=== block 1 ===
Fig. 1: block 1, cell classes on the final placement
Scale: 6 px per um. Fill, decap, tap and diode cells in grey.
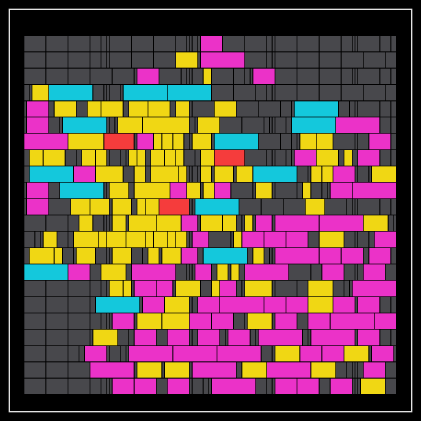
Fig. 2: block 1, routed clock nets over the placement
Scale: 8 px per um.
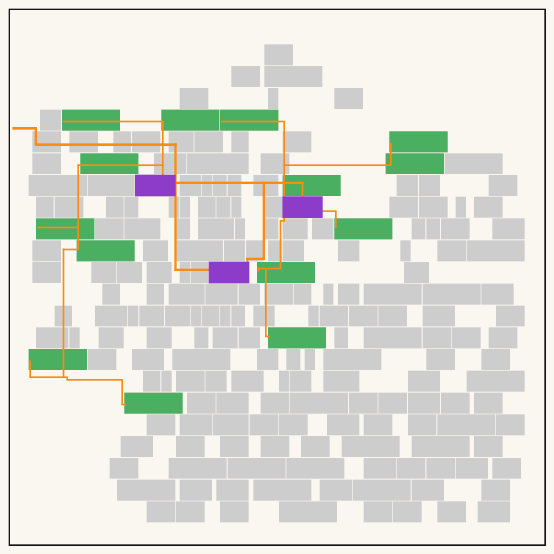
===== src/rtl/line_fifo_arbiter.sv =====
// Two-writer / two-reader arbiter in front of an external line FIFO.
// Round-robin write grant, fixed-priority read grant, and a flush mode that drains the FIFO.
module line_fifo_arbiter #(
  parameter int DATA_W = 16,
  parameter int DEPTH  = 512,
  parameter int CNT_W  = $clog2(DEPTH + 1)
) (
  input  logic              clk_100mhz,
  input  logic              rst,
  input  logic              p_wr_valid,
  input  logic [DATA_W-1:0] p_wr_data,
  output logic              p_wr_ready,
  input  logic              s_wr_valid,
  input  logic [DATA_W-1:0] s_wr_data,
  output logic              s_wr_ready,
  input  logic              p_rd_req,
  input  logic              s_rd_req,
  output logic              rd_valid,
  output logic              rd_owner,
  output logic [DATA_W-1:0] rd_data,
  output logic [DATA_W-1:0] fifo_din,
  output logic              fifo_wr_en,
  output logic              fifo_rd_en,
  input  logic [DATA_W-1:0] fifo_dout,
  input  logic              fifo_full,
  input  logic              fifo_empty,
  input  logic              flush,
  output logic              flush_done,
  output logic [CNT_W-1:0]  count
);

  localparam logic [CNT_W-1:0] DEPTH_C = CNT_W'(DEPTH);

  typedef enum logic {IDLE, FLUSH} state_t;

  state_t state_q, state_d;
  logic   rr_pref_s;
  logic   wr_ok, rd_ok, grant_p, grant_s, wr_xfer;
  logic   rd_grant_p, rd_grant_s, rd_grant, drain;
  logic   vld_p1, owner_p1;

  // Occupancy update, clamped to [0, DEPTH].
  function automatic logic [CNT_W-1:0] next_count(input logic [CNT_W-1:0] cur,
                                                  input logic inc, input logic dec);
    if (inc && !dec && cur != DEPTH_C) return cur + 1'b1;
    if (dec && !inc && cur != '0)      return cur - 1'b1;
    return cur;
  endfunction

  // Stage p0: combinational grant and FIFO strobes; rst masks every strobe
  always_comb begin
    wr_ok      = !rst && (state_q == IDLE) && (count < DEPTH_C) && !fifo_full;
    rd_ok      = !rst && (state_q == IDLE) && (count != '0) && !fifo_empty;
    grant_p    = p_wr_valid && (!s_wr_valid || !rr_pref_s);
    grant_s    = s_wr_valid && !grant_p;
    p_wr_ready = wr_ok && grant_p;
    s_wr_ready = wr_ok && grant_s;
    wr_xfer    = p_wr_ready || s_wr_ready;
    fifo_wr_en = wr_xfer;
    fifo_din   = grant_s ? s_wr_data : p_wr_data;
    rd_grant_p = rd_ok && p_rd_req;
    rd_grant_s = rd_ok && !p_rd_req && s_rd_req;
    rd_grant   = rd_grant_p || rd_grant_s;
    drain      = !rst && (state_q == FLUSH) && (count != '0);
    fifo_rd_en = rd_grant || drain;
    flush_done = !rst && (state_q == FLUSH) && (count == '0);
  end

  always_comb begin
    state_d = state_q;
    case (state_q)
      IDLE:    if (flush) state_d = FLUSH;
      FLUSH:   if (count == '0) state_d = IDLE;
      default: state_d = IDLE;
    endcase
  end

  // Stage p1: state, occupancy and read-return qualifiers
  always_ff @(posedge clk_100mhz) begin
    if (rst) begin
      state_q   <= IDLE;
      count     <= '0;
      rr_pref_s <= 1'b0;
      vld_p1    <= 1'b0;
      owner_p1  <= 1'b0;
    end else begin
      state_q <= state_d;
      count   <= next_count(count, wr_xfer, fifo_rd_en);
      if (wr_xfer) rr_pref_s <= p_wr_ready;
      vld_p1 <= rd_grant;
      if (rd_grant) owner_p1 <= rd_grant_s;
    end
  end

  assign rd_valid = vld_p1;
  assign rd_owner = owner_p1;
  assign rd_data  = fifo_dout;

endmodule


===== config.mk =====
export PLATFORM = sky130hd
export DESIGN_NAME = line_fifo_arbiter
export DESIGN_NICKNAME = d
export VERILOG_FILES = /design/src/rtl/line_fifo_arbiter.sv
export SDC_FILE = /design/constraint.sdc
export NUM_CORES = 1
export LEC_CHECK = 0
export ABC_CLOCK_PERIOD_IN_PS = 2300
export CORE_MARGIN = 2
export CORE_UTILIZATION = 32
export DETAILED_ROUTE_END_ITERATION = 6
export PLACE_DENSITY = 0.8
export SYNTH_ARGS = -nofsm -noshare
export SYNTH_HDL_FRONTEND = slang
export SYNTH_SLANG_ARGS = --single-unit
export TNS_END_PERCENT = 5

===== constraint.sdc =====
create_clock -name clk_100mhz -period 2.3 [get_ports clk_100mhz]
set_clock_uncertainty 0.05 [all_clocks]
set_input_delay 0.345 -clock clk_100mhz [delete_from_list [all_inputs] [get_ports clk_100mhz]]
set_output_delay 0.345 -clock clk_100mhz [all_outputs]
set_load 0.05 [all_outputs]

==> impl_metrics.yaml <==
# physical design summary
logic_synthesis:
  ff_type: "dfxtp_1"
  ys_sh_simple_pct: 22.2
  aoi_share_pct: 12.3
  yosys.area.top_type: "dfxtp_1"
  muxShareOfSynthArea_pct: 23.3
  top_cells_by_area: "dfxtp_1 (22%), mux2_2 (17%), buf_4 (10%), mux2i_1 (6.3%), nor2_1 (3.6%)"
  netlist_area_mm2: 0.00126
power:
  powerDensity_mw_per_mm2: 900
detailed_routing:
  dr.pass1.iters: 4
  wirelength_um: 3730
  antenna_left: 0
  drt_iter0_markers: 14
setup_path:
  worstReg2RegEnd: "count[7]"
  cp-end-kind: "output pin"
final_layout:
  seq_share_pct: 12.6
  final-comb-area_um2: 795
  largest_class: "non-clock buffers"
  layout_top_cell: "clkdlybuf4s50_1"
status:
  outcome: "complete, no violations"
global_routing:
  global_route.usage.met3_pct: 3.89
  use_met2_pct: 30.5
final_timing:
  rsz0062_at_grt: "yes"
  min_period_over_period_pct: 97.3
  slew-limit-headroom_pct: 65.5
placed_design:
  port-buffer-count: 73
  gp_congestion: 0.800
min_path:
  min_path_type: "reg -> reg"
About Fig. 1:
class	colour	cells	share of their area
clock drivers	red	3	1.9%
combinational and other logic	yellow	102	38%
sequential cells	cyan	14	13%
remaining buffers and delay cells	magenta	83	47%

About Fig. 2:
[flip-flops] green | count: 14
[clock wires] orange | length: 237 um
[clock drivers] purple | count: 3
routed clock nets	4

## worst max path at each step
stage	start	endpoint
after floorplan	count[0]	fifo_rd_en
after global placement	rst	count[8]
after detailed placement	rst	count[8]
after CTS	rst	fifo_wr_en
after global routing	count[4]	fifo_rd_en
final	fifo_full	p_wr_ready
## report_power, final
group | total, mW | internal, mW | switching [mW]
clock | 0.202 | 0.116 | 0.0856
sequential | 0.444 | 0.320 | 0.124
combinational | 1.36 | 0.605 | 0.752
## flip-flops by register name, indices dropped and copies added (netlist names)
register / flops
rd_owner: 1
rd_valid: 1
rr_pref_s: 1
state_q: 1
count: 10
## timing repair
item	CTS	global route
hold endpoints to repair	0	0
endpoints found under the setup margin	2	3
pin swaps	1	2
gates resized	2	2
hold buffers	0	0
buffers inserted	0	0
## stage by stage
step | hold slack [ps] | TNS [ps]
after floorplan | 392 | -514
after global placement | 452 | -356
after detailed placement | 461 | -759
after CTS | 472 | 0
after global routing | 506 | -7.82
final | 472 | 0
## critical path, cell delays in order
cell,delay (ps)
clkdlybuf4s50_1,410
or4_4,500
buf_4,160
a211oi_2,250
buf_12,180

=== block 2 ===
===== src/rtl/bayer_mosaic.sv =====
`default_nettype none
// ============================================================================
//  Module   : bayer_mosaic
//  Purpose  : Re-samples a 24-bit RGB AXI4-Stream video frame into an 8-bit
//             Bayer (CFA) AXI4-Stream. Line framing on the output is
//             regenerated from internal row/column counters; malformed input
//             framing (misplaced tuser, early or missing tlast) is flagged
//             with one-cycle pulses and the counters resynchronise.
//  Ports    : clk, rst (async, active-high)
//             s_axis_*  : RGB slave  (tdata = R[23:16] G[15:8] B[7:0])
//             m_axis_*  : Bayer master (tdata = selected 8-bit sample)
//             frame_done    : last pixel of the frame handed off downstream
//             err_sof       : tuser seen away from row 0 / col 0
//             err_eol_early : tlast seen before the last column
//             err_eol_late  : last column reached without tlast
//  Revision : 1.0 - initial release
// ============================================================================
module bayer_mosaic #(
  parameter int Nrows         = 480,
  parameter int Ncol          = 640,
  parameter int BAYER_PATTERN = 0
) (
  input  logic        clk,
  input  logic        rst,
  input  logic        s_axis_tvalid,
  input  logic        s_axis_tuser,
  input  logic        s_axis_tlast,
  input  logic [23:0] s_axis_tdata,
  output logic        s_axis_tready,
  output logic        m_axis_tvalid,
  output logic        m_axis_tuser,
  output logic        m_axis_tlast,
  output logic [7:0]  m_axis_tdata,
  input  logic        m_axis_tready,
  output logic        frame_done,
  output logic        err_sof,
  output logic        err_eol_early,
  output logic        err_eol_late
);

  // Counter widths; a single-row or single-column frame still needs one bit.
  localparam int CW = (Ncol  > 1) ? $clog2(Ncol)  : 1;
  localparam int RW = (Nrows > 1) ? $clog2(Nrows) : 1;
  // Beat payload: {frame_last, tuser, tlast, sample[7:0]}
  localparam int PW = 11;

  localparam logic [CW-1:0] c_col_last = CW'(Ncol - 1);
  localparam logic [RW-1:0] c_row_last = RW'(Nrows - 1);
  localparam logic [1:0]    c_pat      = 2'(BAYER_PATTERN);

  logic [CW-1:0] r_col;
  logic [RW-1:0] r_row;
  logic          r_tready;
  logic          r_skid_full;
  logic [PW-1:0] r_skid;
  logic [PW-1:0] r_out;
  logic          r_m_valid;
  logic          r_err_sof;
  logic          r_err_early;
  logic          r_err_late;

  logic          w_accept;
  logic          w_out_free;
  logic          w_skid_full_nxt;
  logic [CW-1:0] w_eff_col;
  logic [RW-1:0] w_eff_row;
  logic          w_at_origin;
  logic          w_col_end;
  logic          w_line_end;
  logic          w_frame_last;
  logic [1:0]    w_phase;
  logic [7:0]    w_sample;
  logic [PW-1:0] w_beat;

  assign w_accept   = s_axis_tvalid & r_tready;
  assign w_out_free = ~r_m_valid | m_axis_tready;

  // tuser forces the beat to be treated as the frame origin, whatever the
  // counters currently say.
  assign w_eff_col    = s_axis_tuser ? '0 : r_col;
  assign w_eff_row    = s_axis_tuser ? '0 : r_row;
  assign w_at_origin  = (w_eff_row == '0) && (w_eff_col == '0);
  assign w_col_end    = (w_eff_col == c_col_last);
  // A line ends either at the last column or on an early tlast.
  assign w_line_end   = w_col_end | s_axis_tlast;
  assign w_frame_last = w_line_end & (w_eff_row == c_row_last);

  // CFA phase: bit1 = row parity, bit0 = column parity, both offset by the
  // configured pattern so phase 00 is always the red site.
  assign w_phase = {w_eff_row[0] ^ c_pat[1], w_eff_col[0] ^ c_pat[0]};

  always_comb begin
    w_sample = s_axis_tdata[15:8];
    case (w_phase)
      2'b00:   w_sample = s_axis_tdata[23:16];
      2'b11:   w_sample = s_axis_tdata[7:0];
      default: w_sample = s_axis_tdata[15:8];
    endcase
  end

  assign w_beat = {w_frame_last, w_at_origin, w_line_end, w_sample};

  // The skid only fills when a beat is accepted while the output is stalled;
  // it always empties as soon as the output register frees up.
  assign w_skid_full_nxt = w_out_free ? 1'b0 : (r_skid_full | w_accept);

  // Position counters
  always_ff @(posedge clk or posedge rst) begin
    if (rst) begin
      r_col <= '0;
      r_row <= '0;
    end else if (w_accept) begin
      if (w_line_end) begin
        r_col <= '0;
        r_row <= (w_eff_row == c_row_last) ? '0 : w_eff_row + 1'b1;
      end else begin
        r_col <= w_eff_col + 1'b1;
        r_row <= w_eff_row;
      end
    end
  end

  // Output register + one-entry skid buffer
  always_ff @(posedge clk or posedge rst) begin
    if (rst) begin
      r_out       <= '0;
      r_m_valid   <= 1'b0;
      r_skid      <= '0;
      r_skid_full <= 1'b0;
      r_tready    <= 1'b0;
    end else begin
      r_skid_full <= w_skid_full_nxt;
      r_tready    <= ~w_skid_full_nxt;
      if (w_out_free) begin
        if (r_skid_full) begin
          // tready was low, so no new beat can arrive this cycle
          r_out     <= r_skid;
          r_m_valid <= 1'b1;
        end else if (w_accept) begin
          r_out     <= w_beat;
          r_m_valid <= 1'b1;
        end else begin
          r_m_valid <= 1'b0;
        end
      end else if (w_accept) begin
        r_skid <= w_beat;
      end
    end
  end

  // Framing error pulses, one cycle per offending accepted beat
  always_ff @(posedge clk or posedge rst) begin
    if (rst) begin
      r_err_sof   <= 1'b0;
      r_err_early <= 1'b0;
      r_err_late  <= 1'b0;
    end else begin
      r_err_sof   <= w_accept & s_axis_tuser & ((r_row != '0) | (r_col != '0));
      r_err_early <= w_accept & s_axis_tlast & ~w_col_end;
      r_err_late  <= w_accept & w_col_end & ~s_axis_tlast;
    end
  end

  assign s_axis_tready = r_tready;
  assign m_axis_tvalid = r_m_valid;
  assign m_axis_tdata  = r_out[7:0];
  assign m_axis_tlast  = r_out[8];
  assign m_axis_tuser  = r_out[9];
  // Coincides with the downstream handshake of the frame's final pixel.
  assign frame_done    = r_m_valid & m_axis_tready & r_out[10];
  assign err_sof       = r_err_sof;
  assign err_eol_early = r_err_early;
  assign err_eol_late  = r_err_late;

endmodule
`default_nettype wire


===== config.mk =====
export PLATFORM = sky130hd
export DESIGN_NAME = bayer_mosaic
export DESIGN_NICKNAME = d
export VERILOG_FILES = /design/src/rtl/bayer_mosaic.sv
export SDC_FILE = /design/constraint.sdc
export NUM_CORES = 1
export LEC_CHECK = 0
export ABC_AREA = 1
export CELL_PAD_IN_SITES_DETAIL_PLACEMENT = 0
export CELL_PAD_IN_SITES_GLOBAL_PLACEMENT = 1
export CORE_MARGIN = 3
export CORE_UTILIZATION = 39
export DETAILED_ROUTE_END_ITERATION = 8
export MAX_ROUTING_LAYER = met4
export PLACE_DENSITY_LB_ADDON = 0.1
export SLEW_MARGIN = 20
export SYNTH_ARGS = -nofsm -noshare
export SYNTH_HDL_FRONTEND = slang
export SYNTH_SLANG_ARGS = --single-unit

===== constraint.sdc =====
create_clock -name clk -period 2 [get_ports clk]
set_input_delay 0.4 -clock clk [delete_from_list [all_inputs] [get_ports clk]]
set_output_delay 0.4 -clock clk [all_outputs]
set_load 0.02 [all_outputs]

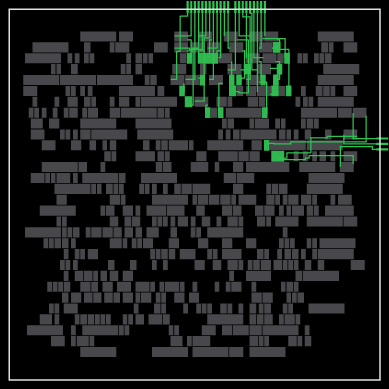
Fig. 3. Nets reached from selected ports (block 2).
Scale: 4 px per um.
port	colour	bits	direction	end cells	buffers	wire
s_axis_tdata	green	24	input	24	24	551 um
IO buf count: 45
# IOs: 46

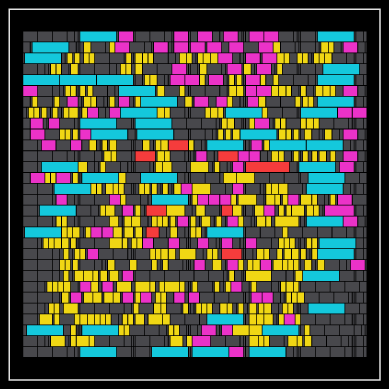
Fig. 4. Cell classes on the final placement (block 2).
Scale: 4 px per um. Fill, decap, tap and diode cells in grey.
class	colour	cells	share of their area
remaining buffers and delay cells	magenta	97	23%
combinational and other logic	yellow	336	43%
clock drivers and dummy loads	red	8	3.1%
sequential cells	cyan	47	31%
fin util: 54.9%
core footprint: 0.00702 mm^2

==> impl_metrics.yaml <==
# physical design summary
status:
  outcome: "complete, no violations"
detailed_routing:
  wirelength_um: 7630
final_layout:
  flop_area_mm2: 0.00118
  comb_share_pct: 36.9
  stdcell_count: 584
  clkbuf_count: 5
power:
  seqPwrFrac_pct: 41.3
  combPwrFrac_pct: 35.2
  power.group.top: "sequential cells"
  irDropWorstVdd_mv: 0.395
final_timing:
  rsz0062_at_grt: "no"
flow_run:
  tool_warnings: 28
  cap_violations: 0
logic_synthesis:
  ys_sh_adder_pct: 2.15
global_routing:
  grt_util_met1_pct: 27.2
  antenna_found_initial: 0
  grt_pass1_wl_um: 12900
setup_path:
  arrival_ps: 1950
  cp-end-kind: "flop"
cts:
  cts_tree: "yes"
  cts_buffers: 5
## registers in the layout (all words and copies together), names as in the netlist
register       count
err_eol_early      1
s_axis_tready      1
r_skid            11
r_row              9
r_out             11
r_col             10
err_eol_late       1
r_skid_full        1
m_axis_tvalid      1
err_sof            1
## path summary, 6_finish.rpt
kind,end,slack [ps],cells after the start
max,r_out[6],240,10
min in group clk,r_skid[7],490,2
min,r_col[3],450,3
max reg2reg,r_out[6],240,10
min reg2reg,r_skid[7],490,2
max in group asynchronous,r_row[5],1340,3
## synthesized netlist by cell type, drive strengths merged
cell type	number	area (um^2)
a21oi	37	196
a22o	1	8.76
buf	15	123
clkbuf	5	18.8
clkinv	4	15.0
dfrtp	47	1180
ha	5	62.6
inv	41	154
nand2	125	502
nand3	36	218
nand4	5	31.3
nor2	53	216
nor3	3	31.3
nor4	4	25.0
o21ai	16	83.8
o22ai	3	18.8
o31ai	1	7.51
xor2	2	17.5
## worst max-delay path, cell delays in order, from the launching register on
cell	delay, ps
dfrtp_1	410
inv_1	70
nor2_2	140
inv_1	80
ha_1	300
clkinv_1	190
buf_4	210
nor2_1	80
a21oi_1	60
nand2_1	70
a21oi_1	60

=== block 3 ===
Fig. 5: block 3, metal 2
Scale: 6 px per um.
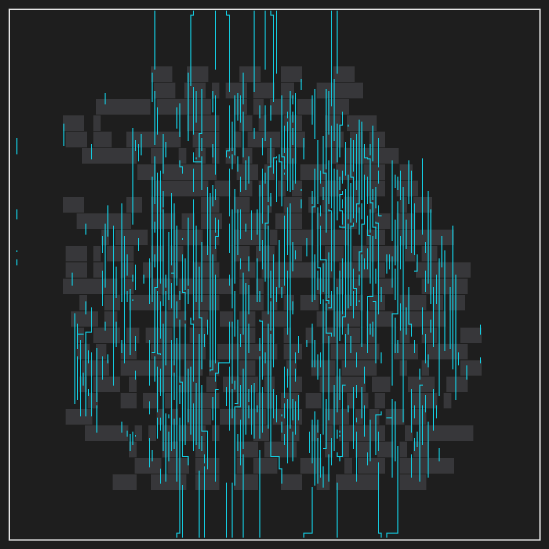
Fig. 6: block 3, routed clock nets over the placement
Scale: 6 px per um.
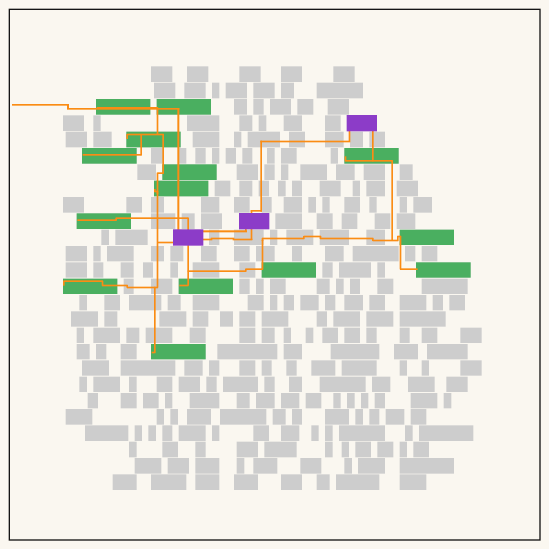
## config.mk

```make
export PLATFORM = sky130hd
export DESIGN_NAME = playback_transport_ctrl
export DESIGN_NICKNAME = d
export VERILOG_FILES = /design/src/rtl/player_pkg.sv /design/src/rtl/beat_counter.sv /design/src/rtl/playback_transport_ctrl.sv
export SDC_FILE = /design/constraint.sdc
export NUM_CORES = 1
export LEC_CHECK = 0
export ABC_AREA = 0
export CELL_PAD_IN_SITES_DETAIL_PLACEMENT = 1
export CELL_PAD_IN_SITES_GLOBAL_PLACEMENT = 1
export CORE_MARGIN = 8
export CORE_UTILIZATION = 35
export DETAILED_ROUTE_END_ITERATION = 7
export GPL_ROUTABILITY_DRIVEN = 0
export GPL_TIMING_DRIVEN = 0
export PLACE_DENSITY = 0.8
export SYNTH_ARGS = -nofsm -noshare
export SYNTH_HDL_FRONTEND = slang
export SYNTH_SLANG_ARGS = --single-unit
```

## constraint.sdc

```tcl
create_clock -name clk -period 3.7 [get_ports clk]
set_input_delay 0.925 -clock clk [delete_from_list [all_inputs] [get_ports clk]]
set_output_delay 0.925 -clock clk [all_outputs]
set_load 0.05 [all_outputs]
```

## src/rtl/player_pkg.sv

```systemverilog
// Shared player definitions: transport states, beat-counter ops and default sizes.
// The song ROM and the tempo divider use the same default sizes.
package player_pkg;

  localparam int unsigned StateW   = 2;
  localparam int unsigned DefAddrW = 9;
  localparam int unsigned DefSkip  = 16;

  typedef enum logic [StateW-1:0] {
    StStop  = 2'd0,
    StPlay  = 2'd1,
    StPause = 2'd2
  } state_e;

  // One-hot beat-counter command. All zeros means hold.
  typedef enum logic [3:0] {
    OpHold = 4'b0000,
    OpZero = 4'b0001,
    OpInc  = 4'b0010,
    OpFwd  = 4'b0100,
    OpRev  = 4'b1000
  } beat_op_e;

endpackage

```

## src/rtl/beat_counter.sv

```systemverilog
// Beat-position register: load-zero, increment and saturating skip.
// It reports whether the index is on the last beat or past the end of the song.
module beat_counter
  import player_pkg::*;
#(
  parameter int unsigned ADDR_W = DefAddrW,
  parameter int unsigned SKIP   = DefSkip
) (
  input  logic              clk_i,
  input  logic              rst_i,
  input  beat_op_e          op_i,
  input  logic [ADDR_W-1:0] song_len_i,
  output logic [ADDR_W-1:0] beat_idx_o,
  output logic              last_o,
  output logic              over_o
);

  localparam logic [ADDR_W:0] SkipW = (ADDR_W+1)'(SKIP);

  logic [ADDR_W-1:0] idx_q, idx_d;
  logic [ADDR_W-1:0] len_eff, max_idx;
  logic [ADDR_W:0]   fwd_sum;

  // A zero length is treated as a one-beat song.
  assign len_eff = (song_len_i == '0) ? ADDR_W'(1) : song_len_i;
  assign max_idx = len_eff - ADDR_W'(1);
  assign fwd_sum = {1'b0, idx_q} + SkipW;

  assign last_o     = (idx_q == max_idx);
  assign over_o     = (idx_q >= len_eff);
  assign beat_idx_o = idx_q;

  always_comb begin
    idx_d = idx_q;
    unique case (op_i)
      OpZero:  idx_d = '0;
      OpInc:   idx_d = idx_q + ADDR_W'(1);
      OpFwd:   idx_d = (fwd_sum > {1'b0, max_idx}) ? max_idx : fwd_sum[ADDR_W-1:0];
      OpRev:   idx_d = ({1'b0, idx_q} < SkipW) ? '0 : idx_q - SkipW[ADDR_W-1:0];
      default: idx_d = idx_q;
    endcase
  end

  always_ff @(posedge clk_i or posedge rst_i) begin
    if (rst_i) begin
      idx_q <= '0;
    end else begin
      idx_q <= idx_d;
    end
  end

endmodule

```

## src/rtl/playback_transport_ctrl.sv

```systemverilog
// STOP/PLAY/PAUSE transport FSM with loop mode and end-of-song pulse.
// The beat position is held in beat_counter; all outputs are registered.
module playback_transport_ctrl
  import player_pkg::*;
#(
  parameter int unsigned ADDR_W   = DefAddrW,
  parameter int unsigned SKIP     = DefSkip,
  parameter bit          LOOP_RST = 1'b0
) (
  input  logic              clk,
  input  logic              rst,
  input  logic              play_1p,
  input  logic              stop_1p,
  input  logic              loop_1p,
  input  logic              fwd_1p,
  input  logic              rev_1p,
  input  logic              beat_tick,
  input  logic [ADDR_W-1:0] song_len,
  output logic [ADDR_W-1:0] beat_idx,
  output logic              play_or_pause,
  output logic [StateW-1:0] state,
  output logic              loop_en,
  output logic              song_done
);

  state_e   state_q, state_d;
  logic     pop_q;
  logic     loop_q, loop_d;
  logic     done_q, done_d;
  beat_op_e op;
  logic     last, over, legal;

  beat_counter #(
    .ADDR_W (ADDR_W),
    .SKIP   (SKIP)
  ) u_beat_counter (
    .clk_i      (clk),
    .rst_i      (rst),
    .op_i       (op),
    .song_len_i (song_len),
    .beat_idx_o (beat_idx),
    .last_o     (last),
    .over_o     (over)
  );

  assign legal = state_q inside {StStop, StPlay, StPause};

  // Priority chain: at most one action fires per cycle; loop toggling sits outside it.
  always_comb begin
    state_d = state_q;
    op      = OpHold;
    done_d  = 1'b0;
    loop_d  = loop_q ^ loop_1p;
    if (stop_1p || !legal) begin
      state_d = StStop;
      op      = OpZero;
    end else if (state_q != StStop && over) begin
      op = OpZero;
    end else if (play_1p) begin
      unique case (state_q)
        StStop: begin
          state_d = StPlay;
          op      = OpZero;
        end
        StPlay:  state_d = StPause;
        StPause: state_d = StPlay;
        default: state_d = StStop;
      endcase
    end else if ((fwd_1p ^ rev_1p) && state_q != StStop) begin
      op = fwd_1p ? OpFwd : OpRev;
    end else if (beat_tick && state_q == StPlay) begin
      if (last) begin
        op     = OpZero;
        done_d = 1'b1;
        if (!loop_q) state_d = StStop;
      end else begin
        op = OpInc;
      end
    end
  end

  always_ff @(posedge clk or posedge rst) begin
    if (rst) begin
      state_q <= StStop;
      pop_q   <= 1'b0;
      loop_q  <= LOOP_RST;
      done_q  <= 1'b0;
    end else begin
      state_q <= state_d;
      pop_q   <= (state_d == StPlay);
      loop_q  <= loop_d;
      done_q  <= done_d;
    end
  end

  assign state         = state_q;
  assign play_or_pause = pop_q;
  assign loop_en       = loop_q;
  assign song_done     = done_q;

endmodule

```

==> impl_metrics.yaml <==
# physical design summary
power:
  seqPwrFrac_pct: 25.9
  p_sw_share_pct: 43.6
  irDropWorstVdd_mv: 0.155
setup_path:
  critPathKind: "in -> reg"
  cp-end-kind: "flop"
  crit_family: "AND-OR/OR-AND gates"
  cp.required_ps: 3840
final_layout:
  final_util_pct: 53.5
  design_area_mm2: 0.00272
  lay_top_cells: "inv_1 (21), ha_1 (21), clkdlybuf4s50_1 (21), buf_4 (19), nor2_1 (15)"
final_timing:
  setup_ws_ps: -117
  hold_ws_ps: 525
  finalClockSkew_ps: 4.41
  fin_crit_ps: 3820
  setup_violations: 5
status:
  outcome: "finished with violations"
  violations: "negative setup slack"
logic_synthesis:
  avgSynthCellArea_um2: 8.01
  ys_area_mm2: 0.00183
  top_cells_by_area: "dfrtp_1 (19%), ha_1 (15%), xnor2_1 (5.8%), inv_1 (4.5%), o21ai_0 (3.8%)"
die:
  die_h_um: 88.2
  tap_cells: 70
flow_run:
  cap_violations: 0
placed_design:
  port-buffer-count: 28
Notes on Fig. 5 above:
main direction	vertical
share of all routed wire	50%
nets with wire on the layer	296
longest straight run	39.1 um
wire length on this layer	3350 um

Notes on Fig. 6 above:
[clock wires] orange | length: 321 um
[clock drivers] purple | count: 3
[flip-flops] green | count: 14
routed clock nets	4

==> layer usage <==
layer	part of all wire, %	global-route usage [%]	up-vias
met1	44	22.1	1002
met3	4.0	3.25	10
met4	1.6	3.69	0
met2	50	29.3	42
met5	0	0	-
li1	-	-	964
==> final timing paths <==
kind                                              startpoint                           end  slack (ps)  cells past startpoint
worst min-delay path                                 loop_en                       loop_en         530                      1
worst max register to register  u_beat_counter.beat_idx_o[6]  u_beat_counter.beat_idx_o[3]         570                     12
worst min register to register                       loop_en                       loop_en         530                      1
worst max-delay path                             song_len[6]  u_beat_counter.beat_idx_o[3]        -120                     15
max in group asynchronous                                rst  u_beat_counter.beat_idx_o[3]        2260                      2
min in group asynchronous                                rst  u_beat_counter.beat_idx_o[1]        1040                      2
==> stage by stage <==
step	TNS [ps]	cells
finish	-301	350
global placement	-14530	326
CTS	-815	345
detailed placement	-14690	326
floorplan	-2380	228
global route	-1550	350
==> registers in the layout, indices dropped and copies added, names as in the netlist <==
name,cells
song_done,1
loop_en,1
state,2
play_or_pause,1
u_beat_counter.beat_idx_o,9

=== block 4 ===
Fig. 7: block 4, metal 2
Scale: 12 px per um.
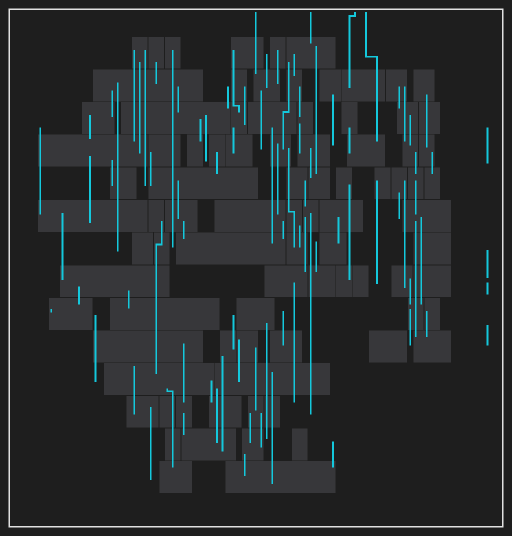
Fig. 8: block 4, cell classes on the final placement
Scale: 8 px per um. Fill, decap, tap and diode cells in grey.
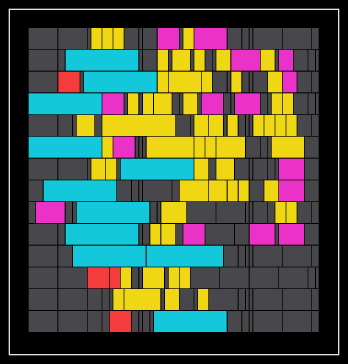
--- config.mk ---
export PLATFORM = sky130hd
export DESIGN_NAME = picomips_controller
export DESIGN_NICKNAME = d
export VERILOG_FILES = /design/src/rtl/picomips_ctrl_pkg.sv /design/src/rtl/handshake_debounce.sv /design/src/rtl/picomips_controller.sv
export VERILOG_INCLUDE_DIRS = /design/src /design/src/rtl
export SDC_FILE = /design/constraint.sdc
export NUM_CORES = 1
export LEC_CHECK = 0
export ABC_AREA = 1
export CAP_MARGIN = 0
export CORE_AREA = 2 2 39 41
export DETAILED_ROUTE_END_ITERATION = 12
export DIE_AREA = 0 0 41 43
export GPL_ROUTABILITY_DRIVEN = 0
export GPL_TIMING_DRIVEN = 0
export PLACE_DENSITY = 0.68
export SLEW_MARGIN = 5
export SYNTH_ARGS = -nofsm -noshare
export SYNTH_HDL_FRONTEND = slang
export SYNTH_SLANG_ARGS = --single-unit
--- constraint.sdc ---
create_clock -name clk -period 1.3 [get_ports clk]
set_input_delay 0.13 -clock clk [delete_from_list [all_inputs] [get_ports clk]]
set_output_delay 0.13 -clock clk [all_outputs]
set_load 0.005 [all_outputs]
--- src/rtl/opcodes.sv ---
// Shared picoMIPS opcode encodings.
// Included by any block that decodes instructions.
`ifndef PICOMIPS_OPCODES_SV
`define PICOMIPS_OPCODES_SV

`define OPCODE_SIZE 4

`define OP_NOP   4'd0
`define OP_ADD   4'd1
`define OP_ADDI  4'd2
`define OP_SUBI  4'd3
`define OP_MULT  4'd4
`define OP_MULTI 4'd5
`define OP_WLD0  4'd6
`define OP_WLD1  4'd7

`endif

--- src/rtl/picomips_ctrl_pkg.sv ---
// picoMIPS sequencing controller: shared types.
// State encoding for the controller FSM.
package picomips_ctrl_pkg;

  typedef enum logic [1:0] {
    RUN       = 2'd0,
    MULT_BUSY = 2'd1,
    WAIT_HS   = 2'd2
  } ctrl_state_t;

endpackage

--- src/rtl/handshake_debounce.sv ---
// Two-flop synchroniser and counting debouncer
// for the bouncy handshake switch.
module handshake_debounce #(
  parameter int DEBOUNCE_CYCLES = 4
) (
  input  logic clk,
  input  logic reset,
  input  logic raw_in,
  output logic stable_out
);

  localparam int CW = $clog2(DEBOUNCE_CYCLES) + 1;
  localparam logic [CW-1:0] CNT_LAST = CW'(DEBOUNCE_CYCLES - 1);

  logic          sw_meta;
  logic          sw_sync;
  logic          sw_stable;
  logic [CW-1:0] cnt;

  always_ff @(posedge clk or posedge reset) begin
    if (reset) begin
      sw_meta <= 1'b0;
      sw_sync <= 1'b0;
    end else begin
      sw_meta <= raw_in;
      sw_sync <= sw_meta;
    end
  end

  // Flip only after a full run of disagreeing samples.
  always_ff @(posedge clk or posedge reset) begin
    if (reset) begin
      sw_stable <= 1'b0;
      cnt       <= '0;
    end else if (sw_sync == sw_stable) begin
      cnt <= '0;
    end else if (cnt == CNT_LAST) begin
      sw_stable <= sw_sync;
      cnt       <= '0;
    end else begin
      cnt <= cnt + 1'b1;
    end
  end

  assign stable_out = sw_stable;

endmodule

--- src/rtl/picomips_controller.sv ---
// picoMIPS sequencing controller: stretches multiplies,
// stalls switch loads, grants one commit/PC step per instruction.
`include "opcodes.sv"

module picomips_controller
  import picomips_ctrl_pkg::*;
#(
  parameter int OPCODE_SIZE     = `OPCODE_SIZE,
  parameter int MULT_CYCLES     = 2,
  parameter int DEBOUNCE_CYCLES = 4
) (
  input  logic                   clk,
  input  logic                   reset,
  input  logic [OPCODE_SIZE-1:0] opcode,
  input  logic                   handshake_switch,
  output logic                   pc_inc,
  output logic                   commit,
  output logic                   wait_hs,
  output logic                   busy
);

  localparam int MW = $clog2(MULT_CYCLES) + 1;
  localparam bit MULT_ONE = (MULT_CYCLES == 1);
  localparam logic [MW-1:0] MCNT_INIT =
    MW'((MULT_CYCLES > 1) ? (MULT_CYCLES - 2) : 0);

  ctrl_state_t   state, state_d;
  logic [MW-1:0] mcnt, mcnt_d;
  logic          target, target_d;
  logic          sw_stable;
  logic          go, wr;

  logic op_alu, op_mul, op_wld0, op_wld1;
  logic op_wld, wld_level;

  handshake_debounce #(
    .DEBOUNCE_CYCLES(DEBOUNCE_CYCLES)
  ) u_debounce (
    .clk       (clk),
    .reset     (reset),
    .raw_in    (handshake_switch),
    .stable_out(sw_stable)
  );

  assign op_alu = (opcode == OPCODE_SIZE'(`OP_ADD))
               || (opcode == OPCODE_SIZE'(`OP_ADDI))
               || (opcode == OPCODE_SIZE'(`OP_SUBI));
  assign op_mul = (opcode == OPCODE_SIZE'(`OP_MULT))
               || (opcode == OPCODE_SIZE'(`OP_MULTI));
  assign op_wld0 = (opcode == OPCODE_SIZE'(`OP_WLD0));
  assign op_wld1 = (opcode == OPCODE_SIZE'(`OP_WLD1));
  assign op_wld = op_wld0 | op_wld1;
  assign wld_level = op_wld1;

  always_ff @(posedge clk or posedge reset) begin
    if (reset) begin
      state  <= RUN;
      mcnt   <= '0;
      target <= 1'b0;
    end else begin
      state  <= state_d;
      mcnt   <= mcnt_d;
      target <= target_d;
    end
  end

  always_comb begin
    state_d  = state;
    mcnt_d   = mcnt;
    target_d = target;
    unique case (state)
      RUN: begin
        unique case (1'b1)
          op_mul: begin
            if (!MULT_ONE) begin
              state_d = MULT_BUSY;
              mcnt_d  = MCNT_INIT;
            end
          end
          op_wld: begin
            if (sw_stable != wld_level) begin
              state_d  = WAIT_HS;
              target_d = wld_level;
            end
          end
          default: ;
        endcase
      end
      MULT_BUSY: begin
        if (mcnt == '0) state_d = RUN;
        else            mcnt_d  = mcnt - 1'b1;
      end
      WAIT_HS: begin
        if (sw_stable == target) state_d = RUN;
      end
      default: state_d = RUN;
    endcase
  end

  // NOP and undefined opcodes still step the PC, without a write.
  always_comb begin
    go = 1'b0;
    wr = 1'b0;
    unique case (state)
      RUN: begin
        unique case (1'b1)
          op_alu: begin
            go = 1'b1;
            wr = 1'b1;
          end
          op_mul: begin
            go = MULT_ONE;
            wr = MULT_ONE;
          end
          op_wld: begin
            go = (sw_stable == wld_level);
            wr = (sw_stable == wld_level);
          end
          default: go = 1'b1;
        endcase
      end
      MULT_BUSY: begin
        go = (mcnt == '0);
        wr = (mcnt == '0);
      end
      WAIT_HS: begin
        go = (sw_stable == target);
        wr = (sw_stable == target);
      end
      default: ;
    endcase
  end

  assign pc_inc  = go & ~reset;
  assign commit  = wr & ~reset;
  assign wait_hs = (state == WAIT_HS) & ~reset;
  assign busy    = (state != RUN) & ~reset;

endmodule

==> impl_metrics.yaml <==
# physical design summary
status:
  outcome: "finished with violations"
  violations: "negative setup slack"
setup_path:
  crit_family: "flip-flops"
cts:
  cts_buffers: 3
  cts_max_path_buffers: 2
power:
  combPwrFrac_pct: 44.2
placed_design:
  port-buffer-count: 10
final_timing:
  setup_ws_ps: -87.5
  setup_violations: 3
  slew-limit-headroom_pct: 73.1
flow_run:
  cap_violations: 0
detailed_routing:
  wl_met1_um: 453
logic_synthesis:
  avgSynthCellArea_um2: 8.30
  ys_sh_simple_pct: 26.2
  ys_area_um2: 564
global_routing:
  antenna_found_initial: 0
die:
  die_x_um: 41
## Picture notes: Fig. 7
nets with wire on the layer	79
longest straight run	16.7 um
met2 usage: 20.0%
Routed Wire Length: 955 um
Vias: 456

## Picture notes: Fig. 8
class	colour	cells	share of their area
sequential cells	cyan	11	37%
combinational and other logic	yellow	57	43%
remaining buffers and delay cells	magenta	15	16%
clock drivers and dummy loads	red	4	3.5%
fin util: 55.2%
row count: 14

state kept, by name, indices dropped and copies added, names as in the netlist:
name	flops
u_debounce.sw_sync	1
u_debounce.stable_out	1
u_debounce.sw_meta	1
target	1
u_debounce.cnt	3
state	2
mcnt	2
kinds of logic (layout without fill, tap and decap cells):
group           Yosys count  count (layout)
compound gates            9               9
buf+inv                  14              33
fa+ha+maj                 2               2
flops                    11              11
simple gates             30              30
xor+xnor                  2               2
layout make-up:
| type | instances | area, um^2 |
|---|---|---|
| inverter | 14 | 52.6 |
| timing repair buffer | 15 | 123 |
| clock buffer | 4 | 26.3 |
| multi-input combinational | 43 | 267 |
| fill | 139 | 619 |
| tap | 16 | 20.0 |
| sequential | 11 | 277 |
final timing paths:
kind	from	slack (ps)	to
hold / removal	reset	260	target
setup reg to reg	state[1]	220	mcnt[1]
max in group asynchronous	reset	730	u_debounce.stable_out
min in group clk	handshake_switch	300	u_debounce.sw_meta
setup / recovery	state[0]	-90	wait_hs
hold reg to reg	u_debounce.sw_meta	350	u_debounce.sw_sync

=== block 5 ===
Fig. 9: block 5, cell classes on the final placement
Scale: 1.5 px per um. Fill, decap, tap and diode cells in grey.
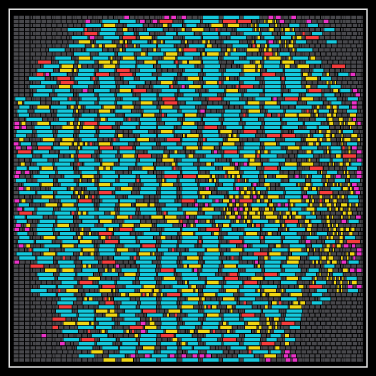
Fig. 10: block 5, nets reached from selected ports
Scale: 1.5 px per um.
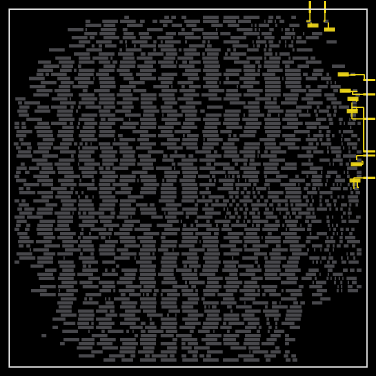
$ cat config.mk
export PLATFORM = sky130hd
export DESIGN_NAME = daq_pin_sampler
export DESIGN_NICKNAME = d
export VERILOG_FILES = /design/src/rtl/daq_pkg.sv /design/src/rtl/sync_fifo.sv /design/src/rtl/daq_pin_sampler.sv
export SDC_FILE = /design/constraint.sdc
export NUM_CORES = 1
export LEC_CHECK = 0
export CAP_MARGIN = 20
export CELL_PAD_IN_SITES_DETAIL_PLACEMENT = 1
export CELL_PAD_IN_SITES_GLOBAL_PLACEMENT = 2
export CORE_MARGIN = 2
export CORE_UTILIZATION = 52
export CTS_CLUSTER_DIAMETER = 60
export CTS_CLUSTER_SIZE = 12
export DETAILED_ROUTE_END_ITERATION = 6
export PLACE_DENSITY = 0.85
export SETUP_SLACK_MARGIN = 0.02
export SYNTH_ARGS = -nofsm -noshare
export SYNTH_HDL_FRONTEND = slang
export SYNTH_HIERARCHICAL = 1
export SYNTH_SLANG_ARGS = --single-unit
$ cat constraint.sdc
create_clock -name clk -period 8.7 [get_ports clk]
set_clock_uncertainty 0.2 [all_clocks]
set_input_delay 1.305 -clock clk [delete_from_list [all_inputs] [get_ports clk]]
set_output_delay 1.305 -clock clk [all_outputs]
set_load 0.03 [all_outputs]
$ cat src/rtl/daq_pkg.sv
// Shared definitions for the DAQ pin sampler: record layout, record length and FSM encoding.
package daq_pkg;

  localparam int unsigned REC_WORDS = 2;

  localparam int unsigned ID_LSB   = 24;
  localparam int unsigned LOST_LSB = 16;
  localparam int unsigned PINS_LSB = 0;

  typedef enum logic [1:0] {
    StIdle,
    StReq,
    StW0,
    StW1
  } daq_state_e;

  function automatic logic [31:0] pack_word0(input logic [7:0]  id,
                                             input logic [7:0]  lost,
                                             input logic [15:0] pins);
    logic [31:0] w;
    w                  = '0;
    w[ID_LSB +: 8]     = id;
    w[LOST_LSB +: 8]   = lost;
    w[PINS_LSB +: 16]  = pins;
    return w;
  endfunction

endpackage

$ cat src/rtl/sync_fifo.sv
// Synchronous FIFO, WIDTH x 2^ADDR_BITS, with registered read of the head entry.
module sync_fifo #(
  parameter int unsigned WIDTH     = 32,
  parameter int unsigned ADDR_BITS = 4
) (
  input  logic             clk,
  input  logic             rst,
  input  logic             push,
  input  logic [WIDTH-1:0] wdata,
  input  logic             pop,
  output logic [WIDTH-1:0] rdata,
  output logic             full,
  output logic             empty
);

  localparam int unsigned Depth = 1 << ADDR_BITS;

  logic [WIDTH-1:0]   mem [Depth];
  logic [ADDR_BITS:0] wptr_q, rptr_q;
  logic               push_ok, pop_ok;

  assign empty   = (wptr_q == rptr_q);
  assign full    = (wptr_q[ADDR_BITS] != rptr_q[ADDR_BITS]) &&
                   (wptr_q[ADDR_BITS-1:0] == rptr_q[ADDR_BITS-1:0]);
  // A pop in the same cycle frees the slot, so a push into a full FIFO still lands.
  assign push_ok = push && (!full || pop);
  assign pop_ok  = pop && !empty;

  always_ff @(posedge clk) begin
    if (rst) begin
      wptr_q <= '0;
      rptr_q <= '0;
    end else begin
      if (push_ok) wptr_q <= wptr_q + 1'b1;
      if (pop_ok)  rptr_q <= rptr_q + 1'b1;
    end
  end

  always_ff @(posedge clk) begin
    if (push_ok) mem[wptr_q[ADDR_BITS-1:0]] <= wdata;
  end

  always_ff @(posedge clk) begin
    rdata <= mem[rptr_q[ADDR_BITS-1:0]];
  end

endmodule

$ cat src/rtl/daq_pin_sampler.sv
// Samples asynchronous pins, queues a timestamped record per change and streams each record
// as two words to one slot of the DAQ aggregator.
module daq_pin_sampler
  import daq_pkg::*;
#(
  parameter int unsigned NPINS      = 8,
  parameter int unsigned FIFO_BITS  = 4,
  parameter logic [7:0]  CHANNEL_ID = 8'h01
) (
  input  logic             clk,
  input  logic             rst,
  input  logic [31:0]      systime,
  input  logic             enable,
  input  logic [NPINS-1:0] pins,
  output logic [31:0]      daq_data,
  output logic             daq_valid,
  output logic             daq_end,
  output logic             daq_req,
  input  logic             daq_grant
);

  localparam int unsigned RecWidth = 32 + NPINS;

  logic [NPINS-1:0]    s1_q, s2_q, last_q;
  logic                primed_q;
  logic [7:0]          lost_q, lost_d;
  daq_state_e          state_q, state_d;
  logic [31:0]         data_q, data_d;
  logic                valid_q, valid_d, end_q, end_d, req_q, req_d;
  logic                push, pop, drop;
  logic                fifo_full, fifo_empty;
  logic [RecWidth-1:0] fifo_rdata;

  // Synchronizer is left out of reset so priming sees live pin values.
  always_ff @(posedge clk) begin
    s1_q <= pins;
    s2_q <= s1_q;
  end

  always_ff @(posedge clk) begin
    if (rst) begin
      last_q   <= '0;
      primed_q <= 1'b0;
    end else begin
      last_q   <= s2_q;
      primed_q <= 1'b1;
    end
  end

  assign push = primed_q && enable && (s2_q != last_q);
  assign drop = push && fifo_full && !pop;

  sync_fifo #(
    .WIDTH     (RecWidth),
    .ADDR_BITS (FIFO_BITS)
  ) u_fifo (
    .clk   (clk),
    .rst   (rst),
    .push  (push),
    .wdata ({systime, s2_q}),
    .pop   (pop),
    .rdata (fifo_rdata),
    .full  (fifo_full),
    .empty (fifo_empty)
  );

  always_comb begin
    lost_d = lost_q;
    if (state_q == StW0) begin
      lost_d = drop ? 8'd1 : 8'd0;
    end else if (drop && (lost_q != 8'hFF)) begin
      lost_d = lost_q + 8'd1;
    end
  end

  always_comb begin
    state_d = state_q;
    req_d   = req_q;
    valid_d = 1'b0;
    end_d   = 1'b0;
    data_d  = data_q;
    pop     = 1'b0;
    unique case (state_q)
      StIdle: begin
        if (!fifo_empty) begin
          state_d = StReq;
          req_d   = 1'b1;
        end
      end
      StReq: begin
        if (daq_grant) state_d = StW0;
      end
      StW0: begin
        valid_d = 1'b1;
        data_d  = pack_word0(CHANNEL_ID, lost_q, 16'(fifo_rdata[NPINS-1:0]));
        // Read data still shows the popped head next cycle, which supplies word1.
        pop     = 1'b1;
        state_d = StW1;
      end
      StW1: begin
        valid_d = 1'b1;
        end_d   = 1'b1;
        data_d  = fifo_rdata[NPINS +: 32];
        req_d   = 1'b0;
        state_d = StIdle;
      end
      default: state_d = StIdle;
    endcase
  end

  always_ff @(posedge clk) begin
    if (rst) begin
      state_q <= StIdle;
      lost_q  <= '0;
      data_q  <= '0;
      valid_q <= 1'b0;
      end_q   <= 1'b0;
      req_q   <= 1'b0;
    end else begin
      state_q <= state_d;
      lost_q  <= lost_d;
      data_q  <= data_d;
      valid_q <= valid_d;
      end_q   <= end_d;
      req_q   <= req_d;
    end
  end

  assign daq_data  = data_q;
  assign daq_valid = valid_q;
  assign daq_end   = end_q;
  assign daq_req   = req_q;

endmodule

==> impl_metrics.yaml <==
# physical design summary
placed_design:
  dpl_cell_area_mm2: 0.0299
  gp_congestion: 0.744
final_layout:
  largest_reg_flops: 640
  final_util_pct: 59.6
detailed_routing:
  wirelength_um: 63100
  maxUsedRoutingLayer: "met5"
  num_vias: 13700
cts:
  postCtsSetupRepairBufs: 0
  cts_tree: "yes"
logic_synthesis:
  ff_type: "edfxtp_1"
  ys_area_mm2: 0.0283
power:
  powerDensity_mw_per_mm2: 231
  combPwrFrac_pct: 5.5
  p_sw_mw: 1.60
  p_int_mw: 5.83
setup_path:
  crit_family: "buffers and inverters"
  worstPathCellList: "clkdlybuf4s50_1, o211ai_1, inv_1, a21boi_4, and3_2, buf_4"
  arrival_ps: 4100
  cp_max_fo: 26
  crit_buf_inv: 3
final_timing:
  slew-limit-headroom_pct: 36.6
  maxSlewViolCount: 0
die:
  core_mm2: 0.0538
status:
  outcome: "complete, no violations"
global_routing:
  antenna_found_initial: 3
About Fig. 9:
class	colour	cells	share of their area
clock drivers and dummy loads	red	136	7.0%
combinational and other logic	yellow	561	20%
remaining buffers and delay cells	magenta	108	3.2%
sequential cells	cyan	760	69%

About Fig. 10:
port	colour	bits	direction	end cells	buffers	wire
pins	yellow	8	input	8	8	183 um

cell type report:
cell class / count / area, um^2
clock buffer: 127 / 2100
timing repair buffer: 108 / 1000
tap: 696 / 871
clock inverter: 9 / 91.3
fill: 4584 / 21700
multi-input combinational: 555 / 6360
sequential: 760 / 21600
inverter: 6 / 22.5
placed cells by master, fill, tap and decap left out, types with 5 or more instances in the layout:
cell type / netlist / layout
edfxtp_1: 640 / 640
mux4_2: 160 / 160
dfxtp_1: 120 / 116
clkdlybuf4s50_1: 0 / 77
clkbuf_16: 0 / 76
a21oi_1: 67 / 66
mux2i_1: 59 / 59
nor2b_1: 58 / 56
nor2_1: 52 / 52
clkbuf_1: 45 / 50
a211oi_1: 40 / 40
buf_4: 10 / 30
a22o_1: 15 / 15
xnor2_1: 14 / 14
and3_2: 0 / 12
nand2_1: 11 / 11
ha_1: 10 / 9
nand4_1: 7 / 7
inv_1: 6 / 6
nand3_1: 6 / 6
xor2_1: 5 / 5
final timing paths:
path,slack [ps],end,depth (start not counted),startpoint
max reg2reg,4770,u_fifo/mem[13][27],7,s2_q[2]
min reg2reg,130,s2_q[6],0,s1_q[6]
min,130,s2_q[6],0,s1_q[6]
max,4630,u_fifo/mem[13][27],6,enable

=== block 6 ===
Fig. 11: block 6, cell classes on the final placement
Scale: 4 px per um. Fill, decap, tap and diode cells in grey.
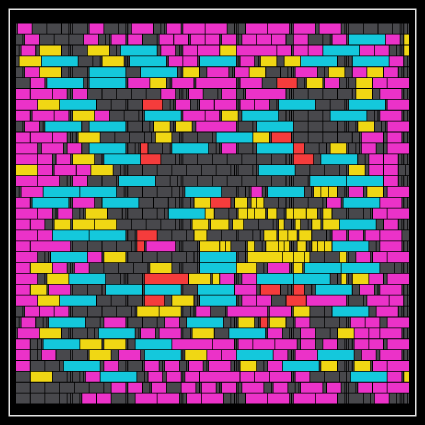
Fig. 12: block 6, nets reached from selected ports
Scale: 4 px per um.
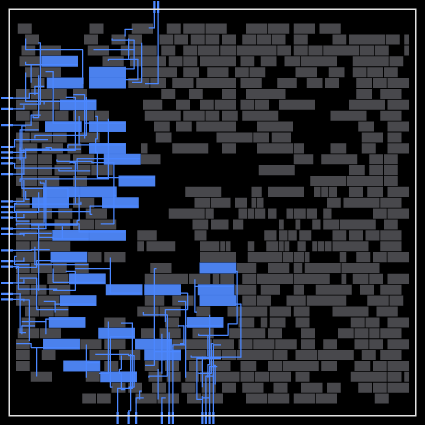
File: src/rtl/cache_wb_ctrl.sv
// -----------------------------------------------------------------------------
// cache_wb_ctrl
//
// Dirty-line writeback controller for the data cache. On an eviction request it
// looks up the victim's dirty bit and tag. A clean victim finishes at once. A
// dirty victim is streamed word by word from the data RAM to memory over a
// valid/ready write channel. The controller then waits for the write response,
// clears the dirty bit and reports completion.
//
// Ports
//   clk, rst_n        clock (rising edge), asynchronous active-low reset
//   evict_req_i       eviction request, taken only while evict_ready_o=1
//   evict_index_i     victim index
//   evict_ready_o     controller idle
//   evict_done_o      one-cycle completion pulse
//   evict_wb_o        with evict_done_o: 1 = line was written back
//   dirty_index_o     registered index to the dirty and tag RAMs
//   dirty_rd_dirty_i  dirty bit for dirty_index_o
//   tag_i             tag for dirty_index_o
//   dirty_wr_en_o     dirty-table write strobe (single cycle)
//   dirty_wr_dirty_o  dirty-table write data, always 0
//   data_rd_addr_o    data RAM word address {index, offset}
//   data_rd_i         data RAM word for data_rd_addr_o
//   mem_w*            memory write beat channel (valid/ready, last marks end)
//   mem_bvalid_i      memory write response
//
// The RAM read data inputs are expected one cycle after the controller
// registers the address. They are sampled at the end of the cycle in which the
// registered address is presented.
// The widths must satisfy TAG_W + CACHE_INDEX_AW + OFF_W + 2 = 32.
// -----------------------------------------------------------------------------
module cache_wb_ctrl #(
    parameter int  CACHE_INDEX_AW = 8,
    parameter int  TAG_W          = 20,
    parameter int  LINE_WORDS     = 4,
    parameter int  DATA_W         = 32,
    localparam int OFF_W          = $clog2(LINE_WORDS)
) (
    input  logic                        clk,
    input  logic                        rst_n,
    input  logic                        evict_req_i,
    input  logic [CACHE_INDEX_AW-1:0]   evict_index_i,
    output logic                        evict_ready_o,
    output logic                        evict_done_o,
    output logic                        evict_wb_o,
    output logic [CACHE_INDEX_AW-1:0]   dirty_index_o,
    input  logic                        dirty_rd_dirty_i,
    input  logic [TAG_W-1:0]            tag_i,
    output logic                        dirty_wr_en_o,
    output logic                        dirty_wr_dirty_o,
    output logic [CACHE_INDEX_AW+OFF_W-1:0] data_rd_addr_o,
    input  logic [DATA_W-1:0]           data_rd_i,
    output logic                        mem_wvalid_o,
    input  logic                        mem_wready_i,
    output logic [31:0]                 mem_waddr_o,
    output logic [DATA_W-1:0]           mem_wdata_o,
    output logic                        mem_wlast_o,
    input  logic                        mem_bvalid_i
);

    typedef enum logic [2:0] {
        S_IDLE,
        S_LOOKUP,
        S_RD,
        S_SEND,
        S_RESP,
        S_CLEAR,
        S_DONE
    } state_e;

    localparam logic [OFF_W-1:0] LAST_OFF = OFF_W'(LINE_WORDS - 1);

    state_e                    state_q;
    logic [CACHE_INDEX_AW-1:0] index_q;
    logic [TAG_W-1:0]          tag_q;
    logic [OFF_W-1:0]          off_q;
    logic [DATA_W-1:0]         wdata_q;
    logic                      ready_q;
    logic                      done_q;
    logic                      wb_q;
    logic                      wr_en_q;
    logic                      wvalid_q;
    logic                      wlast_q;

    // NOTE: every register below is updated with non-blocking assignments so
    // that all of them sample the pre-edge values of each other.
    always_ff @(posedge clk or negedge rst_n) begin
        if (!rst_n) begin
            state_q  <= S_IDLE;
            index_q  <= '0;
            tag_q    <= '0;
            off_q    <= '0;
            wdata_q  <= '0;
            ready_q  <= 1'b1;
            done_q   <= 1'b0;
            wb_q     <= 1'b0;
            wr_en_q  <= 1'b0;
            wvalid_q <= 1'b0;
            wlast_q  <= 1'b0;
        end else begin
            case (state_q)
                S_IDLE: begin
                    // The index is frozen here until the next IDLE.
                    if (evict_req_i) begin
                        index_q <= evict_index_i;
                        ready_q <= 1'b0;
                        state_q <= S_LOOKUP;
                    end
                end
                S_LOOKUP: begin
                    tag_q <= tag_i;
                    if (dirty_rd_dirty_i) begin
                        off_q   <= '0;
                        state_q <= S_RD;
                    end else begin
                        done_q  <= 1'b1;
                        wb_q    <= 1'b0;
                        state_q <= S_DONE;
                    end
                end
                S_RD: begin
                    // The data RAM presents the word for {index, offset} now.
                    wdata_q  <= data_rd_i;
                    wvalid_q <= 1'b1;
                    wlast_q  <= (off_q == LAST_OFF);
                    state_q  <= S_SEND;
                end
                S_SEND: begin
                    // The valid signal is always high in this state, so the
                    // ready signal alone completes the beat.
                    if (mem_wready_i) begin
                        wvalid_q <= 1'b0;
                        wlast_q  <= 1'b0;
                        if (wlast_q) begin
                            state_q <= S_RESP;
                        end else begin
                            off_q   <= off_q + OFF_W'(1);
                            state_q <= S_RD;
                        end
                    end
                end
                S_RESP: begin
                    if (mem_bvalid_i) begin
                        wr_en_q <= 1'b1;
                        state_q <= S_CLEAR;
                    end
                end
                S_CLEAR: begin
                    wr_en_q <= 1'b0;
                    done_q  <= 1'b1;
                    wb_q    <= 1'b1;
                    state_q <= S_DONE;
                end
                S_DONE: begin
                    done_q  <= 1'b0;
                    wb_q    <= 1'b0;
                    ready_q <= 1'b1;
                    state_q <= S_IDLE;
                end
                default: begin
                    state_q  <= S_IDLE;
                    ready_q  <= 1'b1;
                    done_q   <= 1'b0;
                    wb_q     <= 1'b0;
                    wr_en_q  <= 1'b0;
                    wvalid_q <= 1'b0;
                    wlast_q  <= 1'b0;
                end
            endcase
        end
    end

    assign evict_ready_o    = ready_q;
    assign evict_done_o     = done_q;
    assign evict_wb_o       = wb_q;
    assign dirty_index_o    = index_q;
    assign dirty_wr_en_o    = wr_en_q;
    assign dirty_wr_dirty_o = 1'b0;
    assign data_rd_addr_o   = {index_q, off_q};
    assign mem_wvalid_o     = wvalid_q;
    assign mem_waddr_o      = {tag_q, index_q, off_q, 2'b00};
    assign mem_wdata_o      = wdata_q;
    assign mem_wlast_o      = wlast_q;

endmodule

File: config.mk
export PLATFORM = sky130hd
export DESIGN_NAME = cache_wb_ctrl
export DESIGN_NICKNAME = d
export VERILOG_FILES = /design/src/rtl/cache_wb_ctrl.sv
export SDC_FILE = /design/constraint.sdc
export NUM_CORES = 1
export LEC_CHECK = 0
export CAP_MARGIN = 40
export CORE_MARGIN = 1
export CORE_UTILIZATION = 32
export CTS_BUF_LIST = sky130_fd_sc_hd__clkbuf_4 sky130_fd_sc_hd__clkbuf_8 sky130_fd_sc_hd__clkbuf_16
export CTS_CLUSTER_SIZE = 14
export DETAILED_ROUTE_END_ITERATION = 8
export GPL_ROUTABILITY_DRIVEN = 0
export PLACE_DENSITY = 0.65
export SETUP_SLACK_MARGIN = 0.05
export SYNTH_ARGS = -nofsm -noshare
export SYNTH_HDL_FRONTEND = slang
export SYNTH_SLANG_ARGS = --single-unit
export TNS_END_PERCENT = 5
File: constraint.sdc
create_clock -name clk -period 4.15 [get_ports clk]
set_input_delay 0.6225 -clock clk [delete_from_list [all_inputs] [get_ports clk]]
set_output_delay 0.6225 -clock clk [all_outputs]
set_load 0.1 [all_outputs]
==> impl_metrics.yaml <==
# physical design summary
final_layout:
  fin_nets: 500
  design_area_mm2: 0.00623
  buffer_area_share_pct: 47.4
  inverters: 3
  comb_cells: 108
  lay_top_cells: "clkdlybuf4s50_1 (150), buf_8 (78), dfrtp_1 (70), mux2_2 (32), mux2_4 (30)"
cts:
  cts_max_path_buffers: 2
  cts_buffers: 9
  ctsResizeCount: 0
logic_synthesis:
  ys_seq_share_pct: 56.4
  top_cells_by_count: "dfrtp_1 (70), mux2_2 (32), mux2_4 (30), buf_4 (22), a21oi_1 (6)"
  synth-seq-cells: 71
  synthCells: 212
  async_flop_share_pct: 100
  xor_share_pct: 0
  synth_warnings: 0
  aoi_share_pct: 3.69
final_timing:
  worstMarginPinSlew_ps: 683
  finalClockSkew_ps: 9.85
  slew-limit-headroom_pct: 54.2
detailed_routing:
  drt_iter0_markers: 31
  viasPerCell: 4.40
status:
  outcome: "complete, no violations"
global_routing:
  grt_usage_pct: 17.8
  global_route.usage.met3_pct: 4.07
setup_path:
  critPathLaunchType: "flop"
## Picture notes: Fig. 11
class	colour	cells	share of their area
clock drivers and dummy loads	red	16	3.3%
sequential cells	cyan	71	29%
combinational and other logic	yellow	111	19%
remaining buffers and delay cells	magenta	240	49%

## Picture notes: Fig. 12
port	colour	bits	direction	end cells	buffers	wire
mem_wdata_o	blue	32	output	32	64	1520 um
# IOs: 155
IO buf count: 151

[flip-flops by register name, indices dropped and copies added, names as in the netlist]
| register | flops |
|---|---|
| dirty_index_o | 8 |
| dirty_wr_en_o | 1 |
| evict_done_o | 1 |
| evict_ready_o | 1 |
| evict_wb_o | 1 |
| mem_wdata_o | 32 |
| mem_wlast_o | 1 |
| mem_wvalid_o | 1 |
| off_q | 2 |
| state_q | 3 |
| tag_q | 20 |
[path summary, 6_finish.rpt]
kind,end,slack [ps],cells past startpoint,startpoint
max reg2reg,mem_wdata_o[9],1970,4,state_q[1]
min in group clk,evict_ready_o,500,2,evict_ready_o
min,dirty_index_o[1],180,1,rst_n
max in group asynchronous,evict_ready_o,3380,2,rst_n
max,evict_ready_o,1950,2,evict_ready_o
min reg2reg,evict_ready_o,500,2,evict_ready_o
[per-layer routing]
metal	part of all wire (%)	vias up
li1	-	1153
met1	38	1218
met2	54	104
met3	5.3	20
met4	2.6	0
met5	0	-

=== block 7 ===
Fig. 13: block 7, clock nets
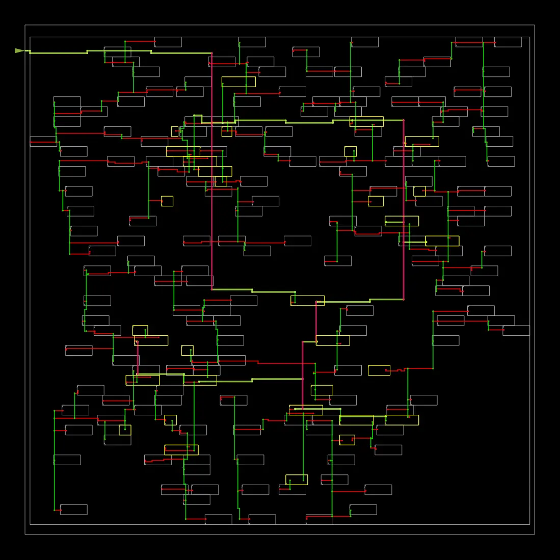
Fig. 14: block 7, nets reached from selected ports
Scale: 3 px per um.
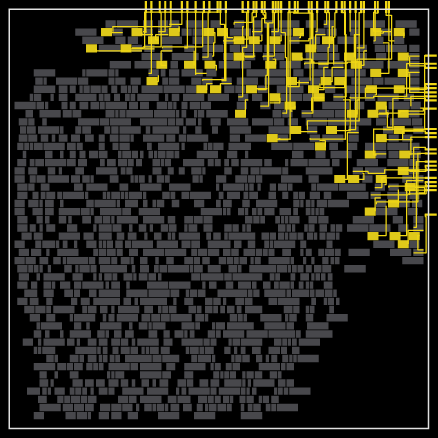
===== src/rtl/pad_streamer.sv =====
// pad_streamer: streams an HxWxC map as a zero-padded (H+2)x(W+2) sequence of 8x8-bit channel vectors
module pad_streamer #(
  parameter int DATA_W = 64,
  parameter int CNT_W  = 16
) (
  input  logic              clk,
  input  logic              rst,
  input  logic              start,
  input  logic [CNT_W-1:0]  in_channels,
  input  logic [CNT_W-1:0]  img_height,
  input  logic [CNT_W-1:0]  img_width,
  input  logic              s_valid,
  output logic              s_ready,
  input  logic [DATA_W-1:0] s_data,
  output logic              m_valid,
  input  logic              m_ready,
  output logic [DATA_W-1:0] m_data,
  output logic              m_last,
  output logic              busy,
  output logic              done
);
  typedef enum logic [1:0] {IDLE, STREAM, FIN} state_t;
  state_t st, st_nx;
  logic [CNT_W-1:0] gm1, grp;
  logic [CNT_W:0] h1, w1, row, col;
  logic fin, zero_cfg, go, pad, grp_last, col_last, is_last, act, ld_ok, ld;
  assign zero_cfg = in_channels[CNT_W-1:3] == '0 || img_height == '0 || img_width == '0;
  assign go = st == IDLE && start;
  assign pad = row == '0 || row == h1 || col == '0 || col == w1;
  assign grp_last = grp == gm1;
  assign col_last = col == w1;
  assign is_last = grp_last && col_last && row == h1;
  // fin stops loading once the final vector sits in the output register
  assign act = st == STREAM && !fin;
  assign ld_ok = !m_valid || m_ready;
  assign s_ready = act && !pad && ld_ok;
  assign ld = act && ld_ok && (pad || s_valid);
  assign busy = st != IDLE;
  assign done = st == FIN;
  always_ff @(posedge clk)
    if (rst) st <= IDLE;
    else st <= st_nx;
  always_comb begin
    st_nx = st;
    if (go) st_nx = zero_cfg ? FIN : STREAM;
    else if (st == STREAM && m_valid && m_ready && m_last) st_nx = FIN;
    else if (st == FIN) st_nx = IDLE;
  end
  always_ff @(posedge clk) begin
    if (rst) begin
      gm1 <= '0;
      h1 <= '0;
      w1 <= '0;
      grp <= '0;
      col <= '0;
      row <= '0;
      fin <= 1'b0;
      m_valid <= 1'b0;
      m_data <= '0;
      m_last <= 1'b0;
    end else if (go) begin
      gm1 <= {3'b0, in_channels[CNT_W-1:3]} - CNT_W'(1);
      h1 <= {1'b0, img_height} + (CNT_W+1)'(1);
      w1 <= {1'b0, img_width} + (CNT_W+1)'(1);
      fin <= 1'b0;
      row <= '0;
      // top-left pad is loaded on the start edge so it appears one cycle later
      grp <= in_channels[CNT_W-1:3] == (CNT_W-3)'(1) ? '0 : CNT_W'(1);
      col <= in_channels[CNT_W-1:3] == (CNT_W-3)'(1) ? (CNT_W+1)'(1) : '0;
      m_valid <= !zero_cfg;
      m_data <= '0;
      m_last <= 1'b0;
    end else if (ld) begin
      m_valid <= 1'b1;
      m_data <= pad ? '0 : s_data;
      m_last <= is_last;
      fin <= is_last;
      grp <= grp_last ? '0 : grp + CNT_W'(1);
      if (grp_last) col <= col_last ? '0 : col + (CNT_W+1)'(1);
      if (grp_last && col_last) row <= row + (CNT_W+1)'(1);
    end else if (m_ready) begin
      m_valid <= 1'b0;
      m_last <= 1'b0;
    end
  end
endmodule


===== config.mk =====
export PLATFORM = sky130hd
export DESIGN_NAME = pad_streamer
export DESIGN_NICKNAME = d
export VERILOG_FILES = /design/src/rtl/pad_streamer.sv
export SDC_FILE = /design/constraint.sdc
export NUM_CORES = 1
export LEC_CHECK = 0
export CORE_UTILIZATION = 45
export DETAILED_ROUTE_END_ITERATION = 8
export PLACE_DENSITY = 0.72
export RECOVER_POWER = 25
export SYNTH_ARGS = -nofsm -noshare
export SYNTH_HDL_FRONTEND = slang
export SYNTH_SLANG_ARGS = --single-unit

===== constraint.sdc =====
create_clock -name clk -period 2.58 [get_ports clk]
set_input_delay 0.258 -clock clk [delete_from_list [all_inputs] [get_ports clk]]
set_output_delay 0.258 -clock clk [all_outputs]
set_load 0.05 [all_outputs]

==> impl_metrics.yaml <==
# physical design summary
logic_synthesis:
  top_cells_by_area: "dfxtp_1 (39%), a32o_1 (7.7%), xor2_1 (6.6%), a211oi_1 (4.0%), nor2_1 (3.8%)"
  async_flop_share_pct: 0
  ys_seq_share_pct: 39.4
  top_cells_by_count: "dfxtp_1 (167), nor2_1 (85), a32o_1 (65), clkbuf_1 (64), xor2_1 (64)"
  ys_area_mm2: 0.00848
min_path:
  min_path_type: "in -> reg"
final_layout:
  syn2layout_area_growth_pct: 34.6
  layout-drive-gt1-share_pct: 9.71
status:
  outcome: "complete, no violations"
global_routing:
  grt_util_met1_pct: 33.8
  global_route.usage.met3_pct: 5.13
die:
  core_mm2: 0.0182
detailed_routing:
  route.detailed.drc: 0
  antenna_left: 0
setup_path:
  worstReg2RegEnd: "row[14]"
  crit_path_start: "grp[15]"
cts:
  cts_tree: "yes"
final_timing:
  hold_ws_ps: 403
About Fig. 13:
FFs & Latches: 167
clock latency (worst-skew pair): 440 ps
Clock Sinks: 167
clock buffers: 17
Clock net power: 2.48 mW

About Fig. 14:
port	colour	bits	direction	end cells	buffers	wire
s_data	yellow	64	input	64	64	1850 um
# IOs: 186
IO buf count: 182

==> final cells by class <==
| cell class | count | area share [%] |
|---|---|---|
| clock buffers | 17 | 3.73 |
| clock inverters | 15 | 1.37 |
| inverters | 34 | 1.12 |
| multi-input cells | 683 | 41.7 |
| flip-flops and latches | 167 | 29.3 |
| well taps | 229 | 2.51 |
| repair buffers | 238 | 20.3 |
==> layer usage <==
metal | vias up | part of all wire [%]
met5 | - | 0
met4 | 0 | 2.1
met3 | 32 | 6.1
met2 | 270 | 46
met1 | 3824 | 46
li1 | 3987 | -
==> kinds of logic (layout without fill, tap and decap cells) <==
kind of cell             count (synthesis)  after routing  synth area share, %
AND-OR/OR-AND                          233            233                 21.9
XOR/XNOR                                89             89                 9.19
multiplexers                            12             12                 1.45
adder cells (fa/ha/maj)                 11             11                 1.62
buffers and inverters                  112            304                 5.25
AND/OR/NAND/NOR                        338            338                 21.2
flip-flops                             167            167                 39.4
==> report_power, final <==
group / total [mW] / switching, mW / internal [mW]
logic: 0.911 / 0.510 / 0.400
clock network: 2.48 / 1.19 / 1.29
registers: 2.72 / 0.0659 / 2.66

=== block 8 ===
Fig. 15: block 8, metal 2
Scale: 3 px per um.
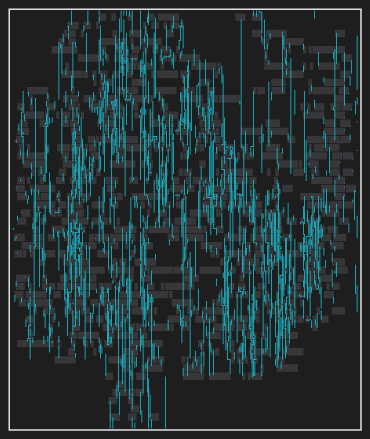
Fig. 16: block 8, clock nets
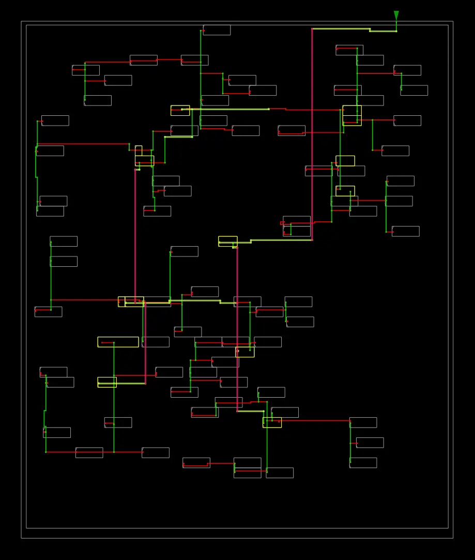
**config.mk**
```make
export PLATFORM = sky130hd
export DESIGN_NAME = fb_scanout_reader_flat
export DESIGN_NICKNAME = d
export VERILOG_FILES = /design/src/rtl/fb_scanout_reader_pkg.sv /design/src/rtl/fb_scanout_reader_if.sv /design/src/rtl/fb_palette.sv /design/src/rtl/fb_scanout_reader.sv /design/src/flat_wrapper.sv
export SDC_FILE = /design/constraint.sdc
export NUM_CORES = 1
export LEC_CHECK = 0
export ABC_AREA = 1
export CORE_ASPECT_RATIO = 1.2
export CORE_UTILIZATION = 30
export CTS_BUF_LIST = sky130_fd_sc_hd__clkbuf_8
export CTS_CLUSTER_DIAMETER = 200
export DETAILED_ROUTE_END_ITERATION = 6
export MAX_ROUTING_LAYER = met4
export PLACE_DENSITY = 0.52
export SLEW_MARGIN = 20
export SYNTH_ARGS = -nofsm -noshare
export SYNTH_HDL_FRONTEND = slang
export SYNTH_SLANG_ARGS = --single-unit
```
**constraint.sdc**
```tcl
create_clock -name clk -period 6.8 [get_ports clk]
set_clock_uncertainty 0.1 [all_clocks]
set_input_delay 1.36 -clock clk [delete_from_list [all_inputs] [get_ports clk]]
set_output_delay 1.36 -clock clk [all_outputs]
set_load 0.03 [all_outputs]
```
**src/rtl/fb_scanout_reader_pkg.sv**
```systemverilog
// Shared types and constants for the framebuffer scan-out reader.
// Latency/backpressure: n/a (definitions only).
package fb_scanout_reader_pkg;

  localparam int H_RES_DEF  = 1280;
  localparam int V_RES_DEF  = 720;
  localparam int ADDR_W_DEF = 20;
  localparam int RD_LAT_DEF = 2;

  localparam logic [7:0] GRAY_STEP = 8'd17;

  typedef enum logic [1:0] {
    WAIT_FRAME,
    ACTIVE,
    H_BLANK
  } state_t;

  // Per-pixel control travelling alongside the BRAM read.
  typedef struct packed {
    logic de;
    logic hsync;
    logic vsync;
    logic vld;
  } ctl_t;

  // Expands a 4-bit code to a full-range 8-bit level (0 -> 0, 15 -> 255).
  function automatic logic [7:0] gray_level(input logic [3:0] code);
    return {4'b0000, code} * GRAY_STEP;
  endfunction

endpackage

```
**src/rtl/fb_scanout_reader_if.sv**
```systemverilog
// Framebuffer BRAM read port (port B): enable/address out, 4-bit code back.
// Fixed-latency read, no backpressure.
interface fb_scanout_reader_if #(
  parameter int ADDR_W = 20
);
  logic              en;
  logic [ADDR_W-1:0] addr;
  logic [3:0]        dout;

  modport master (output en, output addr, input dout);
  modport slave  (input en, input addr, output dout);
endinterface

```
**src/rtl/fb_palette.sv**
```systemverilog
// Registered code->RGB map, one cycle; gray by default, colour when FB_SCANOUT_COLOR_EN is defined.
// No backpressure; invalid pixels map to black.
module fb_palette
  import fb_scanout_reader_pkg::*;
(
  input  logic       clk,
  input  logic       rst,
  input  logic       vld,
  input  logic [3:0] code,
  output logic [7:0] red,
  output logic [7:0] green,
  output logic [7:0] blue
);

  logic [7:0] red_d, green_d, blue_d;
  logic [7:0] red_q, green_q, blue_q;
  logic [7:0] lvl;

  always_comb begin
    lvl     = gray_level(code);
    red_d   = '0;
    green_d = '0;
    blue_d  = '0;
    if (vld) begin
`ifdef FB_SCANOUT_COLOR_EN
      // Blue ramps twice as fast over the lower half, then saturates.
      red_d   = lvl;
      green_d = gray_level(~code);
      blue_d  = code[3] ? 8'hFF : {lvl[6:0], 1'b0};
`else
      red_d   = lvl;
      green_d = lvl;
      blue_d  = lvl;
`endif
    end
  end

  always_ff @(posedge clk) begin
    if (!rst) begin
      red_q   <= '0;
      green_q <= '0;
      blue_q  <= '0;
    end else begin
      red_q   <= red_d;
      green_q <= green_d;
      blue_q  <= blue_d;
    end
  end

  assign red   = red_q;
  assign green = green_q;
  assign blue  = blue_q;

endmodule

```
**src/rtl/fb_scanout_reader.sv**
```systemverilog
// Framebuffer scan-out: HDMI timing -> BRAM port-B reads -> RGB; RD_LAT+1 cycles in to out.
// No backpressure (pixel-rate stream); palette variant selected by FB_SCANOUT_COLOR_EN.
module fb_scanout_reader
  import fb_scanout_reader_pkg::*;
#(
  parameter int H_RES  = H_RES_DEF,
  parameter int V_RES  = V_RES_DEF,
  parameter int ADDR_W = ADDR_W_DEF,
  parameter int RD_LAT = RD_LAT_DEF
) (
  input  logic                clk,
  input  logic                rst,
  input  logic [15:0]         sx,
  input  logic [15:0]         sy,
  input  logic                de_in,
  input  logic                hsync_in,
  input  logic                vsync_in,
  fb_scanout_reader_if.master bram,
  output logic [7:0]          o_red,
  output logic [7:0]          o_green,
  output logic [7:0]          o_blue,
  output logic                o_de,
  output logic                o_hsync,
  output logic                o_vsync,
  output logic                o_sync_err
);

  state_t            state_q, state_d;
  logic [ADDR_W-1:0] line_base_q, line_base_d;
  logic [ADDR_W-1:0] addr_q, addr_d;
  logic [ADDR_W-1:0] base, nxt_base;
  logic [15:0]       line_cnt_q, line_cnt_d, nxt_cnt;
  logic              scan, rd_en, last_line;
  logic              sync_err_q, sync_err_d;
  ctl_t [RD_LAT-1:0] ctl_q, ctl_d;
  logic              o_de_q, o_de_d;
  logic              o_hsync_q, o_hsync_d;
  logic              o_vsync_q, o_vsync_d;

  always_comb begin
    state_d     = state_q;
    line_base_d = line_base_q;
    line_cnt_d  = line_cnt_q;
    sync_err_d  = 1'b0;
    scan        = 1'b0;
    base        = line_base_q;
    // Line base accumulates by H_RES per line; wraps to 0 after the last line.
    last_line   = (line_cnt_q >= 16'(V_RES - 1));
    nxt_cnt     = last_line ? '0 : line_cnt_q + 16'd1;
    nxt_base    = last_line ? '0 : line_base_q + ADDR_W'(H_RES);

    unique case (state_q)
      WAIT_FRAME: begin
        if (de_in && sx == '0 && sy == '0) begin
          state_d     = ACTIVE;
          line_base_d = '0;
          line_cnt_d  = '0;
          base        = '0;
          scan        = 1'b1;
        end
      end
      ACTIVE: begin
        if (de_in) scan = 1'b1;
        else       state_d = H_BLANK;
      end
      H_BLANK: begin
        if (de_in) begin
          if (sx != '0 || sy != nxt_cnt) begin
            sync_err_d = 1'b1;
            state_d    = WAIT_FRAME;
          end else begin
            state_d     = ACTIVE;
            line_base_d = nxt_base;
            line_cnt_d  = nxt_cnt;
            base        = nxt_base;
            scan        = 1'b1;
          end
        end
      end
      default: state_d = WAIT_FRAME;
    endcase

    rd_en  = scan && (sx < 16'(H_RES));
    addr_d = scan ? base + ADDR_W'(sx) : addr_q;
  end

  // Control rides alongside the BRAM read so it lines up with doutb.
  always_comb begin
    ctl_d[0] = '{de: de_in, hsync: hsync_in, vsync: vsync_in, vld: rd_en};
    for (int i = 1; i < RD_LAT; i++) begin
      ctl_d[i] = ctl_q[i-1];
    end
    o_de_d    = ctl_q[RD_LAT-1].de;
    o_hsync_d = ctl_q[RD_LAT-1].hsync;
    o_vsync_d = ctl_q[RD_LAT-1].vsync;
  end

  always_ff @(posedge clk) begin
    if (!rst) begin
      state_q     <= WAIT_FRAME;
      line_base_q <= '0;
      line_cnt_q  <= '0;
      addr_q      <= '0;
      sync_err_q  <= 1'b0;
      ctl_q       <= '0;
      o_de_q      <= 1'b0;
      o_hsync_q   <= 1'b0;
      o_vsync_q   <= 1'b0;
    end else begin
      state_q     <= state_d;
      line_base_q <= line_base_d;
      line_cnt_q  <= line_cnt_d;
      addr_q      <= addr_d;
      sync_err_q  <= sync_err_d;
      ctl_q       <= ctl_d;
      o_de_q      <= o_de_d;
      o_hsync_q   <= o_hsync_d;
      o_vsync_q   <= o_vsync_d;
    end
  end

  fb_palette u_palette (
    .clk   (clk),
    .rst   (rst),
    .vld   (ctl_q[RD_LAT-1].vld),
    .code  (bram.dout),
    .red   (o_red),
    .green (o_green),
    .blue  (o_blue)
  );

  assign bram.en    = rd_en;
  assign bram.addr  = addr_d;
  assign o_de       = o_de_q;
  assign o_hsync    = o_hsync_q;
  assign o_vsync    = o_vsync_q;
  assign o_sync_err = sync_err_q;

endmodule
```
**src/flat_wrapper.sv**
```systemverilog
// flat-port wrapper written by rule: the top's interface ports become plain ports
module fb_scanout_reader_flat import fb_scanout_reader_pkg::*;
#(
  parameter int H_RES  = H_RES_DEF,
  parameter int V_RES  = V_RES_DEF,
  parameter int ADDR_W = ADDR_W_DEF,
  parameter int RD_LAT = RD_LAT_DEF
)
  (clk, rst, sx, sy, de_in, hsync_in, vsync_in, o_red, o_green, o_blue, o_de, o_hsync, o_vsync, o_sync_err, bram_en, bram_addr, bram_dout);
  fb_scanout_reader_if #(.ADDR_W(ADDR_W)) bram_i ();
  input  logic clk;
  input  logic rst;
  input  logic [15:0] sx;
  input  logic [15:0] sy;
  input  logic de_in;
  input  logic hsync_in;
  input  logic vsync_in;
  output logic [7:0] o_red;
  output logic [7:0] o_green;
  output logic [7:0] o_blue;
  output logic o_de;
  output logic o_hsync;
  output logic o_vsync;
  output logic o_sync_err;
  output wire logic [$bits(bram_i.en)-1:0] bram_en;
  output wire logic [$bits(bram_i.addr)-1:0] bram_addr;
  input wire logic [$bits(bram_i.dout)-1:0] bram_dout;
  assign bram_en = bram_i.en;
  assign bram_addr = bram_i.addr;
  assign bram_i.dout = bram_dout;
  fb_scanout_reader #(.H_RES(H_RES), .V_RES(V_RES), .ADDR_W(ADDR_W), .RD_LAT(RD_LAT)) u_core (.clk(clk), .rst(rst), .sx(sx), .sy(sy), .de_in(de_in), .hsync_in(hsync_in), .vsync_in(vsync_in), .bram(bram_i), .o_red(o_red), .o_green(o_green), .o_blue(o_blue), .o_de(o_de), .o_hsync(o_hsync), .o_vsync(o_vsync), .o_sync_err(o_sync_err));
endmodule
```
==> impl_metrics.yaml <==
# physical design summary
logic_synthesis:
  top_area_share_pct: 31.2
power:
  p_int_uw: 663
  combPwrFrac_pct: 9.9
final_layout:
  fin_nets: 908
final_timing:
  worstMarginPinSlew_ps: 670
  setup_ws_ps: 278
  hold_ws_ps: 312
die:
  core_mm2: 0.0155
  die_area_mm2: 0.0163
status:
  outcome: "complete, no violations"
setup_path:
  critPathLaunchType: "input port"
  arrival_ps: 5060
detailed_routing:
  dr.pass1.iters: 4
cts:
  cts_hold_buf: 0
  cts_max_path_buffers: 2
placed_design:
  dpl_cell_area_mm2: 0.00605
About Fig. 15:
main direction	vertical
nets with wire on the layer	719
share of all routed wire	47%
longest straight run	59.2 um
wire length on this layer	5830 um
Vias: 4662
Routed Wire Length: 12400 um
met2 usage: 26.9%

About Fig. 16:
clock buffer count from CTS: 9
Clock net power: 349 uW
clock latency (worst-skew pair): 360 ps
clock buffers: 11
Clock Sinks: 74

[area by class of cell]
cell class,instances,area (um^2)
sequential,74,1480
fill,1679,8930
multi-input combinational,488,2790
clock inverter,3,40.0
clock buffer,11,151
inverter,110,419
timing repair buffer,165,1440
tap,208,260
[registers in the layout (all words and copies together), names as in the netlist, 2 cells and up]
signal                 cells
u_core.u_palette.blue      4
u_core.line_base_q        20
u_core.ctl_d               4
u_core.state_q             2
u_core.addr_q             20
u_core.line_cnt_q         16
[worst paths after layout]
kind	from	to	slack, ps	cells past startpoint
worst max-delay path	sx[11]	bram_addr[17]	280	29
worst min-delay path	u_core.o_vsync_d	u_core.o_vsync	310	2
worst max register to register	u_core.line_cnt_q[0]	u_core.addr_q[18]	2290	32
worst min register to register	u_core.o_vsync_d	u_core.o_vsync	310	2
[cells by family (layout without fill, tap and decap cells)]
family,after synthesis,in the layout,share of synthesized area [%]
AOI/OAI and AO/OA,88,88,10.4
xor gates and xnor gates,19,19,3.51
adders and majority gates,19,19,5.17
buffers and inverters,145,289,13.8
DFF,74,74,31.2
and+or+nand+nor,362,362,36.0
[metal layers]
metal	wire length [um]	up-vias
li1	-	2494
met3	614	14
met5	0	-
met1	5690	2046
met4	210	0
met2	5830	108

=== block 9 ===
Fig. 17: block 9, metal 2
Scale: 4 px per um.
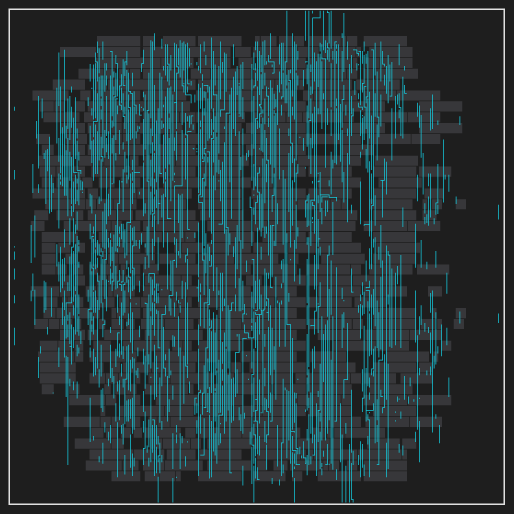
Fig. 18: block 9, routed clock nets over the placement
Scale: 4 px per um.
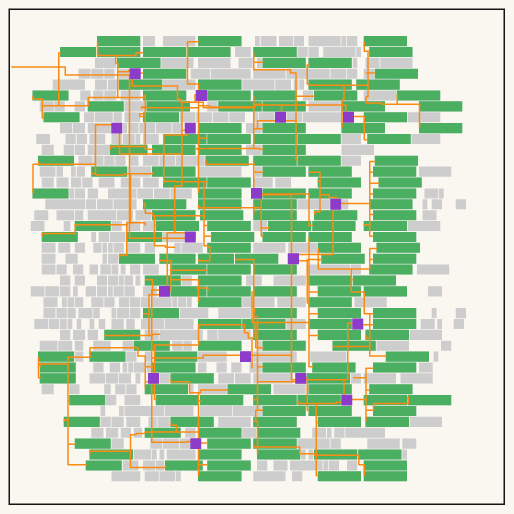
Fig. 19: block 9, clock nets
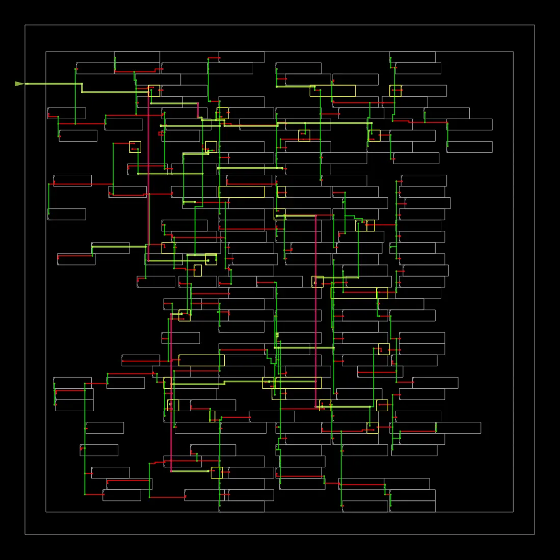
<file path="src/rtl/framed_packet_demux_if.sv">
// Bundle of the receive symbol stream and the two framed output channels.
// The demux takes the slave view; the producer/consumer side takes the master view.
interface framed_packet_demux_if #(
    parameter int unsigned DATA_W = 8
);
    logic [DATA_W-1:0] RX_DATA;
    logic              RX_VALID;
    logic [DATA_W-1:0] TLP_DATA;
    logic              TLP_LAST;
    logic              TLP_VALID;
    logic              TLP_READY;
    logic [DATA_W-1:0] DLLP_DATA;
    logic              DLLP_LAST;
    logic              DLLP_VALID;
    logic              DLLP_READY;
    logic              FRAME_ERR;
    logic [1:0]        OVERFLOW;

    modport slave (
        input  RX_DATA, RX_VALID, TLP_READY, DLLP_READY,
        output TLP_DATA, TLP_LAST, TLP_VALID, DLLP_DATA, DLLP_LAST, DLLP_VALID,
        output FRAME_ERR, OVERFLOW
    );

    modport master (
        output RX_DATA, RX_VALID, TLP_READY, DLLP_READY,
        input  TLP_DATA, TLP_LAST, TLP_VALID, DLLP_DATA, DLLP_LAST, DLLP_VALID,
        input  FRAME_ERR, OVERFLOW
    );
endinterface

</file>
<file path="src/rtl/framed_packet_demux.sv">
// Receive framing demux: strips STP/SDP/END/IDL/PAD and steers payload into per-channel
// FIFOs, holding one byte back so the final byte of a packet can be tagged LAST.
module framed_packet_demux #(
    parameter int unsigned       DATA_W     = 8,
    parameter int unsigned       FIFO_DEPTH = 8,
    parameter logic [DATA_W-1:0] STP_SYM    = 8'hFB,
    parameter logic [DATA_W-1:0] SDP_SYM    = 8'h5C,
    parameter logic [DATA_W-1:0] END_SYM    = 8'hFD,
    parameter logic [DATA_W-1:0] IDL_SYM    = 8'h7C,
    parameter logic [DATA_W-1:0] PAD_SYM    = 8'hF7
) (
    input logic                  CLK,
    input logic                  RESET_L,
    framed_packet_demux_if.slave bus
);
    localparam int unsigned AW = $clog2(FIFO_DEPTH);
    localparam int unsigned EW = DATA_W + 1;
    localparam logic [AW:0] PtrOne = 1;

    typedef enum logic [1:0] {StIdle, StInTlp, StInDllp} state_e;

    state_e            state_q, state_d;
    logic              pend_vld_q, pend_vld_d;
    logic [DATA_W-1:0] pend_data_q, pend_data_d;
    logic              pend_ch_q, pend_ch_d;
    logic              frame_err_q, frame_err_d;
    logic              push, push_last;
    logic [1:0]        push_sel;

    logic              is_stp, is_sdp, is_end, is_ctrl;

    logic [EW-1:0]     mem_q [2][FIFO_DEPTH];
    logic [AW:0]       wr_ptr_q [2];
    logic [AW:0]       rd_ptr_q [2];
    logic [EW-1:0]     head [2];
    logic [1:0]        empty, full, pop, wr_en, drop, ready;
    logic [1:0]        ovf_q;

    assign is_stp  = bus.RX_DATA == STP_SYM;
    assign is_sdp  = bus.RX_DATA == SDP_SYM;
    assign is_end  = bus.RX_DATA == END_SYM;
    assign is_ctrl = is_stp | is_sdp | is_end | (bus.RX_DATA == IDL_SYM) |
                     (bus.RX_DATA == PAD_SYM);

    always_comb begin
        state_d     = state_q;
        pend_vld_d  = pend_vld_q;
        pend_data_d = pend_data_q;
        pend_ch_d   = pend_ch_q;
        frame_err_d = 1'b0;
        push        = 1'b0;
        push_last   = 1'b0;
        if (bus.RX_VALID) begin
            unique case (state_q)
                StIdle: begin
                    if (is_stp) begin
                        state_d = StInTlp;
                    end else if (is_sdp) begin
                        state_d = StInDllp;
                    end else if (is_end) begin
                        frame_err_d = 1'b1;
                    end
                end
                default: begin
                    if (is_ctrl) begin
                        // Any control symbol closes the packet; only END after payload is clean.
                        push        = pend_vld_q;
                        push_last   = 1'b1;
                        pend_vld_d  = 1'b0;
                        frame_err_d = !(is_end && pend_vld_q);
                        state_d     = is_stp ? StInTlp : (is_sdp ? StInDllp : StIdle);
                    end else begin
                        push        = pend_vld_q;
                        pend_vld_d  = 1'b1;
                        pend_data_d = bus.RX_DATA;
                        pend_ch_d   = (state_q == StInDllp);
                    end
                end
            endcase
        end
    end

    assign push_sel = push ? (pend_ch_q ? 2'b10 : 2'b01) : 2'b00;
    assign ready    = {bus.DLLP_READY, bus.TLP_READY};

    always_comb begin
        empty = '0;
        full  = '0;
        pop   = '0;
        wr_en = '0;
        drop  = '0;
        for (int c = 0; c < 2; c++) begin
            empty[c] = wr_ptr_q[c] == rd_ptr_q[c];
            full[c]  = (wr_ptr_q[c][AW] != rd_ptr_q[c][AW]) &&
                       (wr_ptr_q[c][AW-1:0] == rd_ptr_q[c][AW-1:0]);
            pop[c]   = !empty[c] && ready[c];
            // A pop on the same edge frees the slot, so a full FIFO still accepts.
            wr_en[c] = push_sel[c] && (!full[c] || pop[c]);
            drop[c]  = push_sel[c] && full[c] && !pop[c];
            head[c]  = mem_q[c][rd_ptr_q[c][AW-1:0]];
        end
    end

    always_ff @(posedge CLK or negedge RESET_L) begin
        if (!RESET_L) begin
            state_q     <= StIdle;
            pend_vld_q  <= 1'b0;
            pend_data_q <= '0;
            pend_ch_q   <= 1'b0;
            frame_err_q <= 1'b0;
            ovf_q       <= '0;
            for (int c = 0; c < 2; c++) begin
                wr_ptr_q[c] <= '0;
                rd_ptr_q[c] <= '0;
            end
        end else begin
            state_q     <= state_d;
            pend_vld_q  <= pend_vld_d;
            pend_data_q <= pend_data_d;
            pend_ch_q   <= pend_ch_d;
            frame_err_q <= frame_err_d;
            ovf_q       <= ovf_q | drop;
            for (int c = 0; c < 2; c++) begin
                if (wr_en[c]) wr_ptr_q[c] <= wr_ptr_q[c] + PtrOne;
                if (pop[c])   rd_ptr_q[c] <= rd_ptr_q[c] + PtrOne;
            end
        end
    end

    always_ff @(posedge CLK) begin
        for (int c = 0; c < 2; c++) begin
            if (wr_en[c]) mem_q[c][wr_ptr_q[c][AW-1:0]] <= {push_last, pend_data_q};
        end
    end

    // Storage is not reset, so head outputs are masked while the FIFO is empty.
    assign bus.TLP_VALID  = !empty[0];
    assign bus.TLP_DATA   = empty[0] ? '0 : head[0][DATA_W-1:0];
    assign bus.TLP_LAST   = !empty[0] && head[0][DATA_W];
    assign bus.DLLP_VALID = !empty[1];
    assign bus.DLLP_DATA  = empty[1] ? '0 : head[1][DATA_W-1:0];
    assign bus.DLLP_LAST  = !empty[1] && head[1][DATA_W];
    assign bus.FRAME_ERR  = frame_err_q;
    assign bus.OVERFLOW   = ovf_q;
endmodule
</file>
<file path="src/flat_wrapper.sv">
// flat-port wrapper written by rule: the top's interface ports become plain ports
module framed_packet_demux_flat 
#(
    parameter int unsigned       DATA_W     = 8,
    parameter int unsigned       FIFO_DEPTH = 8,
    parameter logic [DATA_W-1:0] STP_SYM    = 8'hFB,
    parameter logic [DATA_W-1:0] SDP_SYM    = 8'h5C,
    parameter logic [DATA_W-1:0] END_SYM    = 8'hFD,
    parameter logic [DATA_W-1:0] IDL_SYM    = 8'h7C,
    parameter logic [DATA_W-1:0] PAD_SYM    = 8'hF7
)
  (CLK, RESET_L, bus_RX_DATA, bus_RX_VALID, bus_TLP_READY, bus_DLLP_READY, bus_TLP_DATA, bus_TLP_LAST, bus_TLP_VALID, bus_DLLP_DATA, bus_DLLP_LAST, bus_DLLP_VALID, bus_FRAME_ERR, bus_OVERFLOW);
  framed_packet_demux_if #(.DATA_W(DATA_W)) bus_i ();
  input logic CLK;
  input logic RESET_L;
  input wire logic [$bits(bus_i.RX_DATA)-1:0] bus_RX_DATA;
  input wire logic [$bits(bus_i.RX_VALID)-1:0] bus_RX_VALID;
  input wire logic [$bits(bus_i.TLP_READY)-1:0] bus_TLP_READY;
  input wire logic [$bits(bus_i.DLLP_READY)-1:0] bus_DLLP_READY;
  output wire logic [$bits(bus_i.TLP_DATA)-1:0] bus_TLP_DATA;
  output wire logic [$bits(bus_i.TLP_LAST)-1:0] bus_TLP_LAST;
  output wire logic [$bits(bus_i.TLP_VALID)-1:0] bus_TLP_VALID;
  output wire logic [$bits(bus_i.DLLP_DATA)-1:0] bus_DLLP_DATA;
  output wire logic [$bits(bus_i.DLLP_LAST)-1:0] bus_DLLP_LAST;
  output wire logic [$bits(bus_i.DLLP_VALID)-1:0] bus_DLLP_VALID;
  output wire logic [$bits(bus_i.FRAME_ERR)-1:0] bus_FRAME_ERR;
  output wire logic [$bits(bus_i.OVERFLOW)-1:0] bus_OVERFLOW;
  assign bus_i.RX_DATA = bus_RX_DATA;
  assign bus_i.RX_VALID = bus_RX_VALID;
  assign bus_i.TLP_READY = bus_TLP_READY;
  assign bus_i.DLLP_READY = bus_DLLP_READY;
  assign bus_TLP_DATA = bus_i.TLP_DATA;
  assign bus_TLP_LAST = bus_i.TLP_LAST;
  assign bus_TLP_VALID = bus_i.TLP_VALID;
  assign bus_DLLP_DATA = bus_i.DLLP_DATA;
  assign bus_DLLP_LAST = bus_i.DLLP_LAST;
  assign bus_DLLP_VALID = bus_i.DLLP_VALID;
  assign bus_FRAME_ERR = bus_i.FRAME_ERR;
  assign bus_OVERFLOW = bus_i.OVERFLOW;
  framed_packet_demux #(.DATA_W(DATA_W), .FIFO_DEPTH(FIFO_DEPTH), .STP_SYM(STP_SYM), .SDP_SYM(SDP_SYM), .END_SYM(END_SYM), .IDL_SYM(IDL_SYM), .PAD_SYM(PAD_SYM)) u_core (.CLK(CLK), .RESET_L(RESET_L), .bus(bus_i));
endmodule
</file>
<file path="config.mk">
export PLATFORM = sky130hd
export DESIGN_NAME = framed_packet_demux_flat
export DESIGN_NICKNAME = d
export VERILOG_FILES = /design/src/rtl/framed_packet_demux_if.sv /design/src/rtl/framed_packet_demux.sv /design/src/flat_wrapper.sv
export SDC_FILE = /design/constraint.sdc
export NUM_CORES = 1
export LEC_CHECK = 0
export CORE_MARGIN = 5
export CORE_UTILIZATION = 56
export CTS_BUF_LIST = sky130_fd_sc_hd__clkbuf_4
export DETAILED_ROUTE_END_ITERATION = 16
export PLACE_DENSITY = 0.78
export SETUP_SLACK_MARGIN = 0.15
export SLEW_MARGIN = 0
export SYNTH_ARGS = -nofsm -noshare
export SYNTH_HDL_FRONTEND = slang
export SYNTH_SLANG_ARGS = --single-unit
</file>
<file path="constraint.sdc">
create_clock -name CLK -period 2.2 [get_ports CLK]
set_input_delay 0.44 -clock CLK [delete_from_list [all_inputs] [get_ports CLK]]
set_output_delay 0.44 -clock CLK [all_outputs]
set_load 0.03 [all_outputs]
</file>
==> impl_metrics.yaml <==
# physical design summary
cts:
  cts.reportedPaths.clkPinSlew_ps: 140
final_timing:
  rsz0062_at_grt: "yes"
  setup_violations: 20
  fin_crit_ps: 2750
  setup_ws_ps: -552
logic_synthesis:
  async_flop_share_pct: 17.7
  synth.net_count: 416
setup_path:
  max_stage_delay_ps: 540
  path_depth: 6
  worstReg2RegStart: "u_core.rd_ptr_q[0]"
  ff2ff_path_depth: 9
  cp_slowest_cell: "mux4_2"
  cp-end-kind: "output pin"
die:
  die_area_mm2: 0.0152
  placementRows: 41
  die_x_um: 123
placed_design:
  port-buffer-count: 35
  dpl.cell_count: 655
final_layout:
  comb_cells: 198
  stdcell_count: 722
  flop_area_mm2: 0.00510
  n_all_buffers: 137
  largest_reg_flops: 144
  layout-drive-gt1-share_pct: 42.0
status:
  violations: "negative setup slack"
  outcome: "finished with violations"
power:
  irDropWorstVdd_mv: 0.882
About Fig. 17:
share of all routed wire	50%
longest straight run	62.4 um
wire length on this layer	8690 um
nets with wire on the layer	517
main direction	vertical
Routed Wire Length: 17400 um
met2 usage: 35.5%
Vias: 4392

About Fig. 18:
[flip-flops] green | count: 175
[clock wires] orange | length: 1800 um
[clock drivers] purple | count: 17
routed clock nets	18
clock latency (worst-skew pair): 570 ps
Clock net power: 2.12 mW

About Fig. 19:
clock buffers: 20
FFs & Latches: 175
clock buffer count from CTS: 17
worst clock skew: 19.6 ps
Clock Sinks: 175

==> cell families after synthesis <==
| kind of cell | after synthesis | share of synthesized area, % |
|---|---|---|
| mux | 62 | 15.2 |
| fa+ha+maj | 4 | 0.695 |
| xor+xnor | 21 | 2.56 |
| simple gates | 79 | 5.41 |
| compound gates | 32 | 3.67 |
| flops | 175 | 70.8 |
| buf+inv | 26 | 1.60 |
==> routing by layer <==
layer / share of wire (%) / GRT usage [%]
met3: 10 / 4.71
met4: 2.0 / 6.57
met2: 50 / 35.5
met5: 0 / 0
met1: 38 / 31.0
==> through the flow <==
stage	utilization (%)	hold slack, ps	setup WS (ps)	setup TNS, ps	cell area (um^2)
6_report	73.4	244	-552	-8670	9270
3_5_place_dp	66.1	447	-293	-8600	8340
4_1_cts	70.8	250	-471	-8340	8940
3_3_place_gp	66.1	449	-211	-3360	8340
5_1_grt	73.4	239	-665	-11060	9270
2_1_floorplan	-	144	69.5	0	7230
==> report_power, final <==
group	internal, mW	switching, mW
sequential	3.97	0.288
combinational	2.93	2.99
clock	1.05	1.07

=== block 10 ===
Fig. 20: block 10, metal 2
Scale: 3 px per um.
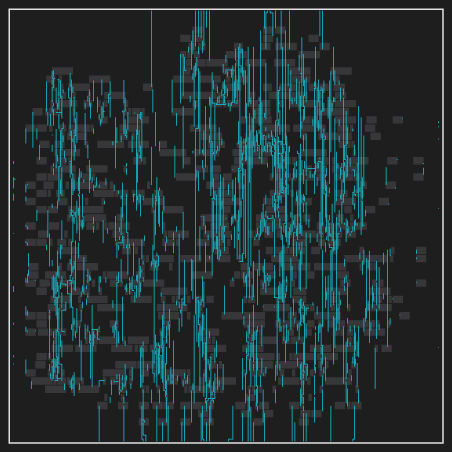
Fig. 21: block 10, routed clock nets over the placement
Scale: 3 px per um.
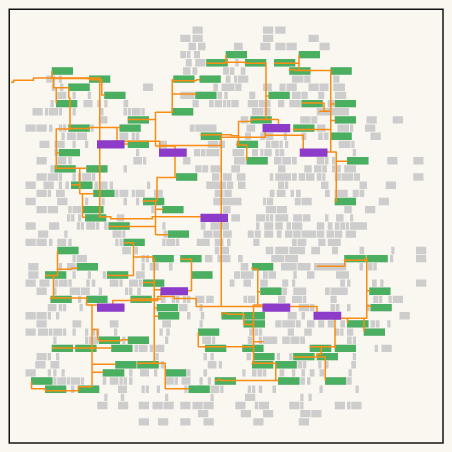
`src/rtl/tile_pkg.sv`:
```
// Shared types and constants for the tile row generator: color/row types,
// sizing constants, the controller state enum and column access helpers.
package tile_pkg;
  localparam int NUM_COLS     = 6;
  localparam int NUM_COLORS   = 5;
  localparam int SEED_W       = 50;
  localparam int MAX_ATTEMPTS = 16;
  localparam int COLOR_W      = 3;
  localparam int ROW_W        = NUM_COLS * COLOR_W;

  typedef logic [COLOR_W-1:0] color_t;
  typedef logic [ROW_W-1:0]   row_t;
  typedef logic [2:0]         col_idx_t;
  typedef logic [3:0]         att_t;

  typedef enum logic [1:0] {
    ST_IDLE = 2'd0,
    ST_GEN  = 2'd1,
    ST_DONE = 2'd2
  } state_t;

  // Indices outside 0..NUM_COLS-1 read as 0 (empty), which keeps callers simple.
  function automatic color_t get_col(row_t r, col_idx_t idx);
    color_t c;
    c = '0;
    for (int i = 0; i < NUM_COLS; i++) begin
      if (idx == col_idx_t'(i)) c = r[i*COLOR_W +: COLOR_W];
    end
    return c;
  endfunction

  function automatic row_t set_col(row_t r, col_idx_t idx, color_t c);
    row_t o;
    o = r;
    for (int i = 0; i < NUM_COLS; i++) begin
      if (idx == col_idx_t'(i)) o[i*COLOR_W +: COLOR_W] = c;
    end
    return o;
  endfunction
endpackage

```
`src/rtl/tile_row_gen_if.sv`:
```
// Request/response bundle between a row consumer and the tile row generator.
interface tile_row_gen_if;
  import tile_pkg::*;

  // Handshakes: a request moves when req=1 and ready=1 on the same rising
  // edge; a finished row moves when out_valid=1 and out_ready=1 on the same
  // rising edge. While out_valid=1, row and out_valid stay stable until taken.
  logic [SEED_W-1:0] seed;
  logic              req;
  row_t              prev_row;
  logic              ready;
  logic              out_valid;
  logic              out_ready;
  row_t              row;

  modport master (
    output seed, req, prev_row, out_ready,
    input  ready, out_valid, row
  );

  modport slave (
    input  seed, req, prev_row, out_ready,
    output ready, out_valid, row
  );
endinterface

```
`src/rtl/tile_legal_check.sv`:
```
// Combinational legality check for one column: judges the PRNG candidate and
// picks the smallest legal color as the fallback.
module tile_legal_check
  import tile_pkg::*;
(
  input  color_t cand_i,
  input  color_t above_i,
  input  color_t left1_i,
  input  color_t left2_i,
  input  logic   two_left_i,
  output logic   cand_ok_o,
  output color_t fallback_o
);

  function automatic logic legal(color_t c, color_t above, color_t l1,
                                 color_t l2, logic two_left);
    return (c != above) && !(two_left && (l1 == c) && (l2 == c));
  endfunction

  always_comb begin
    cand_ok_o  = (cand_i < color_t'(NUM_COLORS)) &&
                 legal(cand_i + color_t'(1), above_i, left1_i, left2_i, two_left_i);
    fallback_o = color_t'(1);
    // Descending scan so the smallest legal color is the last one written.
    for (int c = NUM_COLORS; c >= 1; c--) begin
      if (legal(color_t'(c), above_i, left1_i, left2_i, two_left_i)) begin
        fallback_o = color_t'(c);
      end
    end
  end

endmodule

```
`src/rtl/tile_row_gen.sv`:
```
// Generates one row of tile colors per request from a snapshot of the PRNG
// word, avoiding vertical repeats and horizontal runs of three.
module tile_row_gen
  import tile_pkg::*;
(
  input  logic                 clk,
  input  logic                 reset,
  tile_row_gen_if.slave        bus_if,
  output state_t               state_o
);

  state_t            state_q, state_d;
  logic [SEED_W-1:0] snap_q,  snap_d;
  row_t              prev_q,  prev_d;
  row_t              row_q,   row_d;
  col_idx_t          col_q,   col_d;
  att_t              att_q,   att_d;

  color_t cand;
  color_t above;
  color_t left1;
  color_t left2;
  logic   two_left;
  logic   cand_ok;
  color_t fallback;
  color_t chosen;
  logic   write_col;

  assign cand     = snap_q[2:0];
  assign above    = get_col(prev_q, col_q);
  assign left1    = get_col(row_q, col_q - 3'd1);
  assign left2    = get_col(row_q, col_q - 3'd2);
  assign two_left = (col_q >= 3'd2);

  tile_legal_check u_legal (
    .cand_i     (cand),
    .above_i    (above),
    .left1_i    (left1),
    .left2_i    (left2),
    .two_left_i (two_left),
    .cand_ok_o  (cand_ok),
    .fallback_o (fallback)
  );

  // A column is written either on a legal candidate or once the attempt budget is spent.
  assign chosen    = cand_ok ? (cand + color_t'(1)) : fallback;
  assign write_col = cand_ok || (att_q == att_t'(MAX_ATTEMPTS - 1));

  always_comb begin
    state_d = state_q;
    snap_d  = snap_q;
    prev_d  = prev_q;
    row_d   = row_q;
    col_d   = col_q;
    att_d   = att_q;
    case (state_q)
      ST_IDLE: begin
        if (bus_if.req) begin
          snap_d  = bus_if.seed;
          prev_d  = bus_if.prev_row;
          row_d   = '0;
          col_d   = '0;
          att_d   = '0;
          state_d = ST_GEN;
        end
      end
      ST_GEN: begin
        snap_d = {snap_q[2:0], snap_q[SEED_W-1:3]};
        if (write_col) begin
          row_d = set_col(row_q, col_q, chosen);
          att_d = '0;
          col_d = col_q + 3'd1;
          if (col_q == col_idx_t'(NUM_COLS - 1)) state_d = ST_DONE;
        end else begin
          att_d = att_q + 4'd1;
        end
      end
      ST_DONE: begin
        if (bus_if.out_ready) state_d = ST_IDLE;
      end
      default: state_d = ST_IDLE;
    endcase
  end

  always_ff @(posedge clk) begin
    if (reset) begin
      state_q <= ST_IDLE;
      snap_q  <= '0;
      prev_q  <= '0;
      row_q   <= '0;
      col_q   <= '0;
      att_q   <= '0;
    end else begin
      state_q <= state_d;
      snap_q  <= snap_d;
      prev_q  <= prev_d;
      row_q   <= row_d;
      col_q   <= col_d;
      att_q   <= att_d;
    end
  end

  assign bus_if.ready     = (state_q == ST_IDLE);
  assign bus_if.out_valid = (state_q == ST_DONE);
  assign bus_if.row       = row_q;
  assign state_o          = state_q;

endmodule

```
`src/flat_wrapper.sv`:
```
// flat-port wrapper written by rule: the top's interface ports become plain ports
module tile_row_gen_flat import tile_pkg::*;
  (clk, reset, state_o, bus_if_seed, bus_if_req, bus_if_prev_row, bus_if_out_ready, bus_if_ready, bus_if_out_valid, bus_if_row);
  tile_row_gen_if bus_if_i ();
  input  logic clk;
  input  logic reset;
  output state_t state_o;
  input wire logic [$bits(bus_if_i.seed)-1:0] bus_if_seed;
  input wire logic [$bits(bus_if_i.req)-1:0] bus_if_req;
  input wire logic [$bits(bus_if_i.prev_row)-1:0] bus_if_prev_row;
  input wire logic [$bits(bus_if_i.out_ready)-1:0] bus_if_out_ready;
  output wire logic [$bits(bus_if_i.ready)-1:0] bus_if_ready;
  output wire logic [$bits(bus_if_i.out_valid)-1:0] bus_if_out_valid;
  output wire logic [$bits(bus_if_i.row)-1:0] bus_if_row;
  assign bus_if_i.seed = bus_if_seed;
  assign bus_if_i.req = bus_if_req;
  assign bus_if_i.prev_row = bus_if_prev_row;
  assign bus_if_i.out_ready = bus_if_out_ready;
  assign bus_if_ready = bus_if_i.ready;
  assign bus_if_out_valid = bus_if_i.out_valid;
  assign bus_if_row = bus_if_i.row;
  tile_row_gen u_core (.clk(clk), .reset(reset), .bus_if(bus_if_i), .state_o(state_o));
endmodule
```
`config.mk`:
```
export PLATFORM = sky130hd
export DESIGN_NAME = tile_row_gen_flat
export DESIGN_NICKNAME = d
export VERILOG_FILES = /design/src/rtl/tile_pkg.sv /design/src/rtl/tile_row_gen_if.sv /design/src/rtl/tile_legal_check.sv /design/src/rtl/tile_row_gen.sv /design/src/flat_wrapper.sv
export SDC_FILE = /design/constraint.sdc
export NUM_CORES = 1
export LEC_CHECK = 0
export CORE_MARGIN = 5
export CORE_UTILIZATION = 28
export CTS_CLUSTER_SIZE = 40
export DETAILED_ROUTE_END_ITERATION = 10
export GPL_TIMING_DRIVEN = 1
export PLACE_DENSITY = 0.46
export REMOVE_ABC_BUFFERS = 1
export SETUP_SLACK_MARGIN = 0.02
export SYNTH_ARGS = -nofsm -noshare
export SYNTH_HDL_FRONTEND = slang
export SYNTH_SLANG_ARGS = --single-unit
```
`constraint.sdc`:
```
create_clock -name clk -period 3.4 [get_ports clk]
set_input_delay 0.34 -clock clk [delete_from_list [all_inputs] [get_ports clk]]
set_output_delay 0.34 -clock clk [all_outputs]
set_load 0.1 [all_outputs]
```
==> impl_metrics.yaml <==
# physical design summary
final_layout:
  buffer_area_share_pct: 16.4
  n_all_buffers: 111
  final_util_pct: 36.4
  final-comb-area_mm2: 0.00289
  layout-drive-gt1-share_pct: 9.22
  fin_nets: 783
  inverters: 9
die:
  fp_util_pct: 28.2
  core_mm2: 0.0178
  die_area_mm2: 0.0208
final_timing:
  fin_tns_setup_ps: 0
  setup_ws_ps: 160
  slew-limit-headroom_pct: 33.4
logic_synthesis:
  ys_seq_share_pct: 37.8
  ys_top_logic_family: "simple AND/OR/NAND/NOR gates"
  top_cells_by_count: "nand2_1 (158), dfxtp_1 (95), nor2_1 (60), a311oi_1 (51), a21oi_1 (39)"
  ys_sh_adder_pct: 2.49
  muxShareOfSynthArea_pct: 4.47
power:
  p_total_mw: 3.04
  p_leak_nw: 2.37
setup_path:
  arrival_ps: 3470
  worstPathCellList: "ha_1, ha_1, or2_2, a211oi_1, a311o_1, xnor2_1, o31a_4, a21oi_2, buf_4, a21oi_2, mux2_1"
  max_stage_delay_ps: 380
status:
  outcome: "complete, no violations"
min_path:
  min_from: "u_core.prev_q[15]"
  hold_end: "u_core.prev_q[15]"
detailed_routing:
  wl_met2_um: 6740
  antenna_left: 0
  maxUsedRoutingLayer: "met5"
  viasPerCell: 5.03
## Picture notes: Fig. 20
nets with wire on the layer	634
longest straight run	61.9 um
main direction	vertical
share of all routed wire	47%
wire length on this layer	6740 um
Routed Wire Length: 14400 um
Vias: 4700
met2 usage: 23.4%

## Picture notes: Fig. 21
[clock wires] orange | length: 1300 um
[clock drivers] purple | count: 9
[flip-flops] green | count: 95
flops lie	spread over the die

cell usage in the layout (no fill, tap or decap), types with 3 or more instances in the layout:
| cell | synthesis | final |
|---|---|---|
| buf_4 | 1 | 19 |
| a221oi_1 | 4 | 4 |
| a311oi_1 | 51 | 51 |
| ha_1 | 10 | 8 |
| nand3b_1 | 12 | 12 |
| a21oi_1 | 39 | 39 |
| o211ai_1 | 4 | 4 |
| o21ai_0 | 11 | 11 |
| nand2b_1 | 11 | 10 |
| or3_1 | 6 | 6 |
| a21oi_2 | 4 | 4 |
| nand3_1 | 7 | 7 |
| clkbuf_16 | 0 | 9 |
| dfxtp_1 | 95 | 95 |
| nor2_1 | 60 | 60 |
| inv_1 | 9 | 9 |
| o21ai_1 | 3 | 3 |
| mux2i_1 | 9 | 9 |
| xnor2_1 | 4 | 4 |
| mux2_1 | 10 | 10 |
| clkdlybuf4s50_1 | 0 | 90 |
| nand2_1 | 158 | 157 |
| nor2b_1 | 19 | 19 |
layer usage:
metal	GRT usage, %	up-vias
li1	-	2359
met1	18.1	2216
met2	23.4	111
met3	4.03	12
met4	3.07	2
met5	0	-

=== block 11 ===
$ cat src/rtl/cpu_types_pkg.sv
// Shared CPU types: machine word, fetch FSM encoding and the IF/ID latch record.
package cpu_types_pkg;

    typedef logic [31:0] word_t;

    typedef enum logic [1:0] {
        FETCH  = 2'b00,
        HOLD   = 2'b01,
        HALTED = 2'b10
    } fetch_state_t;

    localparam word_t WORD_BYTES = 32'd4;

    // Contents of the IF/ID pipeline latch
    typedef struct packed {
        word_t instr;
        word_t pc;
        word_t npc;
        logic  valid;
    } fd_t;

    // Sequential successor, 32-bit modulo (FFFF_FFFC wraps to 0)
    function automatic word_t next_pc(input word_t pc);
        return pc + WORD_BYTES;
    endfunction

    // Word-align a branch/jump target
    function automatic word_t align_pc(input word_t addr);
        return {addr[31:2], 2'b00};
    endfunction

endpackage

$ cat src/rtl/if_id_latch.sv
// IF/ID pipeline latch. Flush and bubble both turn the latch into a NOP
// while keeping the last pc/npc, so debug still shows where the bubble sits.
module if_id_latch
    import cpu_types_pkg::*;
(
    input  logic  CLK,
    input  logic  nRST,
    input  logic  en,
    input  logic  flush,
    input  logic  bubble,
    input  word_t instr_in,
    input  word_t pc_in,
    output fd_t   fd
);

    // Latch register: kill beats load, load beats hold
    always_ff @(posedge CLK or negedge nRST) begin
        if (!nRST) begin
            fd <= '0;
        end else if (flush || bubble) begin
            fd.instr <= '0;
            fd.valid <= 1'b0;
        end else if (en) begin
            fd.instr <= instr_in;
            fd.pc    <= pc_in;
            fd.npc   <= next_pc(pc_in);
            fd.valid <= 1'b1;
        end
    end

endmodule

$ cat src/rtl/fetch_stage.sv
// Instruction fetch stage: PC, one-entry skid buffer and FETCH/HOLD/HALTED FSM
// feeding the IF/ID latch.
module fetch_stage
    import cpu_types_pkg::*;
#(
    parameter word_t PC_INIT = 32'h0000_0000
) (
    input  logic        CLK,
    input  logic        nRST,
    input  logic        ihit,
    input  logic [31:0] imemload,
    output logic        iREN,
    output logic [31:0] imemaddr,
    input  logic        FDen,
    input  logic        FDflush,
    input  logic        redirect,
    input  logic [31:0] redirect_pc,
    input  logic        halt,
    output logic [31:0] fd_instr,
    output logic [31:0] fd_pc,
    output logic [31:0] fd_npc,
    output logic        fd_valid,
    output logic [1:0]  fetch_state
);

    fetch_state_t state, state_nxt;
    word_t        pc, pc_nxt;
    word_t        buf_instr, buf_pc;
    fd_t          fd;

    logic  avail;      // an instruction could be handed to IF/ID this cycle
    logic  take;       // ... and it survives redirect/halt
    logic  capture;    // park the icache word because IF/ID is stalled
    logic  bubble;
    word_t src_instr, src_pc;

    // Transfer qualification and source select (buffer when in HOLD)
    always_comb begin
        avail     = ((state == FETCH) && ihit) || (state == HOLD);
        take      = avail && !redirect && !halt;
        capture   = (state == FETCH) && ihit && !FDen && !redirect && !halt;
        bubble    = halt || (FDen && !take);
        src_instr = (state == HOLD) ? buf_instr : imemload;
        src_pc    = (state == HOLD) ? buf_pc    : pc;
    end

    // Next-state and next-PC; halt > redirect > normal flow.
    // A word consumed by IF/ID while FDflush is high is squashed, not refetched.
    always_comb begin
        state_nxt = state;
        pc_nxt    = pc;
        case (state)
            FETCH: begin
                if (halt) begin
                    state_nxt = HALTED;
                end else if (redirect) begin
                    pc_nxt = align_pc(redirect_pc);
                end else if (ihit) begin
                    pc_nxt = next_pc(pc);
                    if (!FDen) state_nxt = HOLD;
                end
            end
            HOLD: begin
                if (halt) begin
                    state_nxt = HALTED;
                end else if (redirect) begin
                    pc_nxt    = align_pc(redirect_pc);
                    state_nxt = FETCH;
                end else if (FDen) begin
                    state_nxt = FETCH;
                end
            end
            HALTED:  state_nxt = HALTED;
            default: state_nxt = FETCH;
        endcase
    end

    // FSM and PC registers
    always_ff @(posedge CLK or negedge nRST) begin
        if (!nRST) begin
            state <= FETCH;
            pc    <= PC_INIT;
        end else begin
            state <= state_nxt;
            pc    <= pc_nxt;
        end
    end

    // Skid buffer; validity is implied by state == HOLD
    always_ff @(posedge CLK or negedge nRST) begin
        if (!nRST) begin
            buf_instr <= '0;
            buf_pc    <= '0;
        end else if (capture) begin
            buf_instr <= imemload;
            buf_pc    <= pc;
        end
    end

    if_id_latch u_fd (
        .CLK      (CLK),
        .nRST     (nRST),
        .en       (FDen),
        .flush    (FDflush),
        .bubble   (bubble),
        .instr_in (src_instr),
        .pc_in    (src_pc),
        .fd       (fd)
    );

    assign iREN        = (state == FETCH);
    assign imemaddr    = pc;
    assign fetch_state = state;
    assign fd_instr    = fd.instr;
    assign fd_pc       = fd.pc;
    assign fd_npc      = fd.npc;
    assign fd_valid    = fd.valid;

endmodule

$ cat config.mk
export PLATFORM = sky130hd
export DESIGN_NAME = fetch_stage
export DESIGN_NICKNAME = d
export VERILOG_FILES = /design/src/rtl/cpu_types_pkg.sv /design/src/rtl/if_id_latch.sv /design/src/rtl/fetch_stage.sv
export SDC_FILE = /design/constraint.sdc
export NUM_CORES = 1
export LEC_CHECK = 0
export CORE_ASPECT_RATIO = 1.1
export CORE_MARGIN = 2
export CORE_UTILIZATION = 30
export CTS_BUF_LIST = sky130_fd_sc_hd__clkbuf_4 sky130_fd_sc_hd__clkbuf_8
export DETAILED_ROUTE_END_ITERATION = 8
export GPL_TIMING_DRIVEN = 0
export SKIP_CTS_REPAIR_TIMING = 1
export SLEW_MARGIN = 10
export SYNTH_ARGS = -nofsm -noshare
export SYNTH_HDL_FRONTEND = slang
export SYNTH_HIERARCHICAL = 1
export SYNTH_SLANG_ARGS = --single-unit
export TNS_END_PERCENT = 5
$ cat constraint.sdc
create_clock -name CLK -period 6.9 [get_ports CLK]
set_clock_uncertainty 0.1 [all_clocks]
set_input_delay 1.725 -clock CLK [delete_from_list [all_inputs] [get_ports CLK]]
set_output_delay 1.725 -clock CLK [all_outputs]
set_load 0.01 [all_outputs]
==> impl_metrics.yaml <==
# physical design summary
status:
  outcome: "complete, no violations"
logic_synthesis:
  ys_sh_adder_pct: 0.274
  ys_seq_share_pct: 51.7
  netlist_area_mm2: 0.00914
  synthCells: 853
  ys_top_logic_family: "simple AND/OR/NAND/NOR gates"
power:
  seqPwrFrac_pct: 50.3
  power.group.top: "sequential cells"
  p_leak_nw: 5.12
final_timing:
  slew-limit-headroom_pct: 27.3
  min_period_over_period_pct: 71.9
final_layout:
  top_regs: "u_fd/fd x95, buf_instr x32"
setup_path:
  r2r_slack_ps: 2560
  crit_path_start: "redirect"
detailed_routing:
  antenna_left: 0
  wl_met2_um: 12900
placed_design:
  dpl_cell_area_mm2: 0.0117
die:
  die_area_mm2: 0.0319
global_routing:
  top_usage_layer: "met2"
  overflow: 0
  grt_start_max_net_pins: 107
min_path:
  min_from: "u_fd/fd[54]"
cts:
  clk_latency_ps: 470
## how the worst max path moves through the flow
stage / endpoint / depth (start not counted)
global placement: u_fd/fd[42] / 1
global route: u_fd/fd[31] / 10
finish: u_fd/fd[50] / 11
detailed placement: u_fd/fd[50] / 11
CTS: u_fd/fd[50] / 11
floorplan: u_fd/fd[31] / 9
## final cells by class
| type | instances | area share, % |
|---|---|---|
| buffer | 61 | 2.45 |
| clock buffer | 18 | 2.00 |
| clock inverter | 14 | 1.27 |
| inverter | 8 | 0.249 |
| multi-input combinational | 598 | 33.9 |
| sequential | 189 | 39.2 |
| tap | 414 | 4.29 |
| timing repair buffer | 199 | 16.7 |
## synth_stat cells (all sizes together) (10+ instances only)
cell type | number | area share, %
a21oi | 24 | 1.3
a22o | 32 | 3.1
a31oi | 16 | 1.1
buf | 28 | 1.9
clkbuf | 33 | 1.4
dfrtp | 189 | 52
mux2 | 121 | 15
nand2 | 145 | 6.0
nand3 | 26 | 1.5
nand4 | 21 | 1.7
nor2 | 40 | 1.8
nor3 | 14 | 1.0
o21ai | 38 | 2.1
xor2 | 10 | 0.96
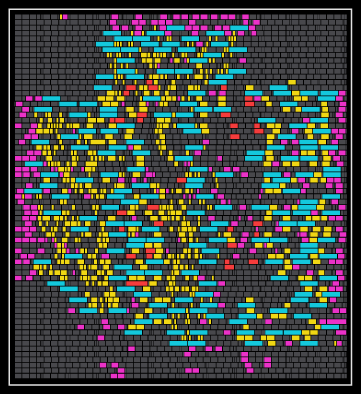
Fig. 22. Cell classes on the final placement (block 11).
Scale: 2 px per um. Fill, decap, tap and diode cells in grey.
class	colour	cells	share of their area
sequential cells	cyan	189	41%
remaining buffers and delay cells	magenta	260	20%
clock drivers and dummy loads	red	32	3.4%
combinational and other logic	yellow	606	36%
row count: 67
sequential cell area share: 39.2%
Post-Layout Inst Area: 0.0121 mm^2
core footprint: 0.0303 mm^2



==> gallery <==
Routed clock nets over the placement.
picture 1
Scale: 2 px per um.
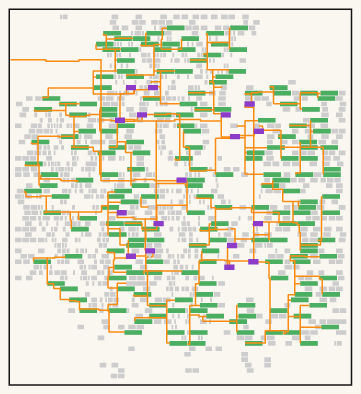
picture 2
Scale: 2 px per um.
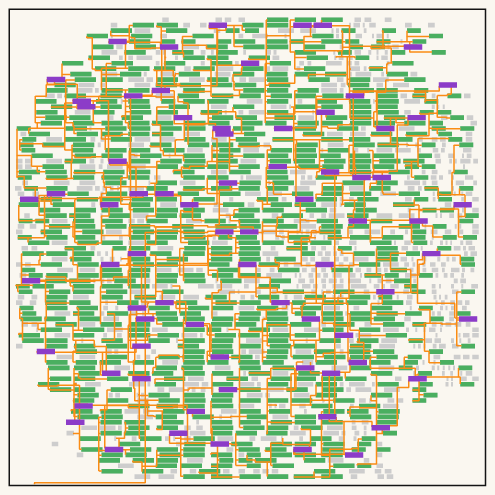
picture 3
Scale: 3 px per um.
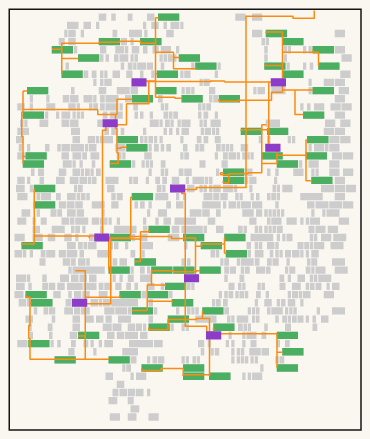
picture 4
Scale: 12 px per um.
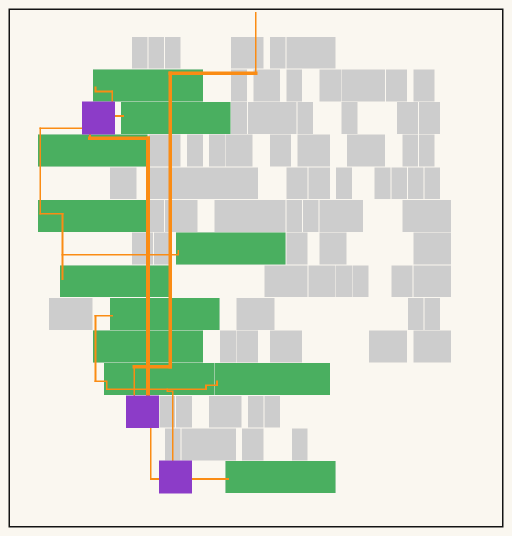
picture 5
Scale: 4 px per um.
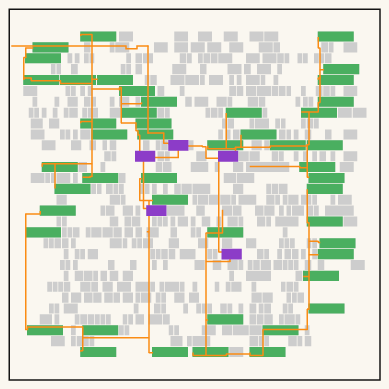
picture 6
Scale: 4 px per um.
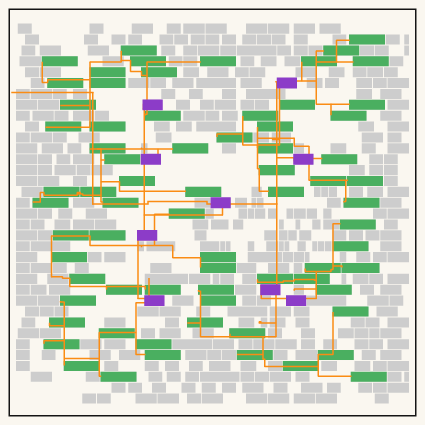
| from | picture |
|---|---|
| block 5 | picture 2 |
| block 4 | picture 4 |
| block 6 | picture 6 |
| block 2 | picture 5 |
| block 8 | picture 3 |
| block 11 | picture 1 |
- smallest die: picture 4
- fewest sequential cells: picture 4

Key to picture 1:
[clock drivers] purple | count: 17
[flip-flops] green | count: 189
[clock wires] orange | length: 2560 um
routed clock nets	18


## Gallery

Metal 2.
Plate I
Scale: 8 px per um.
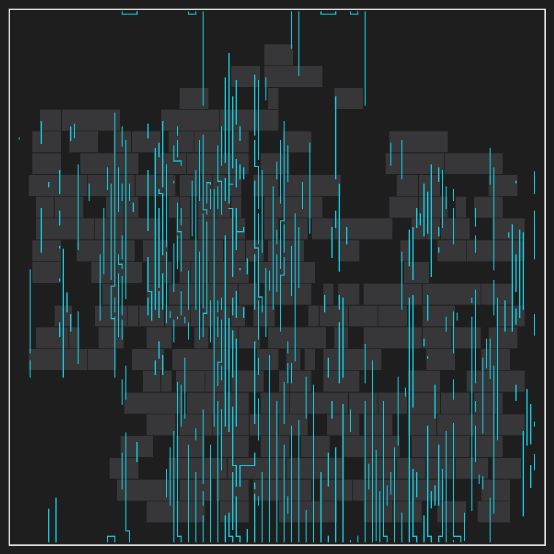
Plate II
Scale: 4 px per um.
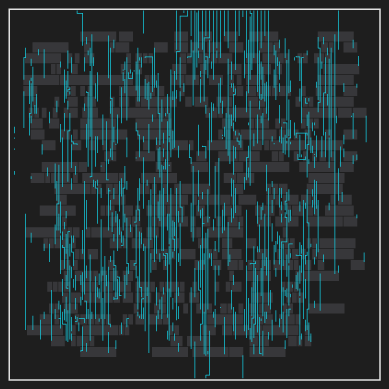
Plate III
Scale: 2 px per um.
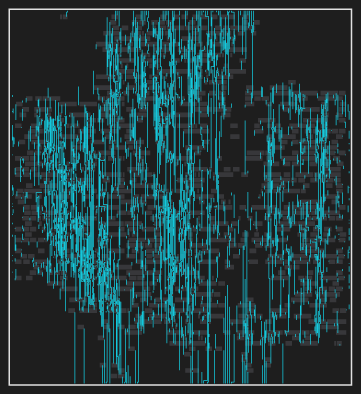
Plate IV
Scale: 3 px per um.
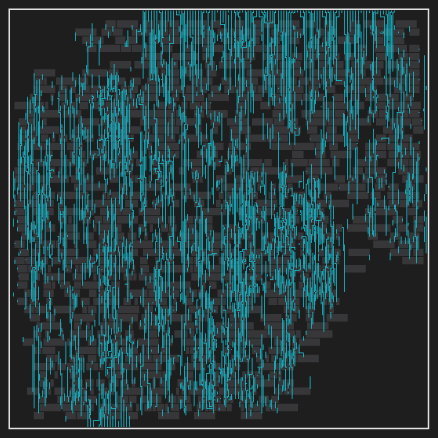
Plate V
Scale: 4 px per um.
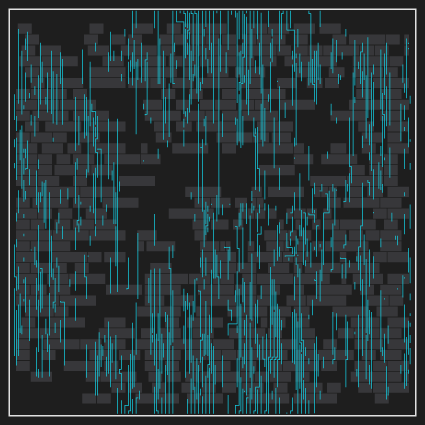
Plate VI
Scale: 2 px per um.
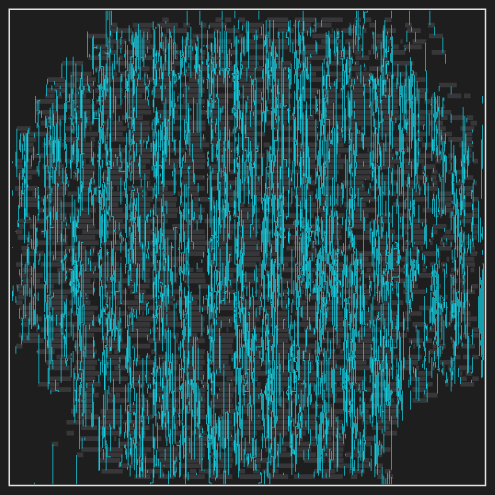
Plate IV comes from block 7.
Plate I comes from block 1.
Plate II comes from block 2.
Plate V comes from block 6.
Plate III comes from block 11.
Plate VI comes from block 5.

Key to Plate III:
longest straight run	63.8 um
wire length on this layer	12900 um

Power figures rest on the tool's default switching activity, not on a simulated workload.
